==================== design 1
Fig. 1: design 1, clock nets
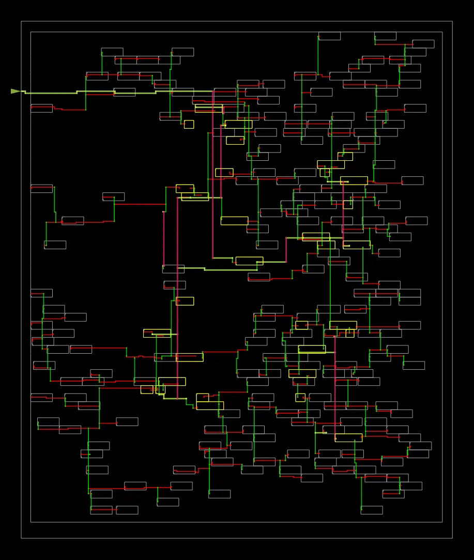

**src/rtl/window_pe_pkg.sv**
```systemverilog
// Shared definitions for the window MAC processing element: FSM states and
// elaboration-time sizing helpers.
package window_pe_pkg;

    typedef enum logic [1:0] {
        IDLE = 2'd0,
        ACK  = 2'd1,
        MAC  = 2'd2,
        DONE = 2'd3
    } pe_state_t;

    function automatic int calc_n(input int k0, input int k1, input int ic);
        return k0 * k1 * ic;
    endfunction

    // Smallest accumulator that cannot overflow on a full-scale window.
    function automatic int acc_min_width(input int dw, input int n);
        return 2 * dw + $clog2(n);
    endfunction

endpackage

```
**src/rtl/mac_unit.sv**
```systemverilog
// Signed DATA_WIDTH x DATA_WIDTH multiplier feeding a wrapping ACC_WIDTH
// accumulator with synchronous clear and enable.
module mac_unit #(
    parameter int DATA_WIDTH = 8,
    parameter int ACC_WIDTH  = 24
) (
    input  logic                         clk,
    input  logic                         rst,
    input  logic                         i_clr,
    input  logic                         i_en,
    input  logic signed [DATA_WIDTH-1:0] i_px,
    input  logic signed [DATA_WIDTH-1:0] i_wt,
    output logic signed [ACC_WIDTH-1:0]  o_acc
);

    localparam int PW = 2 * DATA_WIDTH;

    logic signed [PW-1:0]        w_prod;
    logic signed [ACC_WIDTH-1:0] w_prod_ext;
    logic signed [ACC_WIDTH-1:0] r_acc;

    // Operands are widened before the multiply so the full product is kept.
    assign w_prod     = PW'(i_px) * PW'(i_wt);
    assign w_prod_ext = ACC_WIDTH'(w_prod);
    assign o_acc      = r_acc;

    always_ff @(posedge clk) begin
        if (rst || i_clr) begin
            r_acc <= '0;
        end else if (i_en) begin
            r_acc <= r_acc + w_prod_ext;
        end
    end

endmodule

```
**src/rtl/window_mac_pe.sv**
```systemverilog
// Window dot-product PE: captures one window via pe_ready/pe_ack, MACs one
// element per cycle, presents the result on valid/ready. Option: WINDOW_PE_RELU_EN.
module window_mac_pe
    import window_pe_pkg::*;
#(
    parameter int DATA_WIDTH = 8,
    parameter int IN_CHANNEL = 1,
    parameter int KERNEL_0   = 3,
    parameter int KERNEL_1   = 3,
    parameter int ACC_WIDTH  = 24
) (
    input  logic                                                   clk,
    input  logic                                                   rst,
    input  logic [DATA_WIDTH*KERNEL_0*KERNEL_1*IN_CHANNEL-1:0]     i_data,
    input  logic                                                   i_valid,
    output logic                                                   pe_ready,
    output logic                                                   pe_ack,
    input  logic [DATA_WIDTH*KERNEL_0*KERNEL_1*IN_CHANNEL-1:0]     w_data,
    input  logic                                                   w_load,
    output logic [ACC_WIDTH-1:0]                                   o_result,
    output logic                                                   o_valid,
    input  logic                                                   o_ready
);

    localparam int N     = calc_n(KERNEL_0, KERNEL_1, IN_CHANNEL);
    localparam int CNT_W = (N > 1) ? $clog2(N) : 1;
    localparam int VEC_W = DATA_WIDTH * N;

    if (ACC_WIDTH < acc_min_width(DATA_WIDTH, N)) begin : g_acc_width_chk
        $error("window_mac_pe: ACC_WIDTH too small for DATA_WIDTH and window size");
    end

    pe_state_t                    r_state;
    logic [CNT_W-1:0]             r_cnt;
    logic [VEC_W-1:0]             r_win;
    logic [VEC_W-1:0]             r_wt;
    logic signed [DATA_WIDTH-1:0] w_px;
    logic signed [DATA_WIDTH-1:0] w_wt;
    logic signed [ACC_WIDTH-1:0]  w_acc;
    logic                         w_capture;
    logic                         w_mac_en;

    function automatic logic signed [ACC_WIDTH-1:0] post_proc(
        input logic signed [ACC_WIDTH-1:0] a
    );
`ifdef WINDOW_PE_RELU_EN
        return (a < 0) ? '0 : a;
`else
        return a;
`endif
    endfunction

    assign pe_ready  = (r_state == IDLE) && !w_load;
    assign w_capture = pe_ready && i_valid;
    assign w_mac_en  = (r_state == MAC);
    assign w_px      = r_win[r_cnt*DATA_WIDTH +: DATA_WIDTH];
    assign w_wt      = r_wt[r_cnt*DATA_WIDTH +: DATA_WIDTH];

    mac_unit #(
        .DATA_WIDTH (DATA_WIDTH),
        .ACC_WIDTH  (ACC_WIDTH)
    ) u_mac (
        .clk   (clk),
        .rst   (rst),
        .i_clr (w_capture),
        .i_en  (w_mac_en),
        .i_px  (w_px),
        .i_wt  (w_wt),
        .o_acc (w_acc)
    );

    always_ff @(posedge clk) begin
        if (rst) begin
            r_state  <= IDLE;
            r_cnt    <= '0;
            r_win    <= '0;
            r_wt     <= '0;
            pe_ack   <= 1'b0;
            o_valid  <= 1'b0;
            o_result <= '0;
        end else begin
            case (r_state)
                IDLE: begin
                    if (w_load) begin
                        r_wt <= w_data;
                    end else if (i_valid) begin
                        r_win   <= i_data;
                        pe_ack  <= 1'b1;
                        r_state <= ACK;
                    end
                end
                ACK: begin
                    pe_ack  <= 1'b0;
                    r_cnt   <= '0;
                    r_state <= MAC;
                end
                MAC: begin
                    if (r_cnt == CNT_W'(N - 1)) begin
                        r_cnt   <= '0;
                        r_state <= DONE;
                    end else begin
                        r_cnt <= r_cnt + 1'b1;
                    end
                end
                DONE: begin
                    // First DONE cycle publishes the finished accumulator.
                    if (!o_valid) begin
                        o_valid  <= 1'b1;
                        o_result <= post_proc(w_acc);
                    end else if (o_ready) begin
                        o_valid <= 1'b0;
                        r_state <= IDLE;
                    end
                end
                default: r_state <= IDLE;
            endcase
        end
    end

endmodule

```
**config.mk**
```make
export PLATFORM = sky130hd
export DESIGN_NAME = window_mac_pe
export DESIGN_NICKNAME = d
export VERILOG_FILES = /design/src/rtl/window_pe_pkg.sv /design/src/rtl/mac_unit.sv /design/src/rtl/window_mac_pe.sv
export SDC_FILE = /design/constraint.sdc
export NUM_CORES = 1
export LEC_CHECK = 0
export ABC_AREA = 1
export CORE_AREA = 3 3 143 172
export DETAILED_ROUTE_END_ITERATION = 7
export DIE_AREA = 0 0 146 175
export PLACE_DENSITY = 0.76
export SLEW_MARGIN = 5
export SYNTH_ARGS = -nofsm -noshare
export SYNTH_HDL_FRONTEND = slang
export SYNTH_SLANG_ARGS = --single-unit
```
**constraint.sdc**
```tcl
create_clock -name clk -period 6.7 [get_ports clk]
set_input_delay 1.675 -clock clk [delete_from_list [all_inputs] [get_ports clk]]
set_output_delay 1.675 -clock clk [all_outputs]
set_load 0.01 [all_outputs]
```
==================== design 2
===== src/rtl/render_dispatcher_pkg.sv =====
// rtl/render_dispatcher_pkg.sv - shared widths, engine ids, payload layout and dispatch states
package render_dispatcher_pkg;

    localparam int X_W_DEF     = 8;
    localparam int Y_W_DEF     = 7;
    localparam int COLOR_W_DEF = 3;

    localparam int ENG_TEXT = 0;
    localparam int ENG_RECT = 1;

    // Payload field offsets agreed with the parser and the engines
    localparam int PL_X_LSB     = 0;
    localparam int PL_Y_LSB     = 8;
    localparam int PL_SIZE_LSB  = 15;
    localparam int PL_COLOR_LSB = 31;

    typedef enum logic [1:0] {
        ST_IDLE    = 2'd0,
        ST_RUN     = 2'd1,
        ST_RELEASE = 2'd2
    } disp_state_e;

    function automatic int idx_w(input int n);
        return (n > 1) ? $clog2(n) : 1;
    endfunction

endpackage


===== src/rtl/render_dispatcher_if.sv =====
// rtl/render_dispatcher_if.sv - draw command channel from the markup parser
interface render_dispatcher_if #(
    parameter int ENG_W     = 1,
    parameter int PAYLOAD_W = 40
);
    logic                 cmd_valid;
    logic                 cmd_ready;
    logic [ENG_W-1:0]     cmd_engine;
    logic [PAYLOAD_W-1:0] cmd_payload;

    modport master (output cmd_valid, output cmd_engine, output cmd_payload, input cmd_ready);
    modport slave  (input cmd_valid, input cmd_engine, input cmd_payload, output cmd_ready);
endinterface


===== src/rtl/render_dispatcher_cmd_fifo.sv =====
// rtl/render_dispatcher_cmd_fifo.sv - synchronous command FIFO with flush, full/empty flags
module render_dispatcher_cmd_fifo #(
    parameter int DEPTH = 8,
    parameter int WIDTH = 42
) (
    input  logic             clock,
    input  logic             resetn,
    input  logic             flush,
    input  logic             push,
    input  logic [WIDTH-1:0] wdata,
    input  logic             pop,
    output logic [WIDTH-1:0] rdata,
    output logic             full,
    output logic             empty
);
    localparam int AW = $clog2(DEPTH);

    logic [WIDTH-1:0] mem_q [DEPTH];
    logic [AW-1:0]    wr_ptr_q, rd_ptr_q;
    logic [AW:0]      count_q;
    logic             do_push, do_pop;

    assign full    = (count_q == (AW+1)'(DEPTH));
    assign empty   = (count_q == '0);
    assign do_push = push & ~full & ~flush;
    assign do_pop  = pop & ~empty & ~flush;
    assign rdata   = mem_q[rd_ptr_q];

    always_ff @(posedge clock or negedge resetn) begin
        if (!resetn) begin
            wr_ptr_q <= '0;
            rd_ptr_q <= '0;
            count_q  <= '0;
        end else if (flush) begin
            wr_ptr_q <= '0;
            rd_ptr_q <= '0;
            count_q  <= '0;
        end else begin
            if (do_push) wr_ptr_q <= wr_ptr_q + 1'b1;
            if (do_pop)  rd_ptr_q <= rd_ptr_q + 1'b1;
            case ({do_push, do_pop})
                2'b10:   count_q <= count_q + 1'b1;
                2'b01:   count_q <= count_q - 1'b1;
                default: count_q <= count_q;
            endcase
        end
    end

    // Storage needs no reset: entries are only read once count says they are valid
    always_ff @(posedge clock) begin
        if (do_push) mem_q[wr_ptr_q] <= wdata;
    end

endmodule


===== src/rtl/render_dispatcher.sv =====
// rtl/render_dispatcher.sv - queues draw commands, sequences render engines, muxes pixels to VGA
// Optional RENDER_CLIP_EN suppresses plots outside SCREEN_W x SCREEN_H.
module render_dispatcher
    import render_dispatcher_pkg::*;
#(
    parameter int NUM_ENGINES = 2,
    parameter int FIFO_DEPTH  = 8,
    parameter int PAYLOAD_W   = 40,
    parameter int X_W         = X_W_DEF,
    parameter int Y_W         = Y_W_DEF,
    parameter int COLOR_W     = COLOR_W_DEF,
    parameter int SCREEN_W    = 160,
    parameter int SCREEN_H    = 120
) (
    input  logic                         clock,
    input  logic                         resetn,
    input  logic                         flush,
    render_dispatcher_if.slave           cmd,
    output logic [NUM_ENGINES-1:0]       eng_enable,
    output logic [PAYLOAD_W-1:0]         eng_payload,
    input  logic [NUM_ENGINES-1:0]       eng_finished,
    input  logic [NUM_ENGINES-1:0]       eng_plot,
    input  logic [NUM_ENGINES*X_W-1:0]   eng_x,
    input  logic [NUM_ENGINES*Y_W-1:0]   eng_y,
    input  logic [NUM_ENGINES*COLOR_W-1:0] eng_color,
    output logic [X_W-1:0]               out_x,
    output logic [Y_W-1:0]               out_y,
    output logic [COLOR_W-1:0]           out_color,
    output logic                         plot,
    output logic                         busy,
    output logic                         cmd_err
);
    localparam int ENG_W   = idx_w(NUM_ENGINES);
    localparam int ENTRY_W = ENG_W + PAYLOAD_W;
`ifdef RENDER_CLIP_EN
    localparam bit CLIP_EN = 1'b1;
`else
    localparam bit CLIP_EN = 1'b0;
`endif

    disp_state_e          state_q, state_d;
    logic [ENG_W-1:0]     sel_q, sel_d;
    logic [PAYLOAD_W-1:0] payload_q, payload_d;
    logic                 err_q, err_d;
    logic                 plot_q, plot_d;
    logic [X_W-1:0]       out_x_q;
    logic [Y_W-1:0]       out_y_q;
    logic [COLOR_W-1:0]   out_color_q;

    logic               fifo_push, fifo_pop, fifo_full, fifo_empty;
    logic [ENTRY_W-1:0] fifo_rdata;
    logic               idx_ok, accept;

    // Bad engine indices are consumed off the channel but never reach the queue
    assign idx_ok    = ({1'b0, cmd.cmd_engine} < (ENG_W+1)'(NUM_ENGINES));
    assign accept    = cmd.cmd_valid & cmd.cmd_ready & ~flush;
    assign fifo_push = accept & idx_ok;
    assign err_d     = accept & ~idx_ok;
    assign cmd.cmd_ready = ~fifo_full;

    render_dispatcher_cmd_fifo #(
        .DEPTH (FIFO_DEPTH),
        .WIDTH (ENTRY_W)
    ) u_cmd_fifo (
        .clock  (clock),
        .resetn (resetn),
        .flush  (flush),
        .push   (fifo_push),
        .wdata  ({cmd.cmd_engine, cmd.cmd_payload}),
        .pop    (fifo_pop),
        .rdata  (fifo_rdata),
        .full   (fifo_full),
        .empty  (fifo_empty)
    );

    always_comb begin
        state_d   = state_q;
        sel_d     = sel_q;
        payload_d = payload_q;
        fifo_pop  = 1'b0;
        if (flush) begin
            state_d = ST_IDLE;
        end else begin
            case (state_q)
                ST_IDLE: begin
                    if (!fifo_empty) begin
                        fifo_pop  = 1'b1;
                        sel_d     = fifo_rdata[ENTRY_W-1 -: ENG_W];
                        payload_d = fifo_rdata[PAYLOAD_W-1:0];
                        state_d   = ST_RUN;
                    end
                end
                ST_RUN: begin
                    if (eng_finished[sel_q]) state_d = ST_RELEASE;
                end
                ST_RELEASE: state_d = ST_IDLE;
                default:    state_d = ST_IDLE;
            endcase
        end
    end

    always_comb begin
        eng_enable = '0;
        if (state_q == ST_RUN) eng_enable[sel_q] = 1'b1;
    end

    logic [X_W-1:0]     sel_x;
    logic [Y_W-1:0]     sel_y;
    logic [COLOR_W-1:0] sel_color;
    logic               in_bounds;

    assign sel_x     = eng_x[int'(sel_q)*X_W +: X_W];
    assign sel_y     = eng_y[int'(sel_q)*Y_W +: Y_W];
    assign sel_color = eng_color[int'(sel_q)*COLOR_W +: COLOR_W];
    assign in_bounds = (int'(sel_x) < SCREEN_W) && (int'(sel_y) < SCREEN_H);
    assign plot_d    = ~flush & (state_q == ST_RUN) & eng_plot[sel_q] & (~CLIP_EN | in_bounds);

    always_ff @(posedge clock or negedge resetn) begin
        if (!resetn) begin
            state_q     <= ST_IDLE;
            sel_q       <= '0;
            payload_q   <= '0;
            err_q       <= 1'b0;
            plot_q      <= 1'b0;
            out_x_q     <= '0;
            out_y_q     <= '0;
            out_color_q <= '0;
        end else begin
            state_q   <= state_d;
            sel_q     <= sel_d;
            payload_q <= payload_d;
            err_q     <= err_d;
            plot_q    <= plot_d;
            // Coordinates only move with a real plot so the VGA side sees a stable pixel
            if (plot_d) begin
                out_x_q     <= sel_x;
                out_y_q     <= sel_y;
                out_color_q <= sel_color;
            end
        end
    end

    assign eng_payload = payload_q;
    assign cmd_err     = err_q;
    assign plot        = plot_q;
    assign out_x       = out_x_q;
    assign out_y       = out_y_q;
    assign out_color   = out_color_q;
    assign busy        = (state_q != ST_IDLE) | ~fifo_empty;

endmodule


===== src/flat_wrapper.sv =====
// flat-port wrapper written by rule: the top's interface ports become plain ports
module render_dispatcher_flat import render_dispatcher_pkg::*;
#(
    parameter int NUM_ENGINES = 2,
    parameter int FIFO_DEPTH  = 8,
    parameter int PAYLOAD_W   = 40,
    parameter int X_W         = X_W_DEF,
    parameter int Y_W         = Y_W_DEF,
    parameter int COLOR_W     = COLOR_W_DEF,
    parameter int SCREEN_W    = 160,
    parameter int SCREEN_H    = 120
)
  (clock, resetn, flush, eng_enable, eng_payload, eng_finished, eng_plot, eng_x, eng_y, eng_color, out_x, out_y, out_color, plot, busy, cmd_err, cmd_cmd_valid, cmd_cmd_engine, cmd_cmd_payload, cmd_cmd_ready);
  render_dispatcher_if #(.ENG_W((idx_w((3)))), .PAYLOAD_W(PAYLOAD_W)) cmd_i ();
  input  logic clock;
  input  logic resetn;
  input  logic flush;
  output logic [NUM_ENGINES-1:0] eng_enable;
  output logic [PAYLOAD_W-1:0] eng_payload;
  input  logic [NUM_ENGINES-1:0] eng_finished;
  input  logic [NUM_ENGINES-1:0] eng_plot;
  input  logic [NUM_ENGINES*X_W-1:0] eng_x;
  input  logic [NUM_ENGINES*Y_W-1:0] eng_y;
  input  logic [NUM_ENGINES*COLOR_W-1:0] eng_color;
  output logic [X_W-1:0] out_x;
  output logic [Y_W-1:0] out_y;
  output logic [COLOR_W-1:0] out_color;
  output logic plot;
  output logic busy;
  output logic cmd_err;
  input wire logic [$bits(cmd_i.cmd_valid)-1:0] cmd_cmd_valid;
  input wire logic [$bits(cmd_i.cmd_engine)-1:0] cmd_cmd_engine;
  input wire logic [$bits(cmd_i.cmd_payload)-1:0] cmd_cmd_payload;
  output wire logic [$bits(cmd_i.cmd_ready)-1:0] cmd_cmd_ready;
  assign cmd_i.cmd_valid = cmd_cmd_valid;
  assign cmd_i.cmd_engine = cmd_cmd_engine;
  assign cmd_i.cmd_payload = cmd_cmd_payload;
  assign cmd_cmd_ready = cmd_i.cmd_ready;
  render_dispatcher #(.NUM_ENGINES(NUM_ENGINES), .FIFO_DEPTH(FIFO_DEPTH), .PAYLOAD_W(PAYLOAD_W), .X_W(X_W), .Y_W(Y_W), .COLOR_W(COLOR_W), .SCREEN_W(SCREEN_W), .SCREEN_H(SCREEN_H)) u_core (.clock(clock), .resetn(resetn), .flush(flush), .cmd(cmd_i), .eng_enable(eng_enable), .eng_payload(eng_payload), .eng_finished(eng_finished), .eng_plot(eng_plot), .eng_x(eng_x), .eng_y(eng_y), .eng_color(eng_color), .out_x(out_x), .out_y(out_y), .out_color(out_color), .plot(plot), .busy(busy), .cmd_err(cmd_err));
endmodule

===== config.mk =====
export PLATFORM = sky130hd
export DESIGN_NAME = render_dispatcher_flat
export DESIGN_NICKNAME = d
export VERILOG_FILES = /design/src/rtl/render_dispatcher_pkg.sv /design/src/rtl/render_dispatcher_if.sv /design/src/rtl/render_dispatcher_cmd_fifo.sv /design/src/rtl/render_dispatcher.sv /design/src/flat_wrapper.sv
export SDC_FILE = /design/constraint.sdc
export NUM_CORES = 1
export LEC_CHECK = 0
export CORE_MARGIN = 1
export CORE_UTILIZATION = 40
export CTS_CLUSTER_SIZE = 8
export DETAILED_ROUTE_END_ITERATION = 8
export SYNTH_ARGS = -nofsm -noshare
export SYNTH_HDL_FRONTEND = slang
export SYNTH_SLANG_ARGS = --single-unit

===== constraint.sdc =====
create_clock -name clock -period 6.2 [get_ports clock]
set_input_delay 1.24 -clock clock [delete_from_list [all_inputs] [get_ports clock]]
set_output_delay 1.24 -clock clock [all_outputs]
set_load 0.02 [all_outputs]

==================== design 3
### src/rtl/fsqrt.sv
// fsqrt: pipelined IEEE-754 binary32 square root, round-to-nearest.
// One operand per clock, result on y three clock edges later.
// The 25 root bits come from a restoring digit recurrence (two radicand bits
// in, one root bit out per iteration), unrolled 9/8/8 across three stages.
// Zero, denormal, negative, NaN and infinity operands are resolved in stage 1
// and ride down the pipe as a flag plus a ready-made result word.

module fsqrt (
   input  logic [31:0] x,
   output logic [31:0] y,
   input  logic        clk,
   input  logic        rstn
);

   localparam logic [31:0] QNAN   = 32'h7FC00000;
   localparam logic [31:0] POSINF = 32'h7F800000;

   // Partial remainder and partial root of the digit recurrence.
   // The remainder never exceeds twice the partial root, so 27 bits suffice.
   typedef struct packed {
      logic [26:0] rem;
      logic [24:0] root;
   } sqrtState_t;

   // One restoring iteration: bring down the next radicand bit pair and try
   // to append a 1 to the root, i.e. subtract (4*root + 1).
   function automatic sqrtState_t sqrtStep(input sqrtState_t cur, input logic [1:0] pair);
      sqrtState_t nxt;
      logic [28:0] shifted;
      logic [28:0] trial;
      shifted = {cur.rem, pair};
      trial   = {2'b00, cur.root, 2'b01};
      if (shifted >= trial) begin
         nxt.rem  = shifted[26:0] - trial[26:0];
         nxt.root = {cur.root[23:0], 1'b1};
      end else begin
         nxt.rem  = shifted[26:0];
         nxt.root = {cur.root[23:0], 1'b0};
      end
      return nxt;
   endfunction

   // The last iteration only needs the root bit; its remainder is never used
   // because exact ties cannot occur for a square root.
   function automatic logic lastRootBit(input sqrtState_t cur, input logic [1:0] pair);
      return ({cur.rem, pair} >= {2'b00, cur.root, 2'b01});
   endfunction

   // ------------------------------------------------------------------
   // Stage 1: decode, special-case detection, first 9 root bits
   // ------------------------------------------------------------------
   logic        w_sign;
   logic [7:0]  w_exp;
   logic [22:0] w_frac;
   logic [49:0] w_rad;
   logic [7:0]  w_ey;
   logic        w_special;
   logic [31:0] w_specVal;
   sqrtState_t  w_st1;

   assign w_sign = x[31];
   assign w_exp  = x[30:23];
   assign w_frac = x[22:0];

   // Even biased exponent means an odd true exponent, so the significand is
   // pre-shifted one extra place to make the remaining exponent even.
   // (e + 127) >> 1 is written as e[7:1] + 63 + e[0], which is the same value
   // without a dropped LSB; the maximum is 190 so 8 bits never overflow.
   always_comb begin
      w_rad = w_exp[0] ? {1'b0, 1'b1, w_frac, 25'b0} : {1'b1, w_frac, 26'b0};
      w_ey  = {1'b0, w_exp[7:1]} + 8'd63 + {7'b0, w_exp[0]};
   end

   // Classify the operand; anything that is not a positive normal number
   // bypasses the arithmetic with its final answer chosen here.
   always_comb begin
      w_special = 1'b0;
      w_specVal = 32'h00000000;
      if (w_exp == 8'd0) begin
         w_special = 1'b1;
         w_specVal = {w_sign, 31'b0};
      end else if (w_sign) begin
         w_special = 1'b1;
         w_specVal = QNAN;
      end else if (w_exp == 8'hFF) begin
         w_special = 1'b1;
         w_specVal = (w_frac != 23'd0) ? QNAN : POSINF;
      end
   end

   // First nine recurrence iterations over radicand bits [49:32].
   always_comb begin
      w_st1 = '0;
      for (int i = 0; i < 9; i++) begin
         w_st1 = sqrtStep(w_st1, w_rad[49-2*i -: 2]);
      end
   end

   logic [26:0] r_s1Rem;
   logic [24:0] r_s1Root;
   logic [31:0] r_s1Rad;
   logic [7:0]  r_s1Ey;
   logic        r_s1Special;
   logic [31:0] r_s1SpecVal;

   // Stage 1 register: partial recurrence state plus the unconsumed radicand.
   always_ff @(posedge clk) begin
      if (rstn) begin
         r_s1Rem     <= '0;
         r_s1Root    <= '0;
         r_s1Rad     <= '0;
         r_s1Ey      <= '0;
         r_s1Special <= 1'b0;
         r_s1SpecVal <= '0;
      end else begin
         r_s1Rem     <= w_st1.rem;
         r_s1Root    <= w_st1.root;
         r_s1Rad     <= w_rad[31:0];
         r_s1Ey      <= w_ey;
         r_s1Special <= w_special;
         r_s1SpecVal <= w_specVal;
      end
   end

   // ------------------------------------------------------------------
   // Stage 2: next 8 root bits
   // ------------------------------------------------------------------
   sqrtState_t w_st2;

   // Iterations 10..17 over radicand bits [31:16].
   always_comb begin
      w_st2.rem  = r_s1Rem;
      w_st2.root = r_s1Root;
      for (int i = 0; i < 8; i++) begin
         w_st2 = sqrtStep(w_st2, r_s1Rad[31-2*i -: 2]);
      end
   end

   logic [26:0] r_s2Rem;
   logic [24:0] r_s2Root;
   logic [15:0] r_s2Rad;
   logic [7:0]  r_s2Ey;
   logic        r_s2Special;
   logic [31:0] r_s2SpecVal;

   // Stage 2 register.
   always_ff @(posedge clk) begin
      if (rstn) begin
         r_s2Rem     <= '0;
         r_s2Root    <= '0;
         r_s2Rad     <= '0;
         r_s2Ey      <= '0;
         r_s2Special <= 1'b0;
         r_s2SpecVal <= '0;
      end else begin
         r_s2Rem     <= w_st2.rem;
         r_s2Root    <= w_st2.root;
         r_s2Rad     <= r_s1Rad[15:0];
         r_s2Ey      <= r_s1Ey;
         r_s2Special <= r_s1Special;
         r_s2SpecVal <= r_s1SpecVal;
      end
   end

   // ------------------------------------------------------------------
   // Stage 3: last 8 root bits, rounding, result assembly
   // ------------------------------------------------------------------
   sqrtState_t  w_st3;
   logic [24:0] w_root;
   logic [24:0] w_sum;
   logic [22:0] w_mant;
   logic [7:0]  w_eyOut;
   logic [31:0] w_result;

   // Iterations 18..24 keep full state; iteration 25 only yields the root LSB.
   always_comb begin
      w_st3.rem  = r_s2Rem;
      w_st3.root = r_s2Root;
      for (int i = 0; i < 7; i++) begin
         w_st3 = sqrtStep(w_st3, r_s2Rad[15-2*i -: 2]);
      end
      w_root = {w_st3.root[23:0], lastRootBit(w_st3, r_s2Rad[1:0])};
   end

   // Round the 24-bit significand r[24:1] with r[0] as the round bit. A carry
   // out makes the sum exactly 2^24, whose bits [23:1] are zero, which is the
   // required mantissa when the exponent bumps.
   always_comb begin
      w_sum    = {1'b0, w_root[24:1]} + {24'b0, w_root[0]};
      w_mant   = w_sum[24] ? w_sum[23:1] : w_sum[22:0];
      w_eyOut  = r_s2Ey + {7'b0, w_sum[24]};
      w_result = r_s2Special ? r_s2SpecVal : {1'b0, w_eyOut, w_mant};
   end

   logic [31:0] r_y;

   // Output register; y is driven straight from it.
   always_ff @(posedge clk) begin
      if (rstn) begin
         r_y <= 32'h00000000;
      end else begin
         r_y <= w_result;
      end
   end

   assign y = r_y;

endmodule

### config.mk
export PLATFORM = sky130hd
export DESIGN_NAME = fsqrt
export DESIGN_NICKNAME = d
export VERILOG_FILES = /design/src/rtl/fsqrt.sv
export SDC_FILE = /design/constraint.sdc
export NUM_CORES = 1
export LEC_CHECK = 0
export ABC_AREA = 1
export CORE_MARGIN = 2
export CORE_UTILIZATION = 30
export DETAILED_ROUTE_END_ITERATION = 10
export PLACE_DENSITY_LB_ADDON = 0.15
export SLEW_MARGIN = 40
export SYNTH_ARGS = -nofsm -noshare
export SYNTH_HDL_FRONTEND = slang
export SYNTH_SLANG_ARGS = --single-unit
export TNS_END_PERCENT = 50
### constraint.sdc
create_clock -name clk -period 49.2 [get_ports clk]
set_input_delay 12.3 -clock clk [delete_from_list [all_inputs] [get_ports clk]]
set_output_delay 12.3 -clock clk [all_outputs]
set_load 0.01 [all_outputs]
Fig. 2: design 2, clock nets
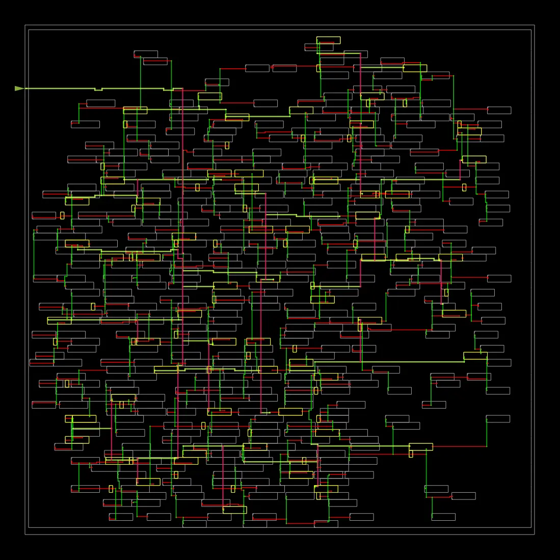
Skew-Pair Late Insertion Delay: 0.58 ns
CTS buffer count: 56

==> impl_metrics.json, design 2 <==
{
  "num_io_pins": 150,
  "status": "complete, no violations",
  "coreArea_um2": 37670,
  "yosys.area.top_type_share": 0.6430,
  "timing.rr.end": "u_core.u_cmd_fifo.count_q[3]$_DFFE_PN0P_",
  "combGateArea_um2": 3491,
  "rsz0062_at_grt": "no",
  "reg2reg_depth": 9,
  "async_flop_share": 0.1820,
  "crit_cells": 9,
  "top_area_cell": "edfxtp_1",
  "cpPeakStageDelay_ns": 0.95,
  "synth_cell_types": 38,
  "adder_share": 0.004574,
  "r2r-start": "u_core.u_cmd_fifo.count_q[0]$_DFFE_PN0P_",
  "holdWs_ns": 0.4756,
  "timing.slew.headroom": 0.2662,
  "worstHoldStart": "u_core.eng_payload[11]$_DFFE_PN0P_",
  "cts_root_buf": "clkbuf_16",
  "syn_avg_cell_area_um2": 19.87,
  "grt_pass1_vias": 8113,
  "floorplan.nets": 862,
  "cp.required_ns": 6.64,
  "ys_sh_xor": 0.002287,
  "fin_cells": 1512,
  "path_cells": "clkdlybuf4s50_1 -> or4_4 -> nor2_1 -> ha_1 -> a21o_1 -> a21oi_1 -> and3_1 -> a2bb2oi_1 -> o21ai_0",
  "ys_sh_mux": 0.1612
}
==> design 2: metal layers <==
layer  GRT usage  part of all wire  vias to the layer above
met5           0           0.00035                        -
met4     0.04106             0.015                        2
met3     0.03866             0.057                       49
met2      0.2679              0.47                      202
met1      0.2259              0.46                     3895
li1            -                 -                     3451
==> design 2: final cells by class <==
type | count | area share
antenna | 1 | 0.0001310
clock buffer | 102 | 0.08242
clock inverter | 4 | 0.003865
inverter | 1 | 0.0001965
multi-input combinational | 328 | 0.1828
sequential | 401 | 0.6120
tap | 511 | 0.03348
timing repair buffer | 164 | 0.08517
==> design 2: flip-flops by register name (all words and copies together) (netlist names) <==
register and flops:
u_core.sel_q 1, u_core.out_y 7, u_core.out_color 3, u_core.u_cmd_fifo.mem_q 328, u_core.u_cmd_fifo.rd_ptr_q 3, u_core.out_x 8, u_core.plot 1, u_core.state_q 2
u_core.u_cmd_fifo.wr_ptr_q 3, u_core.eng_payload 40, u_core.u_cmd_fifo.count_q 4, u_core.cmd_err 1
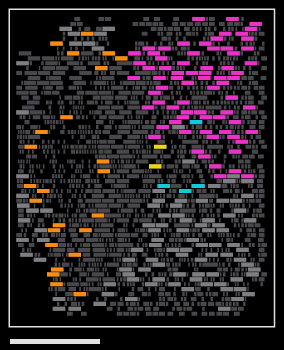
Fig. 3. Where the registers sit (design 1).
The bar under the picture is 50 um long. Other sequential cells in the stronger gray, the rest of the logic in the fainter gray.
color	name in the netlist	placed flops
orange	u_mac.o_acc	24
cyan	r_cnt	4
yellow	r_state	2
magenta	r_win	72
not colored	98

## Picture notes: Fig. 1
Clock Skews: 0.01438 ns

==> impl_metrics.json, design 1 <==
{
  "reg2reg_depth": 22,
  "wl_met1_mm": 14.36,
  "synth_warnings": 0,
  "cts_resized": 0,
  "gp_congestion": 0.8832,
  "status": "complete, no violations",
  "r2r-start": "r_cnt[1]$_SDFFE_PP0P_",
  "clockBufferDepth": 2,
  "synth_cells": 1692,
  "async_flop_share": 0,
  "grt_usage": 0.2783,
  "final_antenna_net_count": 0,
  "floorplan.nets": 2005,
  "cts_tree": "done",
  "num_io_pins": 176,
  "startpoint": "r_cnt[1]$_SDFFE_PP0P_",
  "rows": 61
}
## design 1: cells by family after synthesis
kind of cell	share of synthesized area
fa+ha+maj	0.2211
flops	0.3125
simple gates	0.1721
buf+inv	0.1060
xor+xnor	0.009570
compound gates	0.1788
## design 1: per-stage QoR
| step | hold slack (ns) | area, um^2 |
|---|---|---|
| floorplan | 0.4292 | 12810 |
| global placement | 0.4402 | 14680 |
| detailed placement | 0.4450 | 14680 |
| CTS | 0.4568 | 15290 |
| global route | 0.4773 | 15290 |
| finish | 0.4556 | 15290 |
## design 1: area by class of cell
class | instances | area, um^2
Multi-Input combinational cell | 1151 | 7463
Timing Repair Buffer | 190 | 1864
Clock buffer | 18 | 439.2
Tap cell | 315 | 394.1
Clock inverter | 14 | 166.4
Sequential cell | 200 | 4005
Inverter | 253 | 955.9
Fill cell | 2025 | 7838
## design 1: critical path: cells and delay by family (launching register included)
family / cells / cell delay, ns
AND/OR/NAND/NOR: 9 / 0.99
flip-flops: 1 / 0.31
adder cells (fa/ha/maj): 6 / 2.74
AND-OR/OR-AND: 3 / 0.85
buffers and inverters: 4 / 1.13
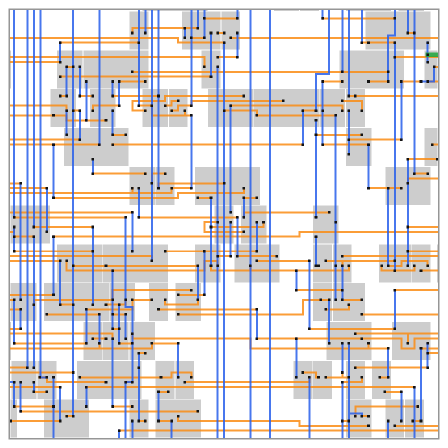
Fig. 4. Zoomed window (design 3).
Region (235, 68) to (265, 98) um. Cells in gray, sequential cells in the stronger gray; small squares are vias.
color	layer
orange	M1
blue	M2
green	M3
sequential cells in the window	0
most frequent	nand2_1 (13), ha_1 (10), a21oi_1 (9)
cells with their middle in the window	62

==> impl_metrics.json, design 3 <==
{
  "status": "complete, no violations",
  "lay_top_count": "nand2_1",
  "crit_path_start_kind": "input pin",
  "nNetsFinal": 6164,
  "yosys.area.top_type_share": 0.1896,
  "rrSetupSlack_ns": 23.17,
  "syn_avg_cell_area_um2": 5.623,
  "worstHoldStart": "r_s1SpecVal[31]$_SDFF_PP0_",
  "cts_sinks": 142,
  "dp.cells": 7176,
  "tns_ns": 0,
  "antenna_found_initial": 4,
  "ys_cells": 5780,
  "async_flop_share": 0,
  "maxCapViolations": 0,
  "die_height_um": 333.2,
  "layout_top_cells": "nand2_1 (1642), inv_1 (772), nor2_1 (648), nand3_1 (442), o21ai_0 (374)",
  "clock.fmax_mhz": 36.07,
  "adder_share": 0.1306,
  "clock_skew_ns": 0.02174,
  "path_max_fanout": 39,
  "routed_wl_mm": 120.5,
  "port_buffers": 65,
  "layout-drive-gt1-share": 0.06064,
  "hold_violations": 0,
  "holdPathStages": 2,
  "fillers": 12273,
  "finalClockPeriodUsage": 0.5635,
  "clockBufferDepth": 2,
  "drv_slew": 0,
  "final_antenna_net_count": 0,
  "antennaDiodeCount": 0
}
==> design 3: stage by stage <==
| step | util | worst slack [ns] |
|---|---|---|
| global route | 0.3263 | 19.78 |
| finish | 0.3263 | 21.48 |
| floorplan | - | 24.20 |
| CTS | 0.3263 | 21.53 |
| global placement | 0.3208 | 21.46 |
| detailed placement | 0.3209 | 21.07 |
==> design 3: worst max-delay path: cells and delay by family <==
family	cells	cell delay, ns
and+or+nand+nor	40	6.77
AOI/OAI and AO/OA	14	3.30
adders and majority gates	8	2.88
buffers and inverters	18	2.81
==> design 3: per-layer routing <==
layer	track usage	routed length, um	vias to the layer above
met4	0.04737	2620	4
met3	0.02861	6086	122
met1	0.3015	59920	16072
met5	0	23	-
met2	0.3359	51820	777
li1	-	-	18792
==> design 3: sequential cells by signal (all words and copies together), names as in the netlist <==
name         cells
r_s1Ey           8
r_s1Rad          7
r_s1Rem         27
r_s1Root         9
r_s1SpecVal      3
r_s1Special      1
r_s2Ey           8
r_s2Rem         27
r_s2Root        16
r_s2SpecVal      3
r_s2Special      1
y               32

==================== design 4
Fig. 5: design 4, cell sizes after repair
The bar under the picture is 50 um long.
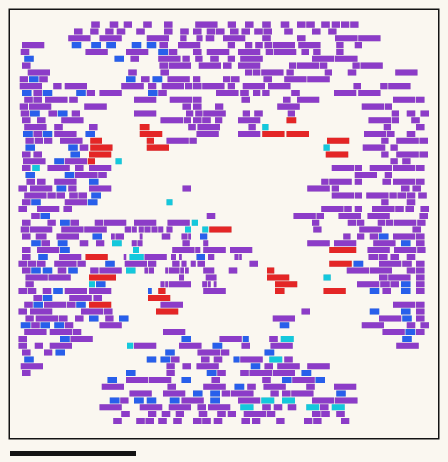

[src/rtl/mem_stage.sv]
// MEM stage of the pipelined MIPS core: data-memory access over a req/ack handshake
// with timeout, upstream stall generation, and the MEM/WB pipeline register.
module mem_stage #(
  parameter int TIMEOUT = 16,
  parameter int CNT_W   = 5
) (
  input  logic        clk,
  input  logic        rst,
  input  logic [1:0]  WB,
  input  logic [1:0]  MEM,
  input  logic [31:0] ALUVal,
  input  logic [31:0] wdata,
  input  logic [4:0]  d_addr,
  output logic        stall,
  output logic        dmem_req,
  output logic        dmem_we,
  output logic [31:0] dmem_addr,
  output logic [31:0] dmem_wdata,
  input  logic [31:0] dmem_rdata,
  input  logic        dmem_ack,
  output logic [1:0]  WB_out,
  output logic [31:0] rdata_out,
  output logic [31:0] alu_out,
  output logic [4:0]  d_addr_out,
  output logic        err_misalign,
  output logic        err_mem
);

  typedef enum logic [1:0] {IDLE = 2'd0, ACCESS = 2'd1, DONE = 2'd2} state_t;

  state_t           state_q;
  logic             req_q, we_q, fault_q, err_mis_q, err_mem_q;
  logic [31:0]      addr_q, wdata_q, rcap_q;
  logic [CNT_W-1:0] cnt_q;
  logic [1:0]       wb_out_q;
  logic [31:0]      rdata_out_q, alu_out_q;
  logic [4:0]       d_addr_out_q;

  logic is_rw, misalign, legal, illegal_op, busy;

  assign is_rw      = (MEM == 2'b10) || (MEM == 2'b01);
  assign misalign   = is_rw && (ALUVal[1:0] != 2'b00);
  assign legal      = is_rw && !misalign;
  assign illegal_op = (MEM == 2'b11);
  assign busy       = ((state_q == IDLE) && legal) || (state_q == ACCESS);
  // Gated with rst so the stall drops in the same cycle reset asserts.
  assign stall      = busy && !rst;

  always_ff @(posedge clk or posedge rst) begin
    if (rst) begin
      state_q   <= IDLE;
      req_q     <= 1'b0;
      we_q      <= 1'b0;
      addr_q    <= '0;
      wdata_q   <= '0;
      cnt_q     <= '0;
      rcap_q    <= '0;
      fault_q   <= 1'b0;
      err_mis_q <= 1'b0;
      err_mem_q <= 1'b0;
    end else begin
      case (state_q)
        IDLE: begin
          fault_q <= 1'b0;
          if (legal) begin
            req_q   <= 1'b1;
            we_q    <= MEM[0];
            addr_q  <= ALUVal;
            wdata_q <= wdata;
            cnt_q   <= '0;
            rcap_q  <= '0;
            state_q <= ACCESS;
          end
        end
        ACCESS: begin
          if (dmem_ack) begin
            rcap_q  <= we_q ? 32'h0 : dmem_rdata;
            req_q   <= 1'b0;
            state_q <= DONE;
          end else if (cnt_q == CNT_W'(TIMEOUT - 1)) begin
            req_q     <= 1'b0;
            err_mem_q <= 1'b1;
            fault_q   <= 1'b1;
            state_q   <= DONE;
          end else begin
            cnt_q <= cnt_q + CNT_W'(1);
          end
        end
        DONE:    state_q <= IDLE;
        default: state_q <= IDLE;
      endcase
      if ((state_q == IDLE) && misalign)   err_mis_q <= 1'b1;
      if ((state_q == IDLE) && illegal_op) err_mem_q <= 1'b1;
    end
  end

  // MEM/WB register: bubble while stalled, completed access in DONE, pass-through otherwise.
  always_ff @(posedge clk or posedge rst) begin
    if (rst) begin
      wb_out_q     <= 2'b00;
      rdata_out_q  <= '0;
      alu_out_q    <= '0;
      d_addr_out_q <= '0;
    end else if (busy) begin
      wb_out_q <= 2'b00;
    end else begin
      alu_out_q    <= ALUVal;
      d_addr_out_q <= d_addr;
      if (state_q == DONE) begin
        wb_out_q    <= fault_q ? 2'b00 : WB;
        rdata_out_q <= rcap_q;
      end else begin
        wb_out_q    <= (misalign || illegal_op) ? 2'b00 : WB;
        rdata_out_q <= '0;
      end
    end
  end

  assign dmem_req     = req_q;
  assign dmem_we      = we_q;
  assign dmem_addr    = addr_q;
  assign dmem_wdata   = wdata_q;
  assign WB_out       = wb_out_q;
  assign rdata_out    = rdata_out_q;
  assign alu_out      = alu_out_q;
  assign d_addr_out   = d_addr_out_q;
  assign err_misalign = err_mis_q;
  assign err_mem      = err_mem_q;

endmodule

[config.mk]
export PLATFORM = sky130hd
export DESIGN_NAME = mem_stage
export DESIGN_NICKNAME = d
export VERILOG_FILES = /design/src/rtl/mem_stage.sv
export SDC_FILE = /design/constraint.sdc
export NUM_CORES = 1
export LEC_CHECK = 0
export CAP_MARGIN = 10
export CORE_MARGIN = 3
export CORE_UTILIZATION = 25
export DETAILED_ROUTE_END_ITERATION = 8
export SETUP_SLACK_MARGIN = 0.5
export SYNTH_ARGS = -nofsm -noshare
export SYNTH_HDL_FRONTEND = slang
export SYNTH_SLANG_ARGS = --single-unit
[constraint.sdc]
create_clock -name clk -period 6.1 [get_ports clk]
set_clock_uncertainty 0.1 [all_clocks]
set_input_delay 0.61 -clock clk [delete_from_list [all_inputs] [get_ports clk]]
set_output_delay 0.61 -clock clk [all_outputs]
set_load 0.005 [all_outputs]
==================== design 5
File: src/rtl/seq_mag_comparator_pkg.sv
// Shared types for the sequential magnitude comparator: FSM state encoding
// and the registered result flags.
package cmp_pkg;

  typedef enum logic [1:0] {
    IDLE = 2'd0,
    CMP  = 2'd1,
    DONE = 2'd2
  } state_t;

  typedef struct packed {
    logic eq;
    logic gt;
    logic lt;
  } result_t;

endpackage

File: src/rtl/seq_mag_comparator_slice_cmp.sv
// Combinational unsigned compare of one CHUNK-bit slice pair.
module slice_cmp #(
  parameter int CHUNK = 4
) (
  input  logic [CHUNK-1:0] a_slice,
  input  logic [CHUNK-1:0] b_slice,
  output logic             s_eq,
  output logic             s_gt
);

  // Slice equality and unsigned greater-than.
  always_comb begin
    s_eq = (a_slice == b_slice);
    s_gt = (a_slice > b_slice);
  end

endmodule

File: src/rtl/seq_mag_comparator.sv
// Sequential magnitude comparator: walks the operands one CHUNK slice per
// cycle from the MSB end and stops at the first differing slice.
module seq_mag_comparator
  import cmp_pkg::*;
#(
  parameter  int WIDTH  = 16,
  parameter  int CHUNK  = 4,
  localparam int NSLICE = WIDTH / CHUNK,
  localparam int SW     = $clog2(NSLICE) + 1
) (
  input  logic             clk,
  input  logic             rst_n,
  input  logic             start,
  input  logic [WIDTH-1:0] a,
  input  logic [WIDTH-1:0] b,
  input  logic             signed_mode,
  output logic             busy,
  output logic             done,
  output logic             eq,
  output logic             gt,
  output logic             lt,
  output logic [SW-1:0]    slices
);

  localparam logic [SW-1:0] LAST = SW'(NSLICE - 1);

  if ((CHUNK < 1) || ((WIDTH % CHUNK) != 0)) begin : g_bad_param
    $error("seq_mag_comparator: WIDTH must be a positive multiple of CHUNK");
  end

  state_t           state_q;
  logic [SW-1:0]    idx_q;
  logic [SW-1:0]    slices_q;
  logic             done_q;
  result_t          res_q;
  logic [WIDTH-1:0] a_q;
  logic [WIDTH-1:0] b_q;
  logic             sgn_q;

  logic             accept;
  logic [CHUNK-1:0] a_sl;
  logic [CHUNK-1:0] b_sl;
  logic             s_eq;
  logic             s_gt;

  assign accept = start && (state_q != CMP);

  // Pick the slice under examination (MSB slice first); in signed mode the
  // sign bits of the top slice are flipped so an unsigned slice compare
  // orders two's-complement values correctly.
  always_comb begin
    a_sl = '0;
    b_sl = '0;
    for (int i = 0; i < NSLICE; i++) begin
      if (idx_q == SW'(i)) begin
        a_sl = a_q[WIDTH-1-i*CHUNK -: CHUNK];
        b_sl = b_q[WIDTH-1-i*CHUNK -: CHUNK];
      end
    end
    if (sgn_q && (idx_q == '0)) begin
      a_sl[CHUNK-1] = ~a_sl[CHUNK-1];
      b_sl[CHUNK-1] = ~b_sl[CHUNK-1];
    end
  end

  slice_cmp #(
    .CHUNK(CHUNK)
  ) u_slice_cmp (
    .a_slice(a_sl),
    .b_slice(b_sl),
    .s_eq   (s_eq),
    .s_gt   (s_gt)
  );

  // Operand capture on an accepted start; held untouched while comparing.
  always_ff @(posedge clk) begin
    if (accept) begin
      a_q   <= a;
      b_q   <= b;
      sgn_q <= signed_mode;
    end
  end

  // Control FSM: IDLE -> CMP (one slice per cycle) -> DONE (one cycle).
  always_ff @(posedge clk or negedge rst_n) begin
    if (!rst_n) begin
      state_q  <= IDLE;
      idx_q    <= '0;
      slices_q <= '0;
      done_q   <= 1'b0;
      res_q    <= '0;
    end else begin
      done_q <= 1'b0;
      case (state_q)
        IDLE: begin
          if (start) begin
            idx_q   <= '0;
            state_q <= CMP;
          end
        end
        CMP: begin
          if (!s_eq) begin
            res_q    <= result_t'{eq: 1'b0, gt: s_gt, lt: ~s_gt};
            slices_q <= idx_q + SW'(1);
            done_q   <= 1'b1;
            state_q  <= DONE;
          end else if (idx_q == LAST) begin
            res_q    <= result_t'{eq: 1'b1, gt: 1'b0, lt: 1'b0};
            slices_q <= idx_q + SW'(1);
            done_q   <= 1'b1;
            state_q  <= DONE;
          end else begin
            idx_q <= idx_q + SW'(1);
          end
        end
        DONE: begin
          if (start) begin
            idx_q   <= '0;
            state_q <= CMP;
          end else begin
            state_q <= IDLE;
          end
        end
        default: state_q <= IDLE;
      endcase
    end
  end

  assign busy   = (state_q == CMP);
  assign done   = done_q;
  assign eq     = res_q.eq;
  assign gt     = res_q.gt;
  assign lt     = res_q.lt;
  assign slices = slices_q;

endmodule
File: config.mk
export PLATFORM = sky130hd
export DESIGN_NAME = seq_mag_comparator
export DESIGN_NICKNAME = d
export VERILOG_FILES = /design/src/rtl/seq_mag_comparator_pkg.sv /design/src/rtl/seq_mag_comparator_slice_cmp.sv /design/src/rtl/seq_mag_comparator.sv
export SDC_FILE = /design/constraint.sdc
export NUM_CORES = 1
export LEC_CHECK = 0
export CORE_MARGIN = 2
export CORE_UTILIZATION = 53
export DETAILED_ROUTE_END_ITERATION = 16
export PLACE_DENSITY = 0.89
export SLEW_MARGIN = 20
export SYNTH_ARGS = -nofsm -noshare
export SYNTH_HDL_FRONTEND = slang
export SYNTH_SLANG_ARGS = --single-unit
File: constraint.sdc
create_clock -name clk -period 7.7 [get_ports clk]
set_clock_uncertainty 0.15 [all_clocks]
set_input_delay 1.155 -clock clk [delete_from_list [all_inputs] [get_ports clk]]
set_output_delay 1.155 -clock clk [all_outputs]
set_load 0.1 [all_outputs]
==================== design 6
==> src/rtl/ps2_host_tx.sv <==
// ps2_host_tx: host-to-device PS/2 command transmitter.
//
// Sends one byte to the keyboard over the open-drain clock/data pair.
// The sequence is: inhibit the clock, request-to-send, LSB-first data,
// odd parity, stop bit, then the device acknowledge.
// The two outputs are active-high pull-low enables for the pads.
// While tx_busy is high, the neighbouring receiver must ignore the wires.
//
// Optional feature macro: PS2_TX_TIMEOUT_EN
//   Defined: a watchdog runs from clock release until the ack completes.
//            When it expires, the block reports tx_err.
//   Undefined: the block waits indefinitely for the device.
//
// state      | meaning
// -----------+-----------------------------------------------------------
// IDLE       | lines released, ready for a new byte
// INHIBIT    | ps2_clk held low for INHIBIT_CYCLES cycles
// REQ        | clock and data both low for one cycle (start bit)
// SHIFT      | clock released; data updated on each device clock fall
// WAIT_IDLE  | ack seen; waiting for both lines to return high
// FINISH     | one-cycle tx_done/tx_err pulse, then back to IDLE

module ps2_host_tx #(
  parameter int unsigned INHIBIT_CYCLES = 5000,
  parameter int unsigned TIMEOUT_CYCLES = 750000
) (
  input  logic       clk,
  input  logic       rst_n,
  input  logic [7:0] tx_data,
  input  logic       tx_valid,
  output logic       tx_ready,
  output logic       tx_busy,
  output logic       tx_done,
  output logic       tx_err,
  input  logic       ps2_clk_i,
  input  logic       ps2_data_i,
  output logic       ps2_clk_oe,
  output logic       ps2_data_oe
);

  localparam logic [2:0] ST_IDLE      = 3'd0;
  localparam logic [2:0] ST_INHIBIT   = 3'd1;
  localparam logic [2:0] ST_REQ       = 3'd2;
  localparam logic [2:0] ST_SHIFT     = 3'd3;
  localparam logic [2:0] ST_WAIT_IDLE = 3'd4;
  localparam logic [2:0] ST_FINISH    = 3'd5;

  // The inhibit timer counts down from INHIBIT_CYCLES-1.
  // Leaving INHIBIT on the zero count gives exactly INHIBIT_CYCLES cycles.
  localparam int unsigned INH_W = (INHIBIT_CYCLES > 1) ? $clog2(INHIBIT_CYCLES) : 1;
  localparam logic [INH_W-1:0] INH_LOAD = INH_W'(INHIBIT_CYCLES - 1);

  logic [2:0]       state;
  logic [INH_W-1:0] inh_cnt;
  logic [3:0]       bit_cnt;
  logic [7:0]       data_q;
  logic             par_q;
  logic             data_oe_q;

  logic clk_meta, clk_sync, clk_prev;
  logic data_meta, data_sync;
  logic clk_fall;
  logic accept;
  logic timeout_hit;

  // Two-flop synchronizers on both lines, plus a history flop for clock-fall detection.
  // The flops reset to 1 (the idle bus level), so reset never produces a fall.
  always_ff @(posedge clk or negedge rst_n) begin
    if (!rst_n) begin
      clk_meta  <= 1'b1;
      clk_sync  <= 1'b1;
      clk_prev  <= 1'b1;
      data_meta <= 1'b1;
      data_sync <= 1'b1;
    end else begin
      clk_meta  <= ps2_clk_i;
      clk_sync  <= clk_meta;
      clk_prev  <= clk_sync;
      data_meta <= ps2_data_i;
      data_sync <= data_meta;
    end
  end

  assign clk_fall = clk_prev & ~clk_sync;
  assign accept   = tx_valid & (state == ST_IDLE);

`ifdef PS2_TX_TIMEOUT_EN
  localparam int unsigned TO_W = (TIMEOUT_CYCLES > 1) ? $clog2(TIMEOUT_CYCLES) : 1;
  localparam logic [TO_W-1:0] TO_LOAD = TO_W'(TIMEOUT_CYCLES - 1);

  logic [TO_W-1:0] to_cnt;

  // Watchdog down-counter: loaded while in REQ, counts during SHIFT and WAIT_IDLE.
  // It expires TIMEOUT_CYCLES cycles after the clock is released.
  always_ff @(posedge clk or negedge rst_n) begin
    if (!rst_n) begin
      to_cnt <= '0;
    end else if (state == ST_REQ) begin
      to_cnt <= TO_LOAD;
    end else if (((state == ST_SHIFT) || (state == ST_WAIT_IDLE)) && (to_cnt != '0)) begin
      to_cnt <= to_cnt - TO_W'(1);
    end
  end

  assign timeout_hit = ((state == ST_SHIFT) || (state == ST_WAIT_IDLE)) && (to_cnt == '0);
`else
  assign timeout_hit = 1'b0;
`endif

  // Transfer sequencer.
  // data_oe is registered, so it moves exactly one cycle after the fall is seen.
  // A device event on the same cycle takes precedence over the watchdog,
  // so done and err can never both be raised.
  always_ff @(posedge clk or negedge rst_n) begin
    if (!rst_n) begin
      state     <= ST_IDLE;
      inh_cnt   <= '0;
      bit_cnt   <= '0;
      data_q    <= '0;
      par_q     <= 1'b0;
      data_oe_q <= 1'b0;
      tx_done   <= 1'b0;
      tx_err    <= 1'b0;
    end else begin
      tx_done <= 1'b0;
      tx_err  <= 1'b0;
      case (state)
        ST_IDLE: begin
          if (accept) begin
            data_q  <= tx_data;
            par_q   <= ~^tx_data;
            inh_cnt <= INH_LOAD;
            state   <= ST_INHIBIT;
          end
        end

        ST_INHIBIT: begin
          if (inh_cnt == '0) begin
            data_oe_q <= 1'b1;
            state     <= ST_REQ;
          end else begin
            inh_cnt <= inh_cnt - INH_W'(1);
          end
        end

        ST_REQ: begin
          bit_cnt <= '0;
          state   <= ST_SHIFT;
        end

        ST_SHIFT: begin
          if (clk_fall) begin
            bit_cnt <= bit_cnt + 4'd1;
            if (bit_cnt < 4'd8) begin
              data_oe_q <= ~data_q[bit_cnt[2:0]];
            end else if (bit_cnt == 4'd8) begin
              data_oe_q <= ~par_q;
            end else if (bit_cnt == 4'd9) begin
              data_oe_q <= 1'b0;
            end else if (!data_sync) begin
              state <= ST_WAIT_IDLE;
            end else begin
              tx_err <= 1'b1;
              state  <= ST_FINISH;
            end
          end else if (timeout_hit) begin
            tx_err    <= 1'b1;
            data_oe_q <= 1'b0;
            state     <= ST_FINISH;
          end
        end

        ST_WAIT_IDLE: begin
          if (clk_sync && data_sync) begin
            tx_done <= 1'b1;
            state   <= ST_FINISH;
          end else if (timeout_hit) begin
            tx_err    <= 1'b1;
            data_oe_q <= 1'b0;
            state     <= ST_FINISH;
          end
        end

        ST_FINISH: begin
          data_oe_q <= 1'b0;
          state     <= ST_IDLE;
        end

        default: begin
          data_oe_q <= 1'b0;
          state     <= ST_IDLE;
        end
      endcase
    end
  end

  assign ps2_clk_oe  = (state == ST_INHIBIT) || (state == ST_REQ);
  assign ps2_data_oe = data_oe_q;
  assign tx_ready    = (state == ST_IDLE);
  assign tx_busy     = ~tx_ready;

endmodule

==> config.mk <==
export PLATFORM = sky130hd
export DESIGN_NAME = ps2_host_tx
export DESIGN_NICKNAME = d
export VERILOG_FILES = /design/src/rtl/ps2_host_tx.sv
export SDC_FILE = /design/constraint.sdc
export NUM_CORES = 1
export LEC_CHECK = 0
export CELL_PAD_IN_SITES_DETAIL_PLACEMENT = 1
export CELL_PAD_IN_SITES_GLOBAL_PLACEMENT = 1
export CORE_AREA = 2 2 69 71
export DETAILED_ROUTE_END_ITERATION = 16
export DIE_AREA = 0 0 71 73
export GPL_TIMING_DRIVEN = 0
export PLACE_DENSITY = 0.93
export SLEW_MARGIN = 40
export SYNTH_ARGS = -nofsm -noshare
export SYNTH_HDL_FRONTEND = slang
export SYNTH_SLANG_ARGS = --single-unit
==> constraint.sdc <==
create_clock -name clk -period 5.15 [get_ports clk]
set_input_delay 0.515 -clock clk [delete_from_list [all_inputs] [get_ports clk]]
set_output_delay 0.515 -clock clk [all_outputs]
set_load 0.1 [all_outputs]
==================== design 7
File: src/rtl/proc_pkg.sv
// Shared definitions for the vector-processor pipeline control blocks.
package proc_pkg;

   localparam int REG_AW  = 3;
   localparam int INSTR_W = 14;

   localparam logic [3:0] NOP_OPC = 4'b0000;

   typedef enum logic [1:0] {
      ST_RUN   = 2'd0,
      ST_STALL = 2'd1,
      ST_FLUSH = 2'd2
   } ctrl_state_e;

endpackage

File: src/rtl/scoreboard_bank.sv
// Per-register pending-write counters for one register file.
// Busy means a write is still in flight; rd_busy flags a source that must wait.
module scoreboard_bank
   import proc_pkg::*;
#(
   parameter int NREG   = 8,
   parameter int WB_LAT = 3
) (
   input  logic              clk,
   input  logic              rst_n,
   input  logic              load_en,
   input  logic [REG_AW-1:0] load_addr,
   input  logic [REG_AW-1:0] rd_addr_a,
   input  logic [REG_AW-1:0] rd_addr_b,
   output logic [NREG-1:0]   busy,
   output logic              rd_busy
);

   localparam int CW = $clog2(WB_LAT + 1);
   localparam logic [CW-1:0] LOAD_VAL = CW'(WB_LAT);
   localparam logic [CW-1:0] WB_CNT   = CW'(1);

   logic [CW-1:0] cnt_q [NREG];

   // NOTE: this is a small flop array, not a RAM, so every entry is reset.
   always_ff @(posedge clk or negedge rst_n) begin
      if (!rst_n) begin
         for (int i = 0; i < NREG; i++) cnt_q[i] <= '0;
      end else begin
         for (int i = 0; i < NREG; i++) begin
            if (load_en && load_addr == REG_AW'(i))
               cnt_q[i] <= LOAD_VAL;
            else if (cnt_q[i] != '0)
               cnt_q[i] <= cnt_q[i] - 1'b1;
         end
      end
   end

   always_comb begin
      for (int i = 0; i < NREG; i++) busy[i] = (cnt_q[i] != '0);
   end

   // In the WB cycle (count 1) the written value is forwarded, so it no longer blocks.
   assign rd_busy = (cnt_q[rd_addr_a] > WB_CNT) | (cnt_q[rd_addr_b] > WB_CNT);

endmodule

File: src/rtl/pipe_hazard_ctrl.sv
// Pipeline sequencing controller: RAW stall detection at ID and branch flush of IF/ID.
module pipe_hazard_ctrl
   import proc_pkg::*;
#(
   parameter int NREG      = 8,
   parameter int WB_LAT    = 3,
   parameter int FLUSH_CYC = 1,
   parameter int PERF_W    = 16
) (
   input  logic              clk,
   input  logic              rst_n,
   input  logic              id_valid,
   input  logic              id_rdv,
   input  logic              id_rds,
   input  logic [REG_AW-1:0] id_src1,
   input  logic [REG_AW-1:0] id_src2,
   input  logic [REG_AW-1:0] id_ssrc,
   input  logic [REG_AW-1:0] id_dest,
   input  logic              id_wrv,
   input  logic              id_wrs,
   input  logic              ex_br_taken,
   output logic              pc_hold,
   output logic              ifid_hold,
   output logic              ifid_flush,
   output logic              idex_bubble,
   output logic [NREG-1:0]   busy_v,
   output logic [NREG-1:0]   busy_s,
   output logic [1:0]        ctrl_state,
   output logic [PERF_W-1:0] stall_cnt
);

   logic              blk_v, blk_s;
   logic              br, hazard, flush_now, issue;
   logic [2:0]        flush_cnt_q, flush_cnt_d;
   logic [PERF_W-1:0] stall_cnt_q, stall_cnt_d;
   ctrl_state_e       state_q, state_d;

   scoreboard_bank #(.NREG(NREG), .WB_LAT(WB_LAT)) u_sb_vec (
      .clk       (clk),
      .rst_n     (rst_n),
      .load_en   (issue & id_wrv),
      .load_addr (id_dest),
      .rd_addr_a (id_src1),
      .rd_addr_b (id_src2),
      .busy      (busy_v),
      .rd_busy   (blk_v)
   );

   scoreboard_bank #(.NREG(NREG), .WB_LAT(WB_LAT)) u_sb_scl (
      .clk       (clk),
      .rst_n     (rst_n),
      .load_en   (issue & id_wrs),
      .load_addr (id_dest),
      .rd_addr_a (id_ssrc),
      .rd_addr_b (id_ssrc),
      .busy      (busy_s),
      .rd_busy   (blk_s)
   );

   // Gating with rst_n keeps every control output low while reset is asserted.
   assign br        = ex_br_taken & rst_n;
   assign hazard    = rst_n & id_valid & ((id_rdv & blk_v) | (id_rds & blk_s));
   assign flush_now = br | (flush_cnt_q != 3'd0);
   assign issue     = id_valid & ~hazard & ~flush_now;

   // NOTE: every always_comb output gets a default first, so no path can infer a latch.
   always_comb begin
      pc_hold     = 1'b0;
      ifid_hold   = 1'b0;
      ifid_flush  = 1'b0;
      idex_bubble = 1'b0;
      state_d     = ST_RUN;
      stall_cnt_d = stall_cnt_q;
      flush_cnt_d = (flush_cnt_q != 3'd0) ? flush_cnt_q - 3'd1 : 3'd0;
      if (flush_now) begin
         ifid_flush  = 1'b1;
         idex_bubble = 1'b1;
         state_d     = ST_FLUSH;
         if (br) flush_cnt_d = 3'(FLUSH_CYC - 1);
      end else if (hazard) begin
         pc_hold     = 1'b1;
         ifid_hold   = 1'b1;
         idex_bubble = 1'b1;
         state_d     = ST_STALL;
         if (stall_cnt_q != '1) stall_cnt_d = stall_cnt_q + 1'b1;
      end
   end

   // NOTE: sequential state uses non-blocking assignments only.
   always_ff @(posedge clk or negedge rst_n) begin
      if (!rst_n) begin
         flush_cnt_q <= 3'd0;
         stall_cnt_q <= '0;
         state_q     <= ST_RUN;
      end else begin
         flush_cnt_q <= flush_cnt_d;
         stall_cnt_q <= stall_cnt_d;
         state_q     <= state_d;
      end
   end

   assign ctrl_state = state_q;
   assign stall_cnt  = stall_cnt_q;

endmodule

File: config.mk
export PLATFORM = sky130hd
export DESIGN_NAME = pipe_hazard_ctrl
export DESIGN_NICKNAME = d
export VERILOG_FILES = /design/src/rtl/proc_pkg.sv /design/src/rtl/scoreboard_bank.sv /design/src/rtl/pipe_hazard_ctrl.sv
export SDC_FILE = /design/constraint.sdc
export NUM_CORES = 1
export LEC_CHECK = 0
export ABC_AREA = 1
export CELL_PAD_IN_SITES_DETAIL_PLACEMENT = 0
export CELL_PAD_IN_SITES_GLOBAL_PLACEMENT = 1
export CORE_ASPECT_RATIO = 0.75
export CORE_MARGIN = 3
export CORE_UTILIZATION = 38
export DETAILED_ROUTE_END_ITERATION = 7
export PLACE_DENSITY_LB_ADDON = 0.2
export RECOVER_POWER = 25
export SLEW_MARGIN = 10
export SYNTH_ARGS = -nofsm -noshare
export SYNTH_HDL_FRONTEND = slang
export SYNTH_HIERARCHICAL = 1
export SYNTH_SLANG_ARGS = --single-unit
export TNS_END_PERCENT = 20
File: constraint.sdc
create_clock -name clk -period 2.4 [get_ports clk]
set_clock_uncertainty 0.1 [all_clocks]
set_input_delay 0.36 -clock clk [delete_from_list [all_inputs] [get_ports clk]]
set_output_delay 0.36 -clock clk [all_outputs]
set_load 0.005 [all_outputs]
Fig. 6: design 4, metal 2
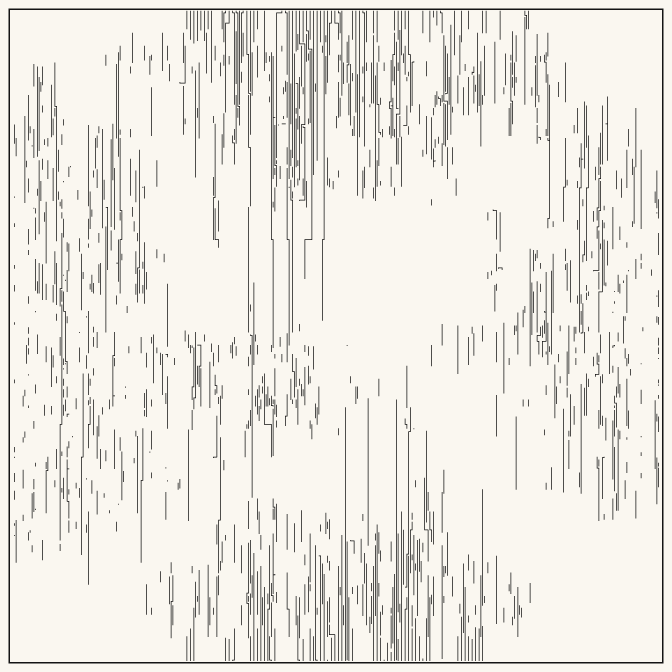
main direction	vertical
nets with wire on the layer	714

Notes on Fig. 5 above:
color	size	cells
purple	x1 and smaller	539
red	x6 and larger	27
blue	x2	95
cyan	x3 and x4	22

==> impl_metrics.json, design 4 <==
{
  "buf_share": 0.2492,
  "status": "complete, no violations",
  "p_seq_mw": 1.55,
  "synth_warnings": 0,
  "crit_arrival_ns": 2.72,
  "hold_buffers": 0,
  "antennaDiodeCount": 0,
  "rrSetupSlack_ns": 3.62,
  "lay_top_count": "clkdlybuf4s50_1",
  "hold_violations": 0,
  "setup_viol": 0,
  "viasPerCell": 4.335,
  "slowest_stage": "clkdlybuf4s50_1",
  "p_per_area_nw_per_um2": 347.5,
  "ir_worst_vdd_mv": 0.1597,
  "clockBufferDepth": 2
}
-- design 4: per-stage QoR --
stage | instance area, um^2 | util | hold WS (ns)
global route | 10130 | 0.3856 | 0.3977
global placement | 9529 | 0.3626 | 0.3639
finish | 10130 | 0.3856 | 0.3827
CTS | 10130 | 0.3856 | 0.3861
detailed placement | 9529 | 0.3626 | 0.3682
floorplan | 6755 | - | 0.3446
-- design 4: kinds of logic (layout without fill, tap and decap cells) --
kind of cell,Yosys count,count (layout),synth area share
flip-flops,179,179,0.6631
AND-OR/OR-AND,80,80,0.09965
buffers and inverters,32,291,0.02982
adder cells (fa/ha/maj),4,4,0.007409
AND/OR/NAND/NOR,27,27,0.02649
multiplexers,102,102,0.1736
-- design 4: worst max-delay path by stage --
| stage | cells after the start | to | startpoint |
|---|---|---|---|
| 2_1_floorplan | 1 | WB_out[0]$_DFF_PP0_ | rst |
| 3_3_place_gp | 6 | stall | MEM[0] |
| 3_5_place_dp | 6 | stall | MEM[0] |
| 4_1_cts | 6 | stall | MEM[0] |
| 5_1_grt | 6 | stall | MEM[0] |
| 6_report | 6 | stall | MEM[0] |
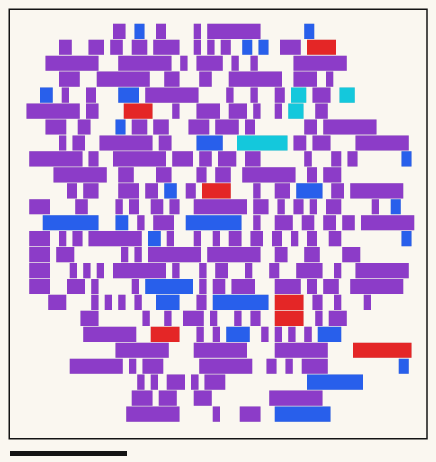
Fig. 7. Cell sizes after repair (design 6).
The bar under the picture is 20 um long.
color	size	cells
purple	x1 and smaller	199
cyan	x3 and x4	4
blue	x2	25
red	x6 and larger	7

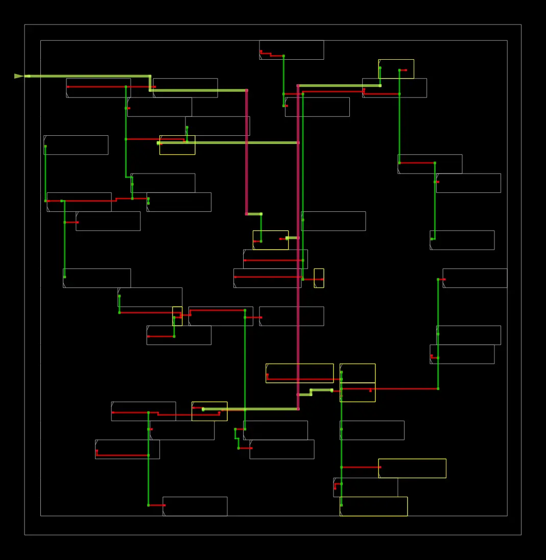
Fig. 8. Clock nets (design 6).
Skew-Pair Late Insertion Delay: 0.30 ns
CTS buffer count: 5
Clock Power: 0.211 mW

==> impl_metrics.json, design 6 <==
{
  "num-nonclk-inverters": 7,
  "edf_count": 0,
  "worst-path-buf-inv": 1,
  "syn-cell-area_um2": 2018,
  "rows": 25,
  "ys_sh_aoi": 0.1079,
  "p_clk_frac": 0.152,
  "comb_area_share": 0.4278,
  "htreeDepth": 2,
  "combGateArea_um2": 1005,
  "final_antenna_net_count": 0,
  "clk_share": 0.03836,
  "buffers_excl_clock": 30,
  "antenna_found_initial": 0,
  "worstSetupEndpoint": "state[1]$_DFFE_PN0P_",
  "rrSetupSlack_ns": 2.68,
  "p_seq_mw": 0.493,
  "setup_viol": 0,
  "crit_path_start_kind": "register",
  "drv_slew": 0,
  "p_per_area_nw_per_um2": 588.7,
  "cts_resized": 0,
  "status": "complete, no violations",
  "firstDrtPassIters": 4,
  "die_area_um2": 5183,
  "grt_first_pass_wirelength_mm": 8.197,
  "viasPerCell": 5.689
}
## design 6: stage by stage
| stage | setup WS [ns] | hold WS (ns) | cells | instance area, um^2 | power [mW] |
|---|---|---|---|---|---|
| finish | 2.677 | 0.1385 | 289 | 2349 | 1.382 |
| global route | 2.583 | 0.1660 | 289 | 2349 | 1.488 |
| CTS | 2.673 | 0.1405 | 289 | 2349 | 1.396 |
| detailed placement | 2.487 | 0.3516 | 281 | 2258 | 1.178 |
| global placement | 2.386 | 0.3471 | 280 | 2266 | 1.150 |
| floorplan | 0.5407 | 0.2194 | 208 | 2018 | 1.006 |
## design 6: registers in the layout (all words and copies together), names as in the netlist
signal and count:
tx_err 1, clk_prev 1, par_q 1, data_q 8, inh_cnt 13, bit_cnt 4
tx_done 1, state 3, data_meta 1, clk_sync 1, clk_meta 1, data_sync 1
ps2_data_oe 1
## design 6: routing by layer
layer | vias up | wire length, um | track usage | share of wire
li1 | 785 | - | - | -
met1 | 819 | 2062 | 0.2498 | 0.43
met2 | 27 | 2413 | 0.3489 | 0.51
met5 | - | 0 | 0 | 0
met3 | 13 | 159 | 0.05387 | 0.033
met4 | 0 | 122 | 0.08595 | 0.026
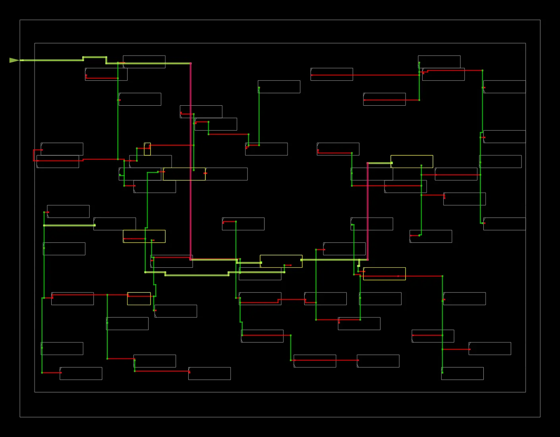
Fig. 9. Clock nets (design 7).
CTS buffer count: 5
Skew-Pair Late Insertion Delay: 0.30 ns
clock buffers: 7
Clock Power: 0.742 mW

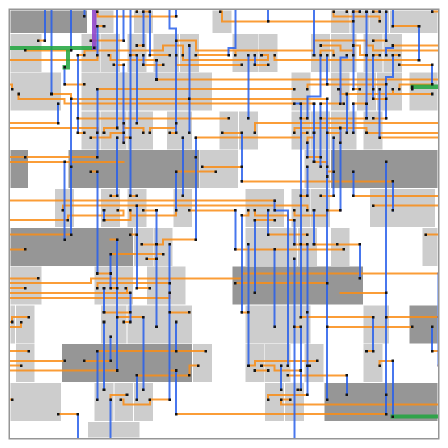
Fig. 10. Zoomed window (design 7).
Region (70, 7) to (100, 37) um. Cells in gray, sequential cells in the stronger gray; small squares are vias.
color	layer
purple	M4
orange	M1
green	M3
blue	M2
sequential cells in the window	7
netlist names of flops here include	u_sb_vec/cnt_q (7)
cells with their middle in the window	75
most frequent	nand2_1 (28), inv_1 (12), nand3_1 (11)

==> impl_metrics.json, design 7 <==
{
  "multi_input_comb_cells": 325,
  "reg2reg_depth": 17,
  "floorplan.nets": 510,
  "setup_viol": 0,
  "dp.cells": 640,
  "placed_cell_area_um2": 4044,
  "warning_count": 29,
  "worst_slew_pin_slew_ns": 1.130,
  "clock.fmax_mhz": 442.0,
  "rows": 28,
  "crit_arrival_ns": 1.80,
  "finalClockPeriodUsage": 0.9428,
  "yosys_area_um2": 3298,
  "rrSetupSlack_ns": 0.34,
  "final_util": 0.5245,
  "yosysMostFrequentCell": "nand2_1",
  "holdWs_ns": 0.2360,
  "tns_ns": 0,
  "r2r-start": "u_sb_scl/cnt_q[3]$_DFFE_PN0P_",
  "crit_path_start_kind": "input pin",
  "routed_wl_mm": 8.336,
  "coreArea_um2": 8163,
  "comb_area_share": 0.3799,
  "post-place-ws_ns": -0.3326,
  "timing.rr.end": "u_sb_vec/cnt_q[1]$_DFFE_PN0P_",
  "layout_top_cells": "nand2_1 (188), inv_1 (79), dfrtp_1 (53), nand3_1 (46), clkdlybuf4s50_1 (46)",
  "buffers_excl_clock": 77,
  "worstSetupEndpointType": "output pin",
  "yosys-top-cells-area": "dfrtp_1 (40%), nand2_1 (22%), inv_1 (9.9%)",
  "taps": 105,
  "htreeDepth": 2,
  "nNetsFinal": 592,
  "die_area_um2": 9845,
  "die_w_um": 113.6,
  "ys_cells": 471,
  "slowest_stage": "clkdlybuf4s50_1",
  "path_cells": "clkdlybuf4s50_1 -> inv_1 -> nand3_1 -> nand2_1 -> nand2_1 -> nand2_1 -> nand2_2 -> nand2_4 -> buf_4 -> nand2_1 -> dlygate4sd2_1",
  "cts_root_buf": "clkbuf_16",
  "edf_count": 0,
  "status": "complete, no violations",
  "leakagePower_nw": 2.262,
  "top_area_cell": "dfrtp_1",
  "worst_slack_ns": 0.1374
}
design 7: kinds of logic after synthesis:
kind of cell | Yosys count | share of synthesized area
fa+ha+maj | 19 | 0.07208
xor+xnor | 6 | 0.01593
flops | 53 | 0.4021
simple gates | 277 | 0.3517
buf+inv | 93 | 0.1093
compound gates | 23 | 0.04894
design 7: registers in the layout, summed over array words and instances (netlist names):
| signal | flops |
|---|---|
| u_sb_scl/cnt_q | 16 |
| ctrl_state | 2 |
| flush_cnt_q | 3 |
| u_sb_vec/cnt_q | 16 |
| stall_cnt | 16 |
design 7: repair_timing:
| item | 4_1_cts | 5_1_grt |
|---|---|---|
| pin swaps | 1 | 6 |
| buffers inserted | 2 | 7 |
| gates cloned | 1 | 0 |
| resized | 8 | 20 |
| endpoints found under the setup margin | 3 | 11 |
| hold buffers | 1 | 0 |
| hold endpoints to repair | 2 | 0 |
design 7: routing by layer:
metal | track usage | wire [um]
met1 | 0.2598 | 4343
met2 | 0.2592 | 3589
met3 | 0.03280 | 339
met4 | 0.04585 | 63
met5 | 0 | 0
design 7: power by group:
group          switching (mW)  internal [mW]
combinational           0.994           1.03
clock                   0.330          0.411
sequential              0.253           1.23
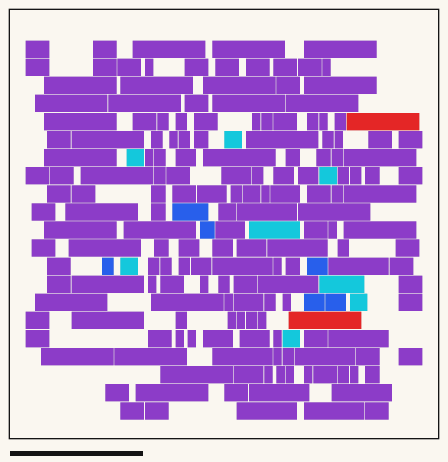
Fig. 11. Cell sizes after repair (design 5).
The bar under the picture is 20 um long.
color	size	cells
red	x6 and larger	2
blue	x2	6
cyan	x3 and x4	8
purple	x1 and smaller	172

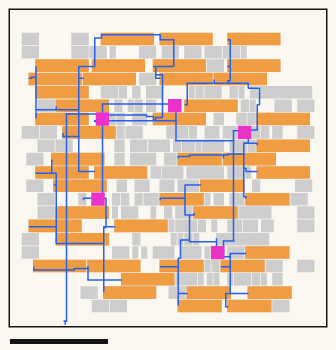
Fig. 12. Clock network drawn from the DEF (design 5).
The bar under the picture is 20 um long.
[orange] flip-flops | count: 45
[magenta] clock-net drivers | count: 5
[blue] clock wires | length: 505 um
flops lie	all over the die

==> impl_metrics.json, design 5 <==
{
  "clockBufferDepth": 2,
  "design_area_um2": 2501,
  "warning_count": 29,
  "yosysMostFrequentCell": "edfxtp_1",
  "die_area_um2": 4144,
  "p_int_mw": 0.5684,
  "edf_count": 33,
  "wl_met2_mm": 1.862,
  "clk_share": 0.04102,
  "num-nonclk-inverters": 5,
  "cp.required_ns": 6.39,
  "worst_slack_ns": 4.091,
  "routed_wl_mm": 3.500,
  "ff_latch_area_um2": 1291,
  "post-place-ws_ns": 4.495,
  "status": "complete, no violations",
  "antenna_found_initial": 0,
  "rrSetupSlack_ns": 4.63,
  "hpwlAfterDp_mm": 2.492,
  "timing.rr.end": "idx_q[0]$_DFFE_PN0P_",
  "cts_root_buf": "clkbuf_4"
}
-- design 5: worst reg2reg max path, cell delays in order (launching register included) --
cell,delay (ns)
dfrtp_1,0.43
ha_1,0.22
ha_1,0.39
nor2_2,0.34
a32oi_1,0.17
xor2_1,0.17
ha_1,0.36
nand4_4,0.16
nor3b_4,0.31
nand2b_1,0.18
o21ai_1,0.08
-- design 5: worst max path at each step --
stage                                  end  cells after the start
final                                 busy                      2
after global routing                  busy                      2
after CTS                             busy                      2
after detailed placement              busy                      2
after global placement                busy                      2
after floorplan           a_q[0]$_DFFE_PP_                      1
-- design 5: sequential cells by signal, summed over array words and instances, names as in the netlist --
name and flops:
gt 1, done 1, slices 3, b_q 16, a_q 16, lt 1
idx_q 3, state_q 2, sgn_q 1, eq 1
-- design 5: placed cells by master (no fill, tap or decap), types with 2 or more instances in the layout --
cell / instances
nor2b_2: 2
o21ai_1: 2
a32oi_1: 4
nand3_1: 3
nand2b_1: 9
bufinv_16: 2
inv_1: 5
ha_1: 9
edfxtp_1: 33
nand2_1: 20
o21ai_0: 11
a32o_1: 4
clkbuf_4: 5
clkdlybuf4s50_1: 43
dfrtp_1: 12
a21oi_1: 9

==================== design 8
Fig. 13: design 8, where the registers sit
The bar under the picture is 20 um long. Other sequential cells in the stronger gray, the rest of the logic in the fainter gray.
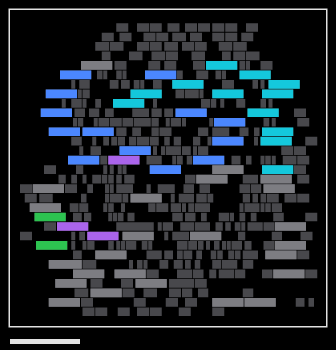

==> src/rtl/bet_arbiter.sv <==
// Block Erase Table arbiter: shares the single-port 1-bit BET RAM between the flag setter (port 0)
// and the wear-leveling scanner (port 1), runs bulk clears, and tracks the count of set flags.
`timescale 1ns/1ps
module bet_arbiter #(
  parameter int unsigned ADDR_W   = 12,
  parameter int unsigned BET_SIZE = 4096
) (
  input  logic              clk_50,
  input  logic              rst,
  input  logic              p0_req,
  input  logic [ADDR_W-1:0] p0_addr,
  input  logic              p0_we,
  input  logic              p0_wdata,
  output logic              p0_gnt,
  output logic              p0_done,
  output logic              p0_rdata,
  input  logic              p1_req,
  input  logic [ADDR_W-1:0] p1_addr,
  input  logic              p1_we,
  input  logic              p1_wdata,
  output logic              p1_gnt,
  output logic              p1_done,
  output logic              p1_rdata,
  input  logic              clr_req,
  output logic              clr_busy,
  output logic [ADDR_W-1:0] ram_addr,
  output logic              ram_w,
  output logic              ram_w_en,
  input  logic              ram_r,
  output logic [ADDR_W:0]   flag_count
);

  localparam logic [ADDR_W:0] FullCnt = (ADDR_W+1)'(BET_SIZE);
  localparam logic [ADDR_W:0] CntOne  = (ADDR_W+1)'(1);
  localparam logic [ADDR_W:0] LastCnt = FullCnt - CntOne;

  // StDoneQ is the done cycle; it arbitrates exactly like StIdle so accesses can run back to back.
  typedef enum logic [2:0] {StIdle, StRd, StCap, StWr, StDoneQ, StClr} state_e;

  state_e            state_q, state_d;
  logic              last_grant_q, last_grant_d;
  logic              port_q, port_d;
  logic [ADDR_W-1:0] addr_q, addr_d;
  logic              we_q, we_d;
  logic              wdata_q, wdata_d;
  logic [1:0]        gnt_q, gnt_d;
  logic [1:0]        done_q, done_d;
  logic [1:0]        rdata_q, rdata_d;
  logic              clr_busy_q, clr_busy_d;
  logic [ADDR_W:0]   clr_cnt_q, clr_cnt_d;
  logic [ADDR_W-1:0] ram_addr_q, ram_addr_d;
  logic              ram_w_q, ram_w_d;
  logic              ram_w_en_q, ram_w_en_d;
  logic [ADDR_W:0]   flag_count_q, flag_count_d;
  logic              pick;

  // On a tie the port not granted last wins; otherwise whichever port is requesting.
  assign pick = (p0_req && p1_req) ? ~last_grant_q : p1_req;

  always_comb begin
    state_d      = state_q;
    last_grant_d = last_grant_q;
    port_d       = port_q;
    addr_d       = addr_q;
    we_d         = we_q;
    wdata_d      = wdata_q;
    gnt_d        = 2'b00;
    done_d       = 2'b00;
    rdata_d      = rdata_q;
    clr_busy_d   = clr_busy_q;
    clr_cnt_d    = clr_cnt_q;
    ram_addr_d   = ram_addr_q;
    ram_w_d      = ram_w_q;
    ram_w_en_d   = 1'b0;
    flag_count_d = flag_count_q;

    case (state_q)
      StIdle, StDoneQ: begin
        if (clr_req) begin
          state_d    = StClr;
          clr_busy_d = 1'b1;
          clr_cnt_d  = CntOne;
          ram_addr_d = '0;
          ram_w_d    = 1'b0;
          ram_w_en_d = 1'b1;
        end else if (p0_req || p1_req) begin
          state_d       = StRd;
          last_grant_d  = pick;
          port_d        = pick;
          addr_d        = pick ? p1_addr : p0_addr;
          we_d          = pick ? p1_we : p0_we;
          wdata_d       = pick ? p1_wdata : p0_wdata;
          ram_addr_d    = pick ? p1_addr : p0_addr;
          gnt_d[pick]   = 1'b1;
        end else begin
          state_d = StIdle;
        end
      end
      StRd: state_d = StCap;
      StCap: begin
        rdata_d[port_q] = ram_r;
        if (we_q && (wdata_q != ram_r)) begin
          state_d    = StWr;
          ram_w_d    = wdata_q;
          ram_w_en_d = 1'b1;
        end else begin
          done_d[port_q] = 1'b1;
          state_d        = StDoneQ;
        end
      end
      StWr: begin
        // Saturate so an uncleared RAM after power-up cannot wrap the count.
        if (wdata_q) begin
          if (flag_count_q != FullCnt) flag_count_d = flag_count_q + CntOne;
        end else if (flag_count_q != '0) begin
          flag_count_d = flag_count_q - CntOne;
        end
        done_d[port_q] = 1'b1;
        state_d        = StDoneQ;
      end
      StClr: begin
        if (clr_cnt_q == FullCnt) begin
          clr_busy_d = 1'b0;
          state_d    = StIdle;
        end else begin
          ram_addr_d = clr_cnt_q[ADDR_W-1:0];
          ram_w_d    = 1'b0;
          ram_w_en_d = 1'b1;
          clr_cnt_d  = clr_cnt_q + CntOne;
          if (clr_cnt_q == LastCnt) flag_count_d = '0;
        end
      end
      default: state_d = StIdle;
    endcase
  end

  always_ff @(posedge clk_50 or negedge rst) begin
    if (!rst) begin
      state_q      <= StIdle;
      last_grant_q <= 1'b1;
      port_q       <= 1'b0;
      addr_q       <= '0;
      we_q         <= 1'b0;
      wdata_q      <= 1'b0;
      gnt_q        <= 2'b00;
      done_q       <= 2'b00;
      rdata_q      <= 2'b00;
      clr_busy_q   <= 1'b0;
      clr_cnt_q    <= '0;
      ram_addr_q   <= '0;
      ram_w_q      <= 1'b0;
      ram_w_en_q   <= 1'b0;
      flag_count_q <= '0;
    end else begin
      state_q      <= state_d;
      last_grant_q <= last_grant_d;
      port_q       <= port_d;
      addr_q       <= addr_d;
      we_q         <= we_d;
      wdata_q      <= wdata_d;
      gnt_q        <= gnt_d;
      done_q       <= done_d;
      rdata_q      <= rdata_d;
      clr_busy_q   <= clr_busy_d;
      clr_cnt_q    <= clr_cnt_d;
      ram_addr_q   <= ram_addr_d;
      ram_w_q      <= ram_w_d;
      ram_w_en_q   <= ram_w_en_d;
      flag_count_q <= flag_count_d;
    end
  end

  assign p0_gnt     = gnt_q[0];
  assign p1_gnt     = gnt_q[1];
  assign p0_done    = done_q[0];
  assign p1_done    = done_q[1];
  assign p0_rdata   = rdata_q[0];
  assign p1_rdata   = rdata_q[1];
  assign clr_busy   = clr_busy_q;
  assign ram_addr   = ram_addr_q;
  assign ram_w      = ram_w_q;
  assign ram_w_en   = ram_w_en_q;
  assign flag_count = flag_count_q;

endmodule

==> config.mk <==
export PLATFORM = sky130hd
export DESIGN_NAME = bet_arbiter
export DESIGN_NICKNAME = d
export VERILOG_FILES = /design/src/rtl/bet_arbiter.sv
export SDC_FILE = /design/constraint.sdc
export NUM_CORES = 1
export LEC_CHECK = 0
export ABC_AREA = 0
export CAP_MARGIN = 15
export CORE_MARGIN = 2
export CORE_UTILIZATION = 40
export DETAILED_ROUTE_END_ITERATION = 6
export PLACE_DENSITY = 0.66
export SLEW_MARGIN = 5
export SYNTH_ARGS = -nofsm -noshare
export SYNTH_HDL_FRONTEND = slang
export SYNTH_SLANG_ARGS = --single-unit
==> constraint.sdc <==
create_clock -name clk_50 -period 4.38 [get_ports clk_50]
set_clock_uncertainty 0.05 [all_clocks]
set_input_delay 0.657 -clock clk_50 [delete_from_list [all_inputs] [get_ports clk_50]]
set_output_delay 0.657 -clock clk_50 [all_outputs]
set_load 0.02 [all_outputs]
==================== design 9
### config.mk
export PLATFORM = sky130hd
export DESIGN_NAME = uart_rx
export DESIGN_NICKNAME = d
export VERILOG_FILES = /design/src/rtl/uart_rx_pkg.sv /design/src/rtl/uart_sync2.sv /design/src/rtl/uart_rx.sv
export SDC_FILE = /design/constraint.sdc
export NUM_CORES = 1
export LEC_CHECK = 0
export CAP_MARGIN = 20
export CORE_MARGIN = 2
export CORE_UTILIZATION = 55
export DETAILED_ROUTE_END_ITERATION = 12
export PLACE_DENSITY = 0.83
export SKIP_CTS_REPAIR_TIMING = 1
export SLEW_MARGIN = 25
export SYNTH_ARGS = -nofsm -noshare
export SYNTH_HDL_FRONTEND = slang
export SYNTH_SLANG_ARGS = --single-unit
### constraint.sdc
create_clock -name clk_i -period 2 [get_ports clk_i]
set_input_delay 0.4 -clock clk_i [delete_from_list [all_inputs] [get_ports clk_i]]
set_output_delay 0.4 -clock clk_i [all_outputs]
set_load 0.01 [all_outputs]
### src/rtl/uart_rx_pkg.sv
// Shared definitions for the UART receive path: FSM state encodings and
// default frame parameters (also used by the transmit side).
package uart_rx_pkg;

    localparam int DEF_DATA_BITS  = 8;
    localparam int DEF_OVERSAMPLE = 16;

    typedef enum logic [2:0] {
        ST_IDLE   = 3'd0,
        ST_START  = 3'd1,
        ST_DATA   = 3'd2,
        ST_PARITY = 3'd3,
        ST_STOP   = 3'd4
    } state_e;

endpackage

### src/rtl/uart_sync2.sv
// Two-flop synchroniser for the asynchronous serial line.
// Resets to 1 so an idle-high line never looks like a start bit coming out of reset.
module uart_sync2 (
    input  logic clk_i,
    input  logic arst_n_i,
    input  logic d_i,
    output logic q_o
);

    logic [1:0] sync_q;

    // shift the raw input through two flops
    always_ff @(posedge clk_i or negedge arst_n_i) begin
        if (!arst_n_i) begin
            sync_q <= 2'b11;
        end else begin
            sync_q <= {sync_q[0], d_i};
        end
    end

    assign q_o = sync_q[1];

endmodule

### src/rtl/uart_rx.sv
// UART receiver: oversampled start detection, LSB-first data recovery, stop-bit check.
// Optional even-parity bit enabled by defining UART_PARITY_EN; without it
// parity_err_o is tied low and the PARITY state is never entered.
//
//   state  | meaning
//   IDLE   | waiting for line low
//   START  | counting to mid start bit, rejecting glitches
//   DATA   | sampling data bits at mid bit
//   PARITY | sampling the parity bit at mid bit
//   STOP   | sampling stop bit, publishing the word
module uart_rx
    import uart_rx_pkg::*;
#(
    parameter int DATA_BITS  = DEF_DATA_BITS,
    parameter int OVERSAMPLE = DEF_OVERSAMPLE
) (
    input  logic                 clk_i,
    input  logic                 arst_n_i,
    input  logic                 s_tick_i,
    input  logic                 rx_i,
    output logic [DATA_BITS-1:0] rx_data_o,
    output logic                 rx_valid_o,
    output logic                 frame_err_o,
    output logic                 parity_err_o,
    output logic                 busy_o
);

    localparam int TW = $clog2(OVERSAMPLE);
    localparam int BW = $clog2(DATA_BITS);
    localparam logic [TW-1:0] T_HALF = TW'(OVERSAMPLE / 2 - 1);
    localparam logic [TW-1:0] T_FULL = TW'(OVERSAMPLE - 1);
    localparam logic [BW-1:0] B_LAST = BW'(DATA_BITS - 1);

    logic                 rxs;
    state_e               state_q, state_d;
    logic [TW-1:0]        tcnt_q, tcnt_d;
    logic [BW-1:0]        bcnt_q, bcnt_d;
    logic [DATA_BITS-1:0] shreg_q, shreg_d;
    logic [DATA_BITS-1:0] data_q, data_d;
    logic                 valid_q, valid_d;
    logic                 ferr_q, ferr_d;
`ifdef UART_PARITY_EN
    logic                 par_q, par_d;
    logic                 perr_q, perr_d;
`endif

    uart_sync2 u_sync (
        .clk_i    (clk_i),
        .arst_n_i (arst_n_i),
        .d_i      (rx_i),
        .q_o      (rxs)
    );

    // state, counters and output registers
    always_ff @(posedge clk_i or negedge arst_n_i) begin
        if (!arst_n_i) begin
            state_q <= ST_IDLE;
            tcnt_q  <= '0;
            bcnt_q  <= '0;
            shreg_q <= '0;
            data_q  <= '0;
            valid_q <= 1'b0;
            ferr_q  <= 1'b0;
`ifdef UART_PARITY_EN
            par_q   <= 1'b0;
            perr_q  <= 1'b0;
`endif
        end else begin
            state_q <= state_d;
            tcnt_q  <= tcnt_d;
            bcnt_q  <= bcnt_d;
            shreg_q <= shreg_d;
            data_q  <= data_d;
            valid_q <= valid_d;
            ferr_q  <= ferr_d;
`ifdef UART_PARITY_EN
            par_q   <= par_d;
            perr_q  <= perr_d;
`endif
        end
    end

    // next-state logic; every bit-timed state samples at its terminal tick count
    always_comb begin
        state_d = state_q;
        tcnt_d  = tcnt_q;
        bcnt_d  = bcnt_q;
        shreg_d = shreg_q;
        data_d  = data_q;
        valid_d = 1'b0;
        ferr_d  = ferr_q;
`ifdef UART_PARITY_EN
        par_d   = par_q;
        perr_d  = perr_q;
`endif
        case (state_q)
            ST_IDLE: begin
                // a tick in this cycle is deliberately ignored
                if (!rxs) begin
                    state_d = ST_START;
                    tcnt_d  = '0;
                end
            end
            ST_START: begin
                if (s_tick_i) begin
                    if (tcnt_q == T_HALF) begin
                        tcnt_d = '0;
                        if (!rxs) begin
                            state_d = ST_DATA;
                            bcnt_d  = '0;
                        end else begin
                            state_d = ST_IDLE;
                        end
                    end else begin
                        tcnt_d = tcnt_q + TW'(1);
                    end
                end
            end
            ST_DATA: begin
                if (s_tick_i) begin
                    if (tcnt_q == T_FULL) begin
                        tcnt_d  = '0;
                        shreg_d = {rxs, shreg_q[DATA_BITS-1:1]};
                        if (bcnt_q == B_LAST) begin
`ifdef UART_PARITY_EN
                            state_d = ST_PARITY;
`else
                            state_d = ST_STOP;
`endif
                        end else begin
                            bcnt_d = bcnt_q + BW'(1);
                        end
                    end else begin
                        tcnt_d = tcnt_q + TW'(1);
                    end
                end
            end
`ifdef UART_PARITY_EN
            ST_PARITY: begin
                if (s_tick_i) begin
                    if (tcnt_q == T_FULL) begin
                        tcnt_d  = '0;
                        par_d   = rxs;
                        state_d = ST_STOP;
                    end else begin
                        tcnt_d = tcnt_q + TW'(1);
                    end
                end
            end
`endif
            ST_STOP: begin
                if (s_tick_i) begin
                    if (tcnt_q == T_FULL) begin
                        // leave at mid stop bit so a back-to-back start edge is seen
                        tcnt_d  = '0;
                        data_d  = shreg_q;
                        ferr_d  = ~rxs;
                        valid_d = 1'b1;
`ifdef UART_PARITY_EN
                        perr_d  = ^{shreg_q, par_q};
`endif
                        state_d = ST_IDLE;
                    end else begin
                        tcnt_d = tcnt_q + TW'(1);
                    end
                end
            end
            default: begin
                state_d = ST_IDLE;
            end
        endcase
    end

    assign rx_data_o   = data_q;
    assign rx_valid_o  = valid_q;
    assign frame_err_o = ferr_q;
    assign busy_o      = (state_q != ST_IDLE);
`ifdef UART_PARITY_EN
    assign parity_err_o = perr_q;
`else
    assign parity_err_o = 1'b0;
`endif

endmodule

==================== design 10
`src/rtl/sobel_edge3x3_pkg.sv`:
```
// Shared widths, default geometry and small arithmetic helpers for the Sobel stage.
package sobel_edge3x3_pkg;

  localparam int unsigned DefImgW   = 640;
  localparam int unsigned DefImgH   = 480;
  localparam int unsigned DefWinLag = 5;
  localparam int unsigned DefThresh = 100;

  localparam int unsigned PIX_W  = 8;
  localparam int unsigned SUM_W  = 10;
  localparam int unsigned GRAD_W = 11;
  localparam int unsigned MAG_W  = 11;

  typedef logic        [PIX_W-1:0]  pix_t;
  typedef logic        [SUM_W-1:0]  sum_t;
  typedef logic signed [GRAD_W-1:0] grad_t;
  typedef logic        [MAG_W-1:0]  mag_t;

  // 1-2-1 weighted sum of three taps; max 1020 fits in SUM_W.
  function automatic sum_t wsum(input pix_t a, input pix_t b, input pix_t c);
    return sum_t'(a) + sum_t'({b, 1'b0}) + sum_t'(c);
  endfunction

  // |pos - neg| via a signed gradient; the magnitude always fits back in SUM_W.
  function automatic sum_t abs_grad(input sum_t pos, input sum_t neg);
    grad_t g;
    g = $signed({1'b0, pos}) - $signed({1'b0, neg});
    return g[GRAD_W-1] ? sum_t'(-g) : sum_t'(g);
  endfunction

endpackage

```
`src/rtl/sobel_edge3x3_win_pos_cnt.sv`:
```
// Pixel position tracking: col/row counters, sof resync, window qualification, frame_done.
module win_pos_cnt
  import sobel_edge3x3_pkg::*;
#(
  parameter int unsigned IMG_W   = DefImgW,
  parameter int unsigned IMG_H   = DefImgH,
  parameter int unsigned WIN_LAG = DefWinLag
) (
  input  logic clk_i,
  input  logic rst_ni,
  input  logic load_i,
  input  logic sof_i,
  output logic qual_o,
  output logic frame_done_o
);

  localparam int unsigned ColW = (IMG_W > 1) ? $clog2(IMG_W) : 1;
  localparam int unsigned RowW = (IMG_H > 1) ? $clog2(IMG_H) : 1;

  logic [ColW-1:0] col_q, col_d, pix_col;
  logic [RowW-1:0] row_q, row_d, pix_row;
  logic            col_last, row_last;
  logic            frame_done_q, frame_done_d;

  // Position of the pixel being loaded (sof overrides the counters) and next counter state.
  always_comb begin
    pix_col      = sof_i ? '0 : col_q;
    pix_row      = sof_i ? '0 : row_q;
    col_last     = (pix_col == ColW'(IMG_W - 1));
    row_last     = (pix_row == RowW'(IMG_H - 1));
    col_d        = col_q;
    row_d        = row_q;
    qual_o       = 1'b0;
    frame_done_d = 1'b0;
    if (load_i) begin
      qual_o       = (32'(pix_col) >= WIN_LAG) && (32'(pix_row) >= 32'd2);
      // A last pixel that coincides with sof belongs to a new frame, not the old one.
      frame_done_d = col_last && row_last && !sof_i;
      if (col_last) begin
        col_d = '0;
        row_d = row_last ? '0 : pix_row + 1'b1;
      end else begin
        col_d = pix_col + 1'b1;
        row_d = pix_row;
      end
    end
  end

  // Counter and frame_done registers.
  always_ff @(posedge clk_i or negedge rst_ni) begin
    if (!rst_ni) begin
      col_q        <= '0;
      row_q        <= '0;
      frame_done_q <= 1'b0;
    end else begin
      col_q        <= col_d;
      row_q        <= row_d;
      frame_done_q <= frame_done_d;
    end
  end

  assign frame_done_o = frame_done_q;

endmodule

```
`src/rtl/sobel_edge3x3.sv`:
```
// Three-stage 3x3 Sobel gradient, L1 magnitude and threshold with border suppression.
module sobel_edge3x3
  import sobel_edge3x3_pkg::*;
#(
  parameter int unsigned IMG_W   = DefImgW,
  parameter int unsigned IMG_H   = DefImgH,
  parameter int unsigned WIN_LAG = DefWinLag,
  parameter int unsigned THRESH  = DefThresh
) (
  input  logic             clk_i,
  input  logic             rst_ni,
  input  logic             load_i,
  input  logic             sof_i,
  input  logic [PIX_W-1:0] t1_i,
  input  logic [PIX_W-1:0] t2_i,
  input  logic [PIX_W-1:0] t3_i,
  input  logic [PIX_W-1:0] m1_i,
  input  logic [PIX_W-1:0] m2_i,
  input  logic [PIX_W-1:0] m3_i,
  input  logic [PIX_W-1:0] b1_i,
  input  logic [PIX_W-1:0] b2_i,
  input  logic [PIX_W-1:0] b3_i,
  output logic             out_valid_o,
  output logic [MAG_W-1:0] mag_o,
  output logic             edge_o,
  output logic             frame_done_o
);

  logic qual;

  win_pos_cnt #(
    .IMG_W  (IMG_W),
    .IMG_H  (IMG_H),
    .WIN_LAG(WIN_LAG)
  ) u_pos (
    .clk_i       (clk_i),
    .rst_ni      (rst_ni),
    .load_i      (load_i),
    .sof_i       (sof_i),
    .qual_o      (qual),
    .frame_done_o(frame_done_o)
  );

  // The centre tap has zero weight in both kernels.
  logic unused_m2;
  assign unused_m2 = ^m2_i;

  sum_t sum_l_d, sum_r_d, sum_t_d, sum_b_d;
  sum_t sum_l_q, sum_r_q, sum_t_q, sum_b_q;
  sum_t abs_gx_d, abs_gy_d, abs_gx_q, abs_gy_q;
  mag_t mag_d, mag_q;
  logic edge_d, edge_q;
  logic vld1_q, vld2_q, vld3_q;

  // Next-state of each stage: weighted sums, absolute gradients, magnitude and threshold.
  always_comb begin
    sum_l_d  = wsum(t1_i, m1_i, b1_i);
    sum_r_d  = wsum(t3_i, m3_i, b3_i);
    sum_t_d  = wsum(t1_i, t2_i, t3_i);
    sum_b_d  = wsum(b1_i, b2_i, b3_i);
    abs_gx_d = abs_grad(sum_r_q, sum_l_q);
    abs_gy_d = abs_grad(sum_b_q, sum_t_q);
    mag_d    = mag_t'(abs_gx_q) + mag_t'(abs_gy_q);
    edge_d   = (mag_d >= mag_t'(THRESH));
  end

  // Free-running pipeline; only the token marks which beats carry a qualified window.
  always_ff @(posedge clk_i or negedge rst_ni) begin
    if (!rst_ni) begin
      sum_l_q  <= '0;
      sum_r_q  <= '0;
      sum_t_q  <= '0;
      sum_b_q  <= '0;
      abs_gx_q <= '0;
      abs_gy_q <= '0;
      mag_q    <= '0;
      edge_q   <= 1'b0;
      vld1_q   <= 1'b0;
      vld2_q   <= 1'b0;
      vld3_q   <= 1'b0;
    end else begin
      sum_l_q  <= sum_l_d;
      sum_r_q  <= sum_r_d;
      sum_t_q  <= sum_t_d;
      sum_b_q  <= sum_b_d;
      abs_gx_q <= abs_gx_d;
      abs_gy_q <= abs_gy_d;
      mag_q    <= mag_d;
      edge_q   <= edge_d;
      vld1_q   <= qual;
      vld2_q   <= vld1_q;
      vld3_q   <= vld2_q;
    end
  end

  assign out_valid_o = vld3_q;
  assign mag_o       = mag_q;
  assign edge_o      = edge_q;

endmodule

```
`config.mk`:
```
export PLATFORM = sky130hd
export DESIGN_NAME = sobel_edge3x3
export DESIGN_NICKNAME = d
export VERILOG_FILES = /design/src/rtl/sobel_edge3x3_pkg.sv /design/src/rtl/sobel_edge3x3_win_pos_cnt.sv /design/src/rtl/sobel_edge3x3.sv
export SDC_FILE = /design/constraint.sdc
export NUM_CORES = 1
export LEC_CHECK = 0
export CORE_MARGIN = 2
export CORE_UTILIZATION = 45
export DETAILED_ROUTE_END_ITERATION = 8
export GPL_ROUTABILITY_DRIVEN = 0
export PLACE_DENSITY_LB_ADDON = 0.05
export SLEW_MARGIN = 5
export SYNTH_ARGS = -nofsm -noshare
export SYNTH_HDL_FRONTEND = slang
export SYNTH_HIERARCHICAL = 1
export SYNTH_SLANG_ARGS = --single-unit
```
`constraint.sdc`:
```
create_clock -name clk_i -period 2.8 [get_ports clk_i]
set_input_delay 0.28 -clock clk_i [delete_from_list [all_inputs] [get_ports clk_i]]
set_output_delay 0.28 -clock clk_i [all_outputs]
set_load 0.01 [all_outputs]
```
Fig. 14: design 10, cell sizes after repair
The bar under the picture is 50 um long.
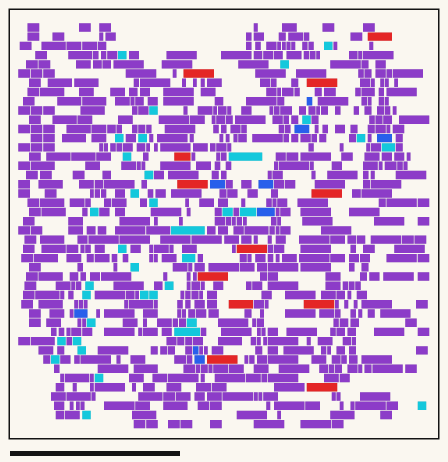
color	size	cells
purple	x1 and smaller	712
blue	x2	9
cyan	x3 and x4	36
red	x6 and larger	12

==> impl_metrics.json, design 10 <==
{
  "status": "complete, no violations",
  "fin_total_pwr_mw": 8.013,
  "num_io_pins": 90,
  "coreArea_um2": 14530,
  "slowest_stage": "fa_1",
  "final_antenna_net_count": 0,
  "rsz0062_at_grt": "no",
  "path_max_fanout": 2,
  "cts-buffers-inserted": 9,
  "fp_util": 0.4622,
  "grt_overflow_total": 0,
  "clock_skew_ns": 0.005415,
  "final_util": 0.5665,
  "worstSetupEndpoint": "sum_t_q[9]$_DFF_PN0_",
  "cts_tree": "done",
  "cts_root_buf": "clkbuf_16",
  "ys_sh_xor": 0.07972,
  "firstDrtPassIters": 4,
  "worst-path-buf-inv": 3,
  "ys_cells": 651,
  "cp.required_ns": 3.03,
  "nNetsFinal": 948,
  "routed_wl_mm": 14.34,
  "tns_ns": 0,
  "simple_gate_share": 0.1267,
  "hold_buffers": 0,
  "die_area_um2": 15920,
  "yosys.area.top_type_share": 0.3539,
  "synth_warnings": 6,
  "dr_total_vias": 4974,
  "ys_sh_aoi": 0.1442,
  "dp.cells": 937,
  "synth_cell_types": 66
}
==> design 10: per-layer routing <==
layer / wire length, um / GRT usage
met1: 6266 / 0.2322
met4: 277 / 0.06399
met5: 0 / 0
met2: 7224 / 0.3393
met3: 574 / 0.02931
==> design 10: final cells by class <==
| type | instances | area, um^2 |
|---|---|---|
| Clock buffer | 13 | 250.2 |
| Clock inverter | 3 | 18.77 |
| Fill cell | 1279 | 6300 |
| Inverter | 73 | 274.0 |
| Multi-Input combinational cell | 475 | 4033 |
| Sequential cell | 95 | 2377 |
| Tap cell | 184 | 230.2 |
| Timing Repair Buffer | 110 | 1051 |
==> design 10: power by group <==
group,internal (mW),switching (mW)
clock network,0.626,0.501
registers,1.89,0.164
logic,2.26,2.57
==> design 10: cell usage in the layout (no fill, tap or decap), types with 6 or more instances in the layout <==
cell,count
a211oi_1,6
a21o_1,21
a21oi_1,35
a31oi_1,7
and3_1,8
buf_4,28
clkbuf_16,9
clkdlybuf4s50_1,80
dfrtp_1,95
fa_1,35
ha_1,73
inv_1,71
mux2i_1,6
nand2_1,28
nand2b_1,10
nand3_1,15
nand4_1,8
nor2_1,40
nor2b_1,8
nor3_1,10
o21ai_0,32
xnor2_1,34
xor2_1,24
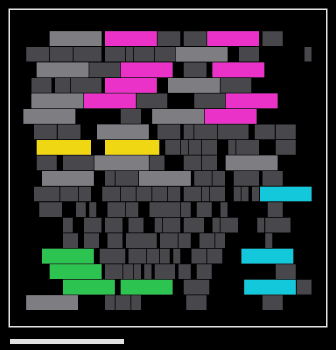
Fig. 15. Where the registers sit (design 9).
The bar under the picture is 20 um long. Other sequential cells in the stronger gray, the rest of the logic in the fainter gray.
color	name in the netlist	placed flops
green	tcnt_q	4
magenta	rx_data_o	8
cyan	bcnt_q	3
yellow	u_sync.sync_q	2

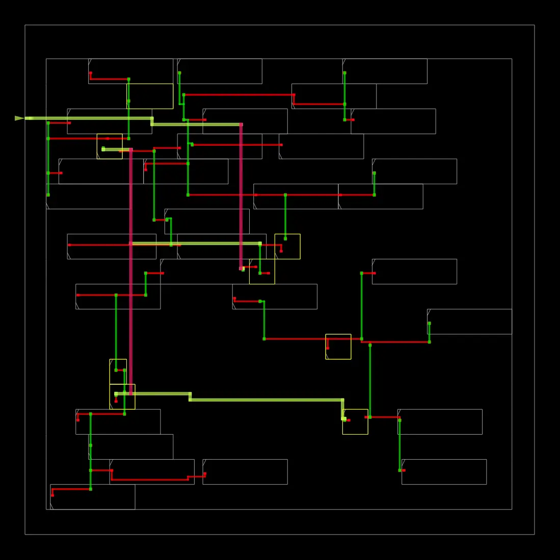
Fig. 16. Clock nets (design 9).
clock buffers: 6
TritonCTS Sinks: 30
Clock Power: 0.388 mW
CTS buffer count: 5
Flop Count: 30

==> impl_metrics.json, design 9 <==
{
  "status": "complete, no violations",
  "firstDrtPassIters": 4,
  "floorplan.nets": 122,
  "synth_cells": 115,
  "finalClockPeriodUsage": 0.9628,
  "slowest_stage": "dfrtp_1",
  "die_height_um": 55.35,
  "crit_arrival_ns": 2.15,
  "grt_start_max_net_pins": 31,
  "r2r-start": "tcnt_q[0]$_DFFE_PN0P_",
  "tns_ns": 0,
  "antenna_found_initial": 0,
  "grt_pass1_vias": 1050,
  "layout-drive-gt1-share": 0.3147,
  "p_clk_frac": 0.226,
  "powerComb_mw": 0.561,
  "synthTopCellsByCount": "dfrtp_1 (28), mux2_2 (11), mux2_4 (7), nand2_1 (6), nor2_1 (6)",
  "top_area_cell": "dfrtp_1",
  "cts_root_buf": "clkbuf_4",
  "syn-cell-area_um2": 1450,
  "grt_usage": 0.2052,
  "ys_cells": 115,
  "drv_slew": 0,
  "p_per_area_nw_per_um2": 982.9
}
==> design 9: cell type report <==
cell class              count  area (um^2)  share of cell area
clock buffers               6        51.30             0.02941
clock inverters             2        12.51            0.007174
inverters                   4        15.01            0.008608
multi-input cells          76        648.1              0.3716
flip-flops and latches     30        754.5              0.4326
well taps                  30        37.54             0.02152
repair buffers             25        225.2              0.1291
==> design 9: layer usage <==
layer,up-vias,GRT usage,share of wire,routed length [um]
li1,468,-,-,-
met1,509,0.2496,0.46,1260
met2,21,0.3401,0.48,1335
met3,9,0.05386,0.041,113
met4,0,0.09408,0.020,55
met5,-,0,0,0
==> design 9: sequential cells by signal, indices dropped and copies added (netlist names) <==
signal	flops
frame_err_o	1
u_sync.sync_q	2
bcnt_q	3
tcnt_q	4
rx_data_o	8
rx_valid_o	1
shreg_q	8
state_q	3
==> design 9: logic make-up (layout without fill, tap and decap cells) <==
logic type,Yosys count,after routing,share of synthesized area
flip-flops,30,30,0.5194
AND/OR/NAND/NOR,27,27,0.1061
adder cells (fa/ha/maj),3,3,0.02589
XOR/XNOR,3,3,0.01812
buffers and inverters,9,37,0.03365
multiplexers,21,21,0.1795
other,1,1,0.002586
AND-OR/OR-AND,21,21,0.1148
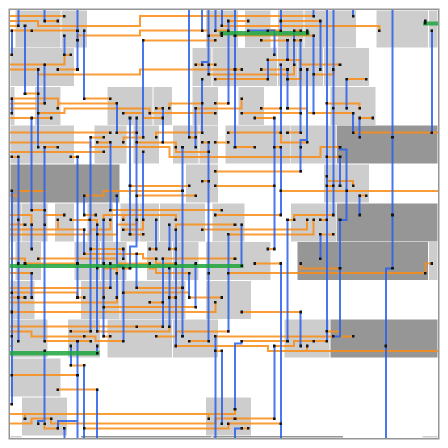
Fig. 17. Zoomed window (design 8).
Region (53, 8) to (83, 38) um. Cells in gray, sequential cells in the stronger gray; small squares are vias.
color	layer
orange	M1
green	M3
blue	M2
sequential cells in the window	5
netlist names of flops here include	flag_count (5)
most frequent	a21oi_1 (8), ha_1 (7)
cells with their middle in the window	59

About Fig. 13:
color	name in the netlist	placed flops
purple	state_q	3
blue	clr_cnt_q	13
cyan	ram_addr	12
green	done_q	2
not colored	24

==> impl_metrics.json, design 8 <==
{
  "status": "complete, no violations",
  "htreeDepth": 2,
  "combGateArea_um2": 1572,
  "worstSetupEndpointType": "register",
  "setup_viol": 0,
  "synth_cell_types": 47,
  "rsz0062_at_grt": "no",
  "antennaDiodeCount": 0,
  "async_flop_share": 1.000,
  "final_util": 0.5334,
  "holdWs_ns": 0.4227,
  "final_antenna_net_count": 0,
  "drt_iter0_markers": 87,
  "nNetsFinal": 414,
  "switching_share": 0.4324,
  "syn-cell-area_um2": 3007,
  "grt_start_max_net_pins": 55,
  "rrSetupSlack_ns": 1.51,
  "crit_path_start_kind": "register",
  "num_io_pins": 68,
  "warning_count": 27,
  "synthTopCellsByCount": "dfrtp_1 (53), nand2_1 (28), nor2_1 (28), mux2_2 (15), o21ai_1 (14)",
  "met3_usage": 0.03339,
  "dp.cells": 458,
  "syn_to_final_growth_pct": 28.67,
  "routed_wl_mm": 7.132,
  "r2r-start": "wdata_q$_DFFE_PN0P_",
  "p_seq_mw": 0.833,
  "fillers": 672,
  "antenna_found_initial": 0,
  "clockBufferDepth": 2,
  "p_clk_frac": 0.128,
  "path_cells": "inv_1 -> fa_1 -> a211oi_1 -> o21ai_0 -> a2111oi_0 -> o311ai_0 -> o41ai_1 -> mux2i_1",
  "worst-path-buf-inv": 1,
  "grt_pass1_vias": 2376,
  "yosys_area_um2": 3007
}
==> design 8: final cells by class <==
type | instances | share of cell area
multi-input combinational | 230 | 0.4062
sequential | 54 | 0.3496
timing repair buffer | 69 | 0.1759
tap | 99 | 0.03202
clock buffer | 5 | 0.01779
clock inverter | 3 | 0.01261
inverter | 6 | 0.005821
==> design 8: layout by cell type, fill, tap and decap left out, drive strengths merged, types with 2 or more instances in the layout <==
cell type      instances
nand2                 28
nand4                  4
ha                    13
dfrtp                 53
clkdlybuf4s50         66
or4                    2
mux2i                  4
clkbuf                 5
nor4                   5
a211oi                 2
nor3                  10
xor2                  13
o21bai                 2
xnor2                 10
and2                   2
nand2b                 2
and3                   3
a22o                  10
inv                    7
o21ai                 25
a21o                   4
a22oi                 12
nor2                  28
mux2                  16
or4b                   2
a21oi                 12
buf                    3
nand3                  7
==> design 8: sequential cells by signal, indices dropped and copies added, names as in the netlist, 2 cells and up <==
name / flops
state_q: 3
ram_addr: 12
flag_count: 13
done_q: 2
clr_cnt_q: 13
gnt_q: 2
rdata_q: 2

==================== design 11
Fig. 18: design 11, where the registers sit
The bar under the picture is 20 um long. Other sequential cells in the stronger gray, the rest of the logic in the fainter gray.
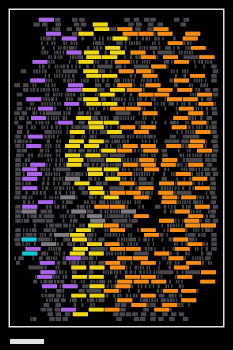
Fig. 19: design 11, clock nets
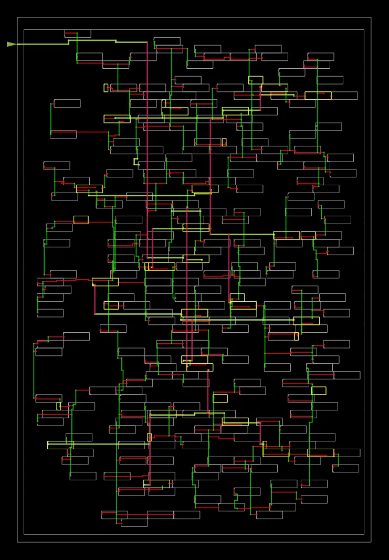
File: config.mk
export PLATFORM = sky130hd
export DESIGN_NAME = ifu_fetch_flat
export DESIGN_NICKNAME = d
export VERILOG_FILES = /design/src/rtl/ifu_fetch_if.sv /design/src/rtl/ifu_fetch.sv /design/src/flat_wrapper.sv
export SDC_FILE = /design/constraint.sdc
export NUM_CORES = 1
export LEC_CHECK = 0
export ABC_AREA = 1
export CORE_ASPECT_RATIO = 1.5
export CORE_MARGIN = 2
export CORE_UTILIZATION = 50
export DETAILED_ROUTE_END_ITERATION = 10
export GPL_TIMING_DRIVEN = 0
export PLACE_DENSITY = 0.75
export SLEW_MARGIN = 20
export SYNTH_ARGS = -nofsm -noshare
export SYNTH_HDL_FRONTEND = slang
export SYNTH_SLANG_ARGS = --single-unit
File: constraint.sdc
create_clock -name clk -period 21.9 [get_ports clk]
set_clock_uncertainty 0.1 [all_clocks]
set_input_delay 2.19 -clock clk [delete_from_list [all_inputs] [get_ports clk]]
set_output_delay 2.19 -clock clk [all_outputs]
set_load 0.03 [all_outputs]
File: src/rtl/ifu_fetch_if.sv
// ifu_fetch_if: redirect, instruction-memory and decode-side signals of the fetch sequencer.
// Latency: none, wiring only.
// Backpressure: imem_gnt throttles requests and instr_ready throttles delivery to decode.
interface ifu_fetch_if #(
    parameter int XLEN      = 32,
    parameter int INSTR_LEN = 32
);
    logic [XLEN-1:0]      pc_in;
    logic                 pc_load;
    logic                 imem_req;
    logic [XLEN-1:0]      imem_addr;
    logic                 imem_gnt;
    logic                 imem_rvalid;
    logic [INSTR_LEN-1:0] imem_rdata;
    logic                 instr_valid;
    logic                 instr_ready;
    logic [INSTR_LEN-1:0] instr_out;
    logic [XLEN-1:0]      instr_tag_out;

    modport master (
        input  pc_in, pc_load, imem_gnt, imem_rvalid, imem_rdata, instr_ready,
        output imem_req, imem_addr, instr_valid, instr_out, instr_tag_out
    );

    modport slave (
        output pc_in, pc_load, imem_gnt, imem_rvalid, imem_rdata, instr_ready,
        input  imem_req, imem_addr, instr_valid, instr_out, instr_tag_out
    );
endinterface

File: src/rtl/ifu_fetch.sv
// ifu_fetch: fetch PC sequencer with in-order imem requests and tagged output buffer (option IFU_BYPASS_EN).
// Latency: rvalid->instr_valid 1 cycle (0 with IFU_BYPASS_EN when buffer is empty); pc_load->new-PC request next cycle.
// Backpressure: at most DEPTH fetches in flight plus buffered; imem_req drops when those credits run out.
module ifu_fifo #(
    parameter int W     = 8,
    parameter int DEPTH = 2
) (
    input  logic                   clk,
    input  logic                   rst,
    input  logic                   flush,
    input  logic                   push,
    input  logic [W-1:0]           push_dat,
    input  logic                   pop,
    output logic [W-1:0]           head_dat,
    output logic [$clog2(DEPTH):0] count
);
    localparam int AW = $clog2(DEPTH);
    localparam int CW = AW + 1;

    logic [W-1:0]  mem [DEPTH];
    logic [AW-1:0] wr_ptr;
    logic [AW-1:0] rd_ptr;

    always_ff @(posedge clk or posedge rst) begin
        if (rst) begin
            for (int i = 0; i < DEPTH; i++) mem[i] <= '0;
            wr_ptr <= '0;
            rd_ptr <= '0;
            count  <= '0;
        end else if (flush) begin
            wr_ptr <= '0;
            rd_ptr <= '0;
            count  <= '0;
        end else begin
            if (push) begin
                mem[wr_ptr] <= push_dat;
                wr_ptr      <= wr_ptr + AW'(1);
            end
            if (pop) rd_ptr <= rd_ptr + AW'(1);
            count <= count + CW'(push) - CW'(pop);
        end
    end

    assign head_dat = mem[rd_ptr];
endmodule

module ifu_fetch #(
    parameter int              XLEN      = 32,
    parameter int              INSTR_LEN = 32,
    parameter logic [XLEN-1:0] RESET_PC  = '0,
    parameter int              DEPTH     = 2
) (
    input logic         clk,
    input logic         rst,
    ifu_fetch_if.master bus
);
    localparam int              STEP       = INSTR_LEN / 8;
    localparam int              CW         = $clog2(DEPTH) + 1;
    localparam logic [XLEN-1:0] ALIGN_MASK = ~(XLEN'(STEP) - XLEN'(1));

    typedef enum logic {BOOT, RUN} state_t;

    state_t                    state;
    state_t                    state_nxt;
    logic                      fetch_req;
    logic                      grant;
    logic                      keep_rsp;
    logic                      fifo_push;
    logic                      fifo_pop;
    logic [XLEN-1:0]           fetch_pc;
    logic [XLEN-1:0]           rsp_tag;
    logic [CW-1:0]             outstanding;
    logic [CW-1:0]             fifo_count;
    logic [CW-1:0]             discard_cnt;
    logic [INSTR_LEN+XLEN-1:0] fifo_head;

    always_ff @(posedge clk or posedge rst) begin
        if (rst) state <= BOOT;
        else     state <= state_nxt;
    end

    always_comb begin
        state_nxt = state;
        fetch_req = 1'b0;
        case (state)
            BOOT: state_nxt = RUN;
            RUN: begin
                if (!bus.pc_load && (int'(outstanding) + int'(fifo_count) < DEPTH))
                    fetch_req = 1'b1;
            end
            default: state_nxt = BOOT;
        endcase
    end

    assign grant         = fetch_req & bus.imem_gnt;
    assign bus.imem_req  = fetch_req;
    assign bus.imem_addr = fetch_pc;

    always_ff @(posedge clk or posedge rst) begin
        if (rst)              fetch_pc <= RESET_PC;
        else if (bus.pc_load) fetch_pc <= bus.pc_in & ALIGN_MASK;
        else if (grant)       fetch_pc <= fetch_pc + XLEN'(STEP);
    end

    // Stale responses still in flight at a redirect are counted here and dropped as they return.
    always_ff @(posedge clk or posedge rst) begin
        if (rst)
            discard_cnt <= '0;
        else if (bus.pc_load)
            discard_cnt <= discard_cnt + outstanding - CW'(bus.imem_rvalid);
        else if (bus.imem_rvalid && discard_cnt != '0)
            discard_cnt <= discard_cnt - CW'(1);
    end

    // The tag queue occupancy is the in-flight request count.
    ifu_fifo #(.W(XLEN), .DEPTH(DEPTH)) u_tag_q (
        .clk      (clk),
        .rst      (rst),
        .flush    (1'b0),
        .push     (grant),
        .push_dat (fetch_pc),
        .pop      (bus.imem_rvalid),
        .head_dat (rsp_tag),
        .count    (outstanding)
    );

    assign keep_rsp = bus.imem_rvalid & ~bus.pc_load & (discard_cnt == '0);
    assign fifo_pop = (fifo_count != '0) & bus.instr_ready;

`ifdef IFU_BYPASS_EN
    logic bypass;
    assign bypass            = keep_rsp & (fifo_count == '0);
    assign fifo_push         = keep_rsp & ~(bypass & bus.instr_ready);
    assign bus.instr_valid   = (fifo_count != '0) | bypass;
    assign bus.instr_out     = bypass ? bus.imem_rdata : fifo_head[INSTR_LEN+XLEN-1:XLEN];
    assign bus.instr_tag_out = bypass ? rsp_tag : fifo_head[XLEN-1:0];
`else
    assign fifo_push         = keep_rsp;
    assign bus.instr_valid   = (fifo_count != '0);
    assign bus.instr_out     = fifo_head[INSTR_LEN+XLEN-1:XLEN];
    assign bus.instr_tag_out = fifo_head[XLEN-1:0];
`endif

    ifu_fifo #(.W(INSTR_LEN + XLEN), .DEPTH(DEPTH)) u_out_q (
        .clk      (clk),
        .rst      (rst),
        .flush    (bus.pc_load),
        .push     (fifo_push),
        .push_dat ({bus.imem_rdata, rsp_tag}),
        .pop      (fifo_pop),
        .head_dat (fifo_head),
        .count    (fifo_count)
    );
endmodule
File: src/flat_wrapper.sv
// flat-port wrapper written by rule: the top's interface ports become plain ports
module ifu_fetch_flat 
#(
    parameter int              XLEN      = 32,
    parameter int              INSTR_LEN = 32,
    parameter logic [XLEN-1:0] RESET_PC  = '0,
    parameter int              DEPTH     = 2
)
  (clk, rst, bus_pc_in, bus_pc_load, bus_imem_gnt, bus_imem_rvalid, bus_imem_rdata, bus_instr_ready, bus_imem_req, bus_imem_addr, bus_instr_valid, bus_instr_out, bus_instr_tag_out);
  ifu_fetch_if #(.XLEN(XLEN), .INSTR_LEN(INSTR_LEN)) bus_i ();
  input logic clk;
  input logic rst;
  input wire logic [$bits(bus_i.pc_in)-1:0] bus_pc_in;
  input wire logic [$bits(bus_i.pc_load)-1:0] bus_pc_load;
  input wire logic [$bits(bus_i.imem_gnt)-1:0] bus_imem_gnt;
  input wire logic [$bits(bus_i.imem_rvalid)-1:0] bus_imem_rvalid;
  input wire logic [$bits(bus_i.imem_rdata)-1:0] bus_imem_rdata;
  input wire logic [$bits(bus_i.instr_ready)-1:0] bus_instr_ready;
  output wire logic [$bits(bus_i.imem_req)-1:0] bus_imem_req;
  output wire logic [$bits(bus_i.imem_addr)-1:0] bus_imem_addr;
  output wire logic [$bits(bus_i.instr_valid)-1:0] bus_instr_valid;
  output wire logic [$bits(bus_i.instr_out)-1:0] bus_instr_out;
  output wire logic [$bits(bus_i.instr_tag_out)-1:0] bus_instr_tag_out;
  assign bus_i.pc_in = bus_pc_in;
  assign bus_i.pc_load = bus_pc_load;
  assign bus_i.imem_gnt = bus_imem_gnt;
  assign bus_i.imem_rvalid = bus_imem_rvalid;
  assign bus_i.imem_rdata = bus_imem_rdata;
  assign bus_i.instr_ready = bus_instr_ready;
  assign bus_imem_req = bus_i.imem_req;
  assign bus_imem_addr = bus_i.imem_addr;
  assign bus_instr_valid = bus_i.instr_valid;
  assign bus_instr_out = bus_i.instr_out;
  assign bus_instr_tag_out = bus_i.instr_tag_out;
  ifu_fetch #(.XLEN(XLEN), .INSTR_LEN(INSTR_LEN), .RESET_PC(RESET_PC), .DEPTH(DEPTH)) u_core (.clk(clk), .rst(rst), .bus(bus_i));
endmodule
==> impl_metrics.json <==
{
  "timing.slew.headroom": 0.5898,
  "hold_violations": 0,
  "fillers": 1823,
  "status": "complete, no violations",
  "simple_gate_share": 0.2318,
  "regMostFlops": "u_core.u_out_q.mem",
  "p_per_area_nw_per_um2": 135.5,
  "antennaDiodeCount": 0,
  "grt_overflow_total": 0,
  "cts-buffers-inserted": 22,
  "fin_cells": 1796,
  "routed_wl_mm": 27.90,
  "die_area_um2": 22780,
  "lay_top_count": "nand2_1",
  "cts_resized": 0,
  "nNetsFinal": 1593,
  "path_max_fanout": 10,
  "layout-drive-gt1-share": 0.08835,
  "buf_share": 0.1514,
  "clock.fmax_mhz": 176.6,
  "grtUsageMet1": 0.3137,
  "worstSetupEndpointType": "output pin"
}
Notes on Fig. 18 above:
color	name in the netlist	placed flops
cyan	u_core.u_out_q.count	2
orange	u_core.u_out_q.mem	124
purple	u_core.bus.imem_addr	30
yellow	u_core.u_tag_q.mem	60
not colored	9

Notes on Fig. 19 above:
Clock Power: 0.370 mW
Skew-Pair Late Insertion Delay: 0.50 ns
Flop Count: 225

-- cell usage after synthesis, drive strengths merged (3+ instances only) --
cell type  instances
a21oi              3
buf               38
clkbuf            31
dfrtp            225
ha                 8
inv              132
mux2              30
nand2            510
nand3             62
nor2              46
o211ai             6
o21ai            213
xnor2              5
xor2               4
-- power by group --
part,internal [mW],switching [mW]
registers,0.585,0.0910
clock network,0.216,0.154
logic,0.309,0.474
total,1.11,0.719
-- final timing paths --
kind / slack (ns) / depth (start not counted) / startpoint / end
max: 16.24 / 5 / bus_pc_load / bus_imem_req
min: 0.37 / 2 / u_core.u_out_q.mem[55]$_DFFE_PP0P_ / u_core.u_out_q.mem[55]$_DFFE_PP0P_
max reg2reg: 19.41 / 10 / u_core.u_tag_q.count[0]$_DFF_PP0_ / u_core.u_tag_q.count[1]$_DFF_PP0_
min reg2reg: 0.37 / 2 / u_core.u_out_q.mem[55]$_DFFE_PP0P_ / u_core.u_out_q.mem[55]$_DFFE_PP0P_
max in group asynchronous: 18.86 / 3 / rst / u_core.u_out_q.count[1]$_DFF_PP0_
min in group asynchronous: 2.06 / 2 / rst / u_core.u_out_q.mem[46]$_DFFE_PP0P_


==> layout pictures side by side <==
Clock network drawn from the DEF.
picture 1
The bar under the picture is 50 um long.
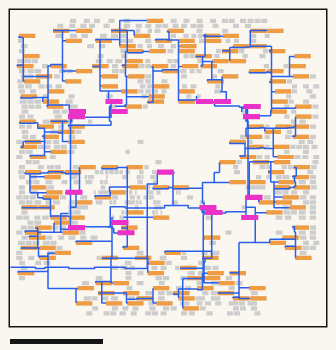
picture 2
The bar under the picture is 100 um long.
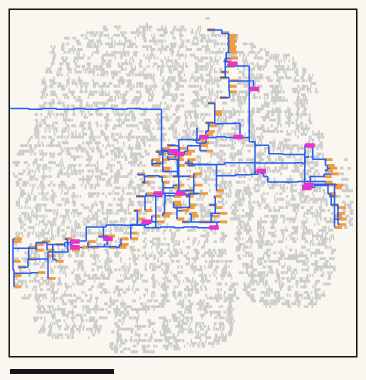
picture 3
The bar under the picture is 20 um long.
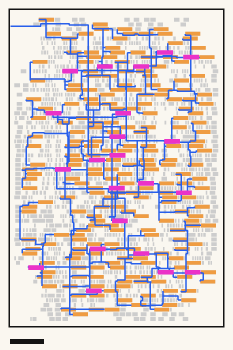
picture 4
The bar under the picture is 20 um long.
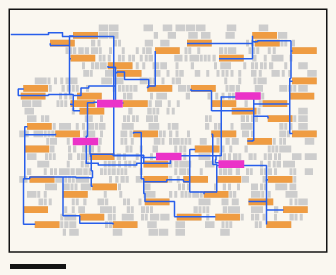
picture 5
The bar under the picture is 50 um long.
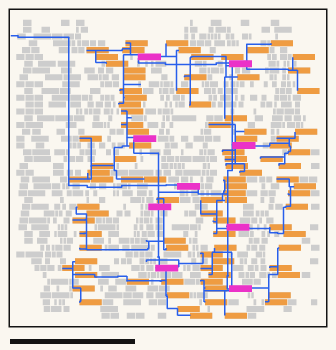
picture 6
The bar under the picture is 50 um long.
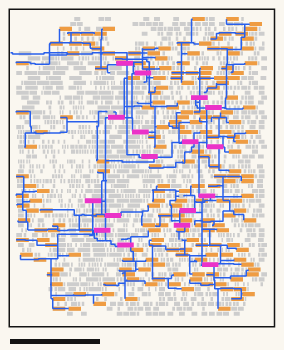
- design 7 = picture 4
- design 3 = picture 2
- design 1 = picture 6
- design 4 = picture 1
- design 11 = picture 3
- design 10 = picture 5
The one with the largest die is picture 2.
The one with the fewest sequential cells is picture 4.


==> gallery <==
Clock nets.
(a)
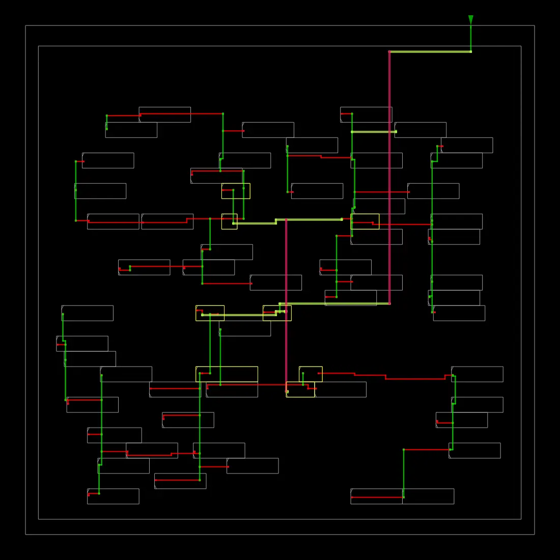
(b)
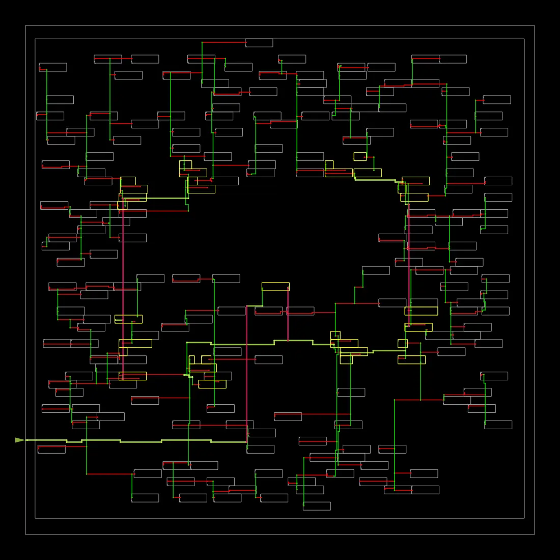
(c)
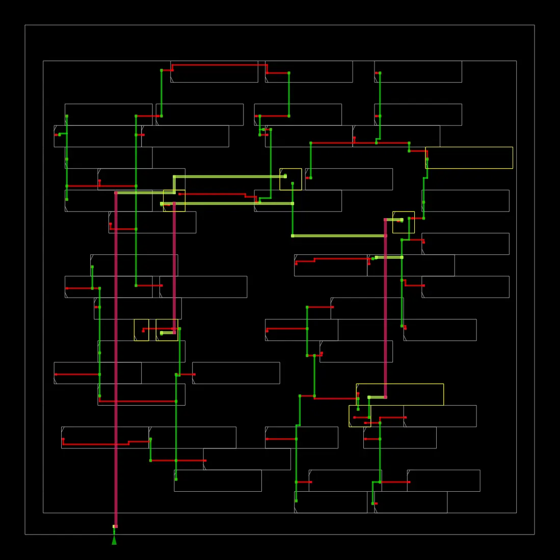
(d)
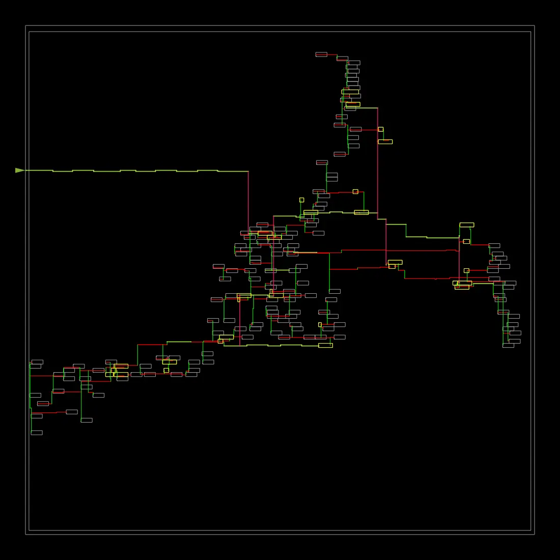
(e)
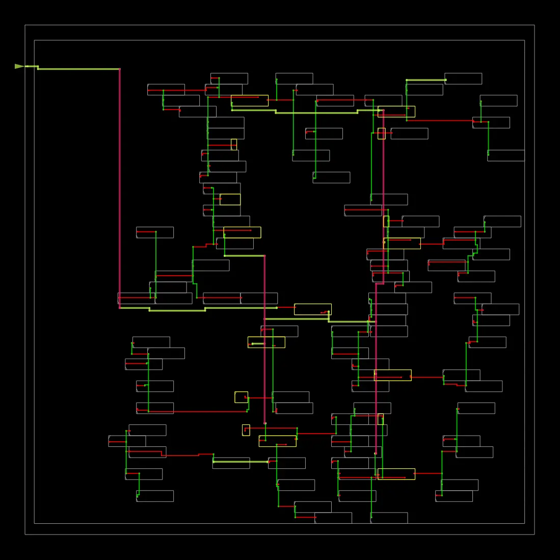
(d) -> design 3
(e) -> design 10
(c) -> design 5
(a) -> design 8
(b) -> design 4

Power is estimated from default activity; no workload was simulated.
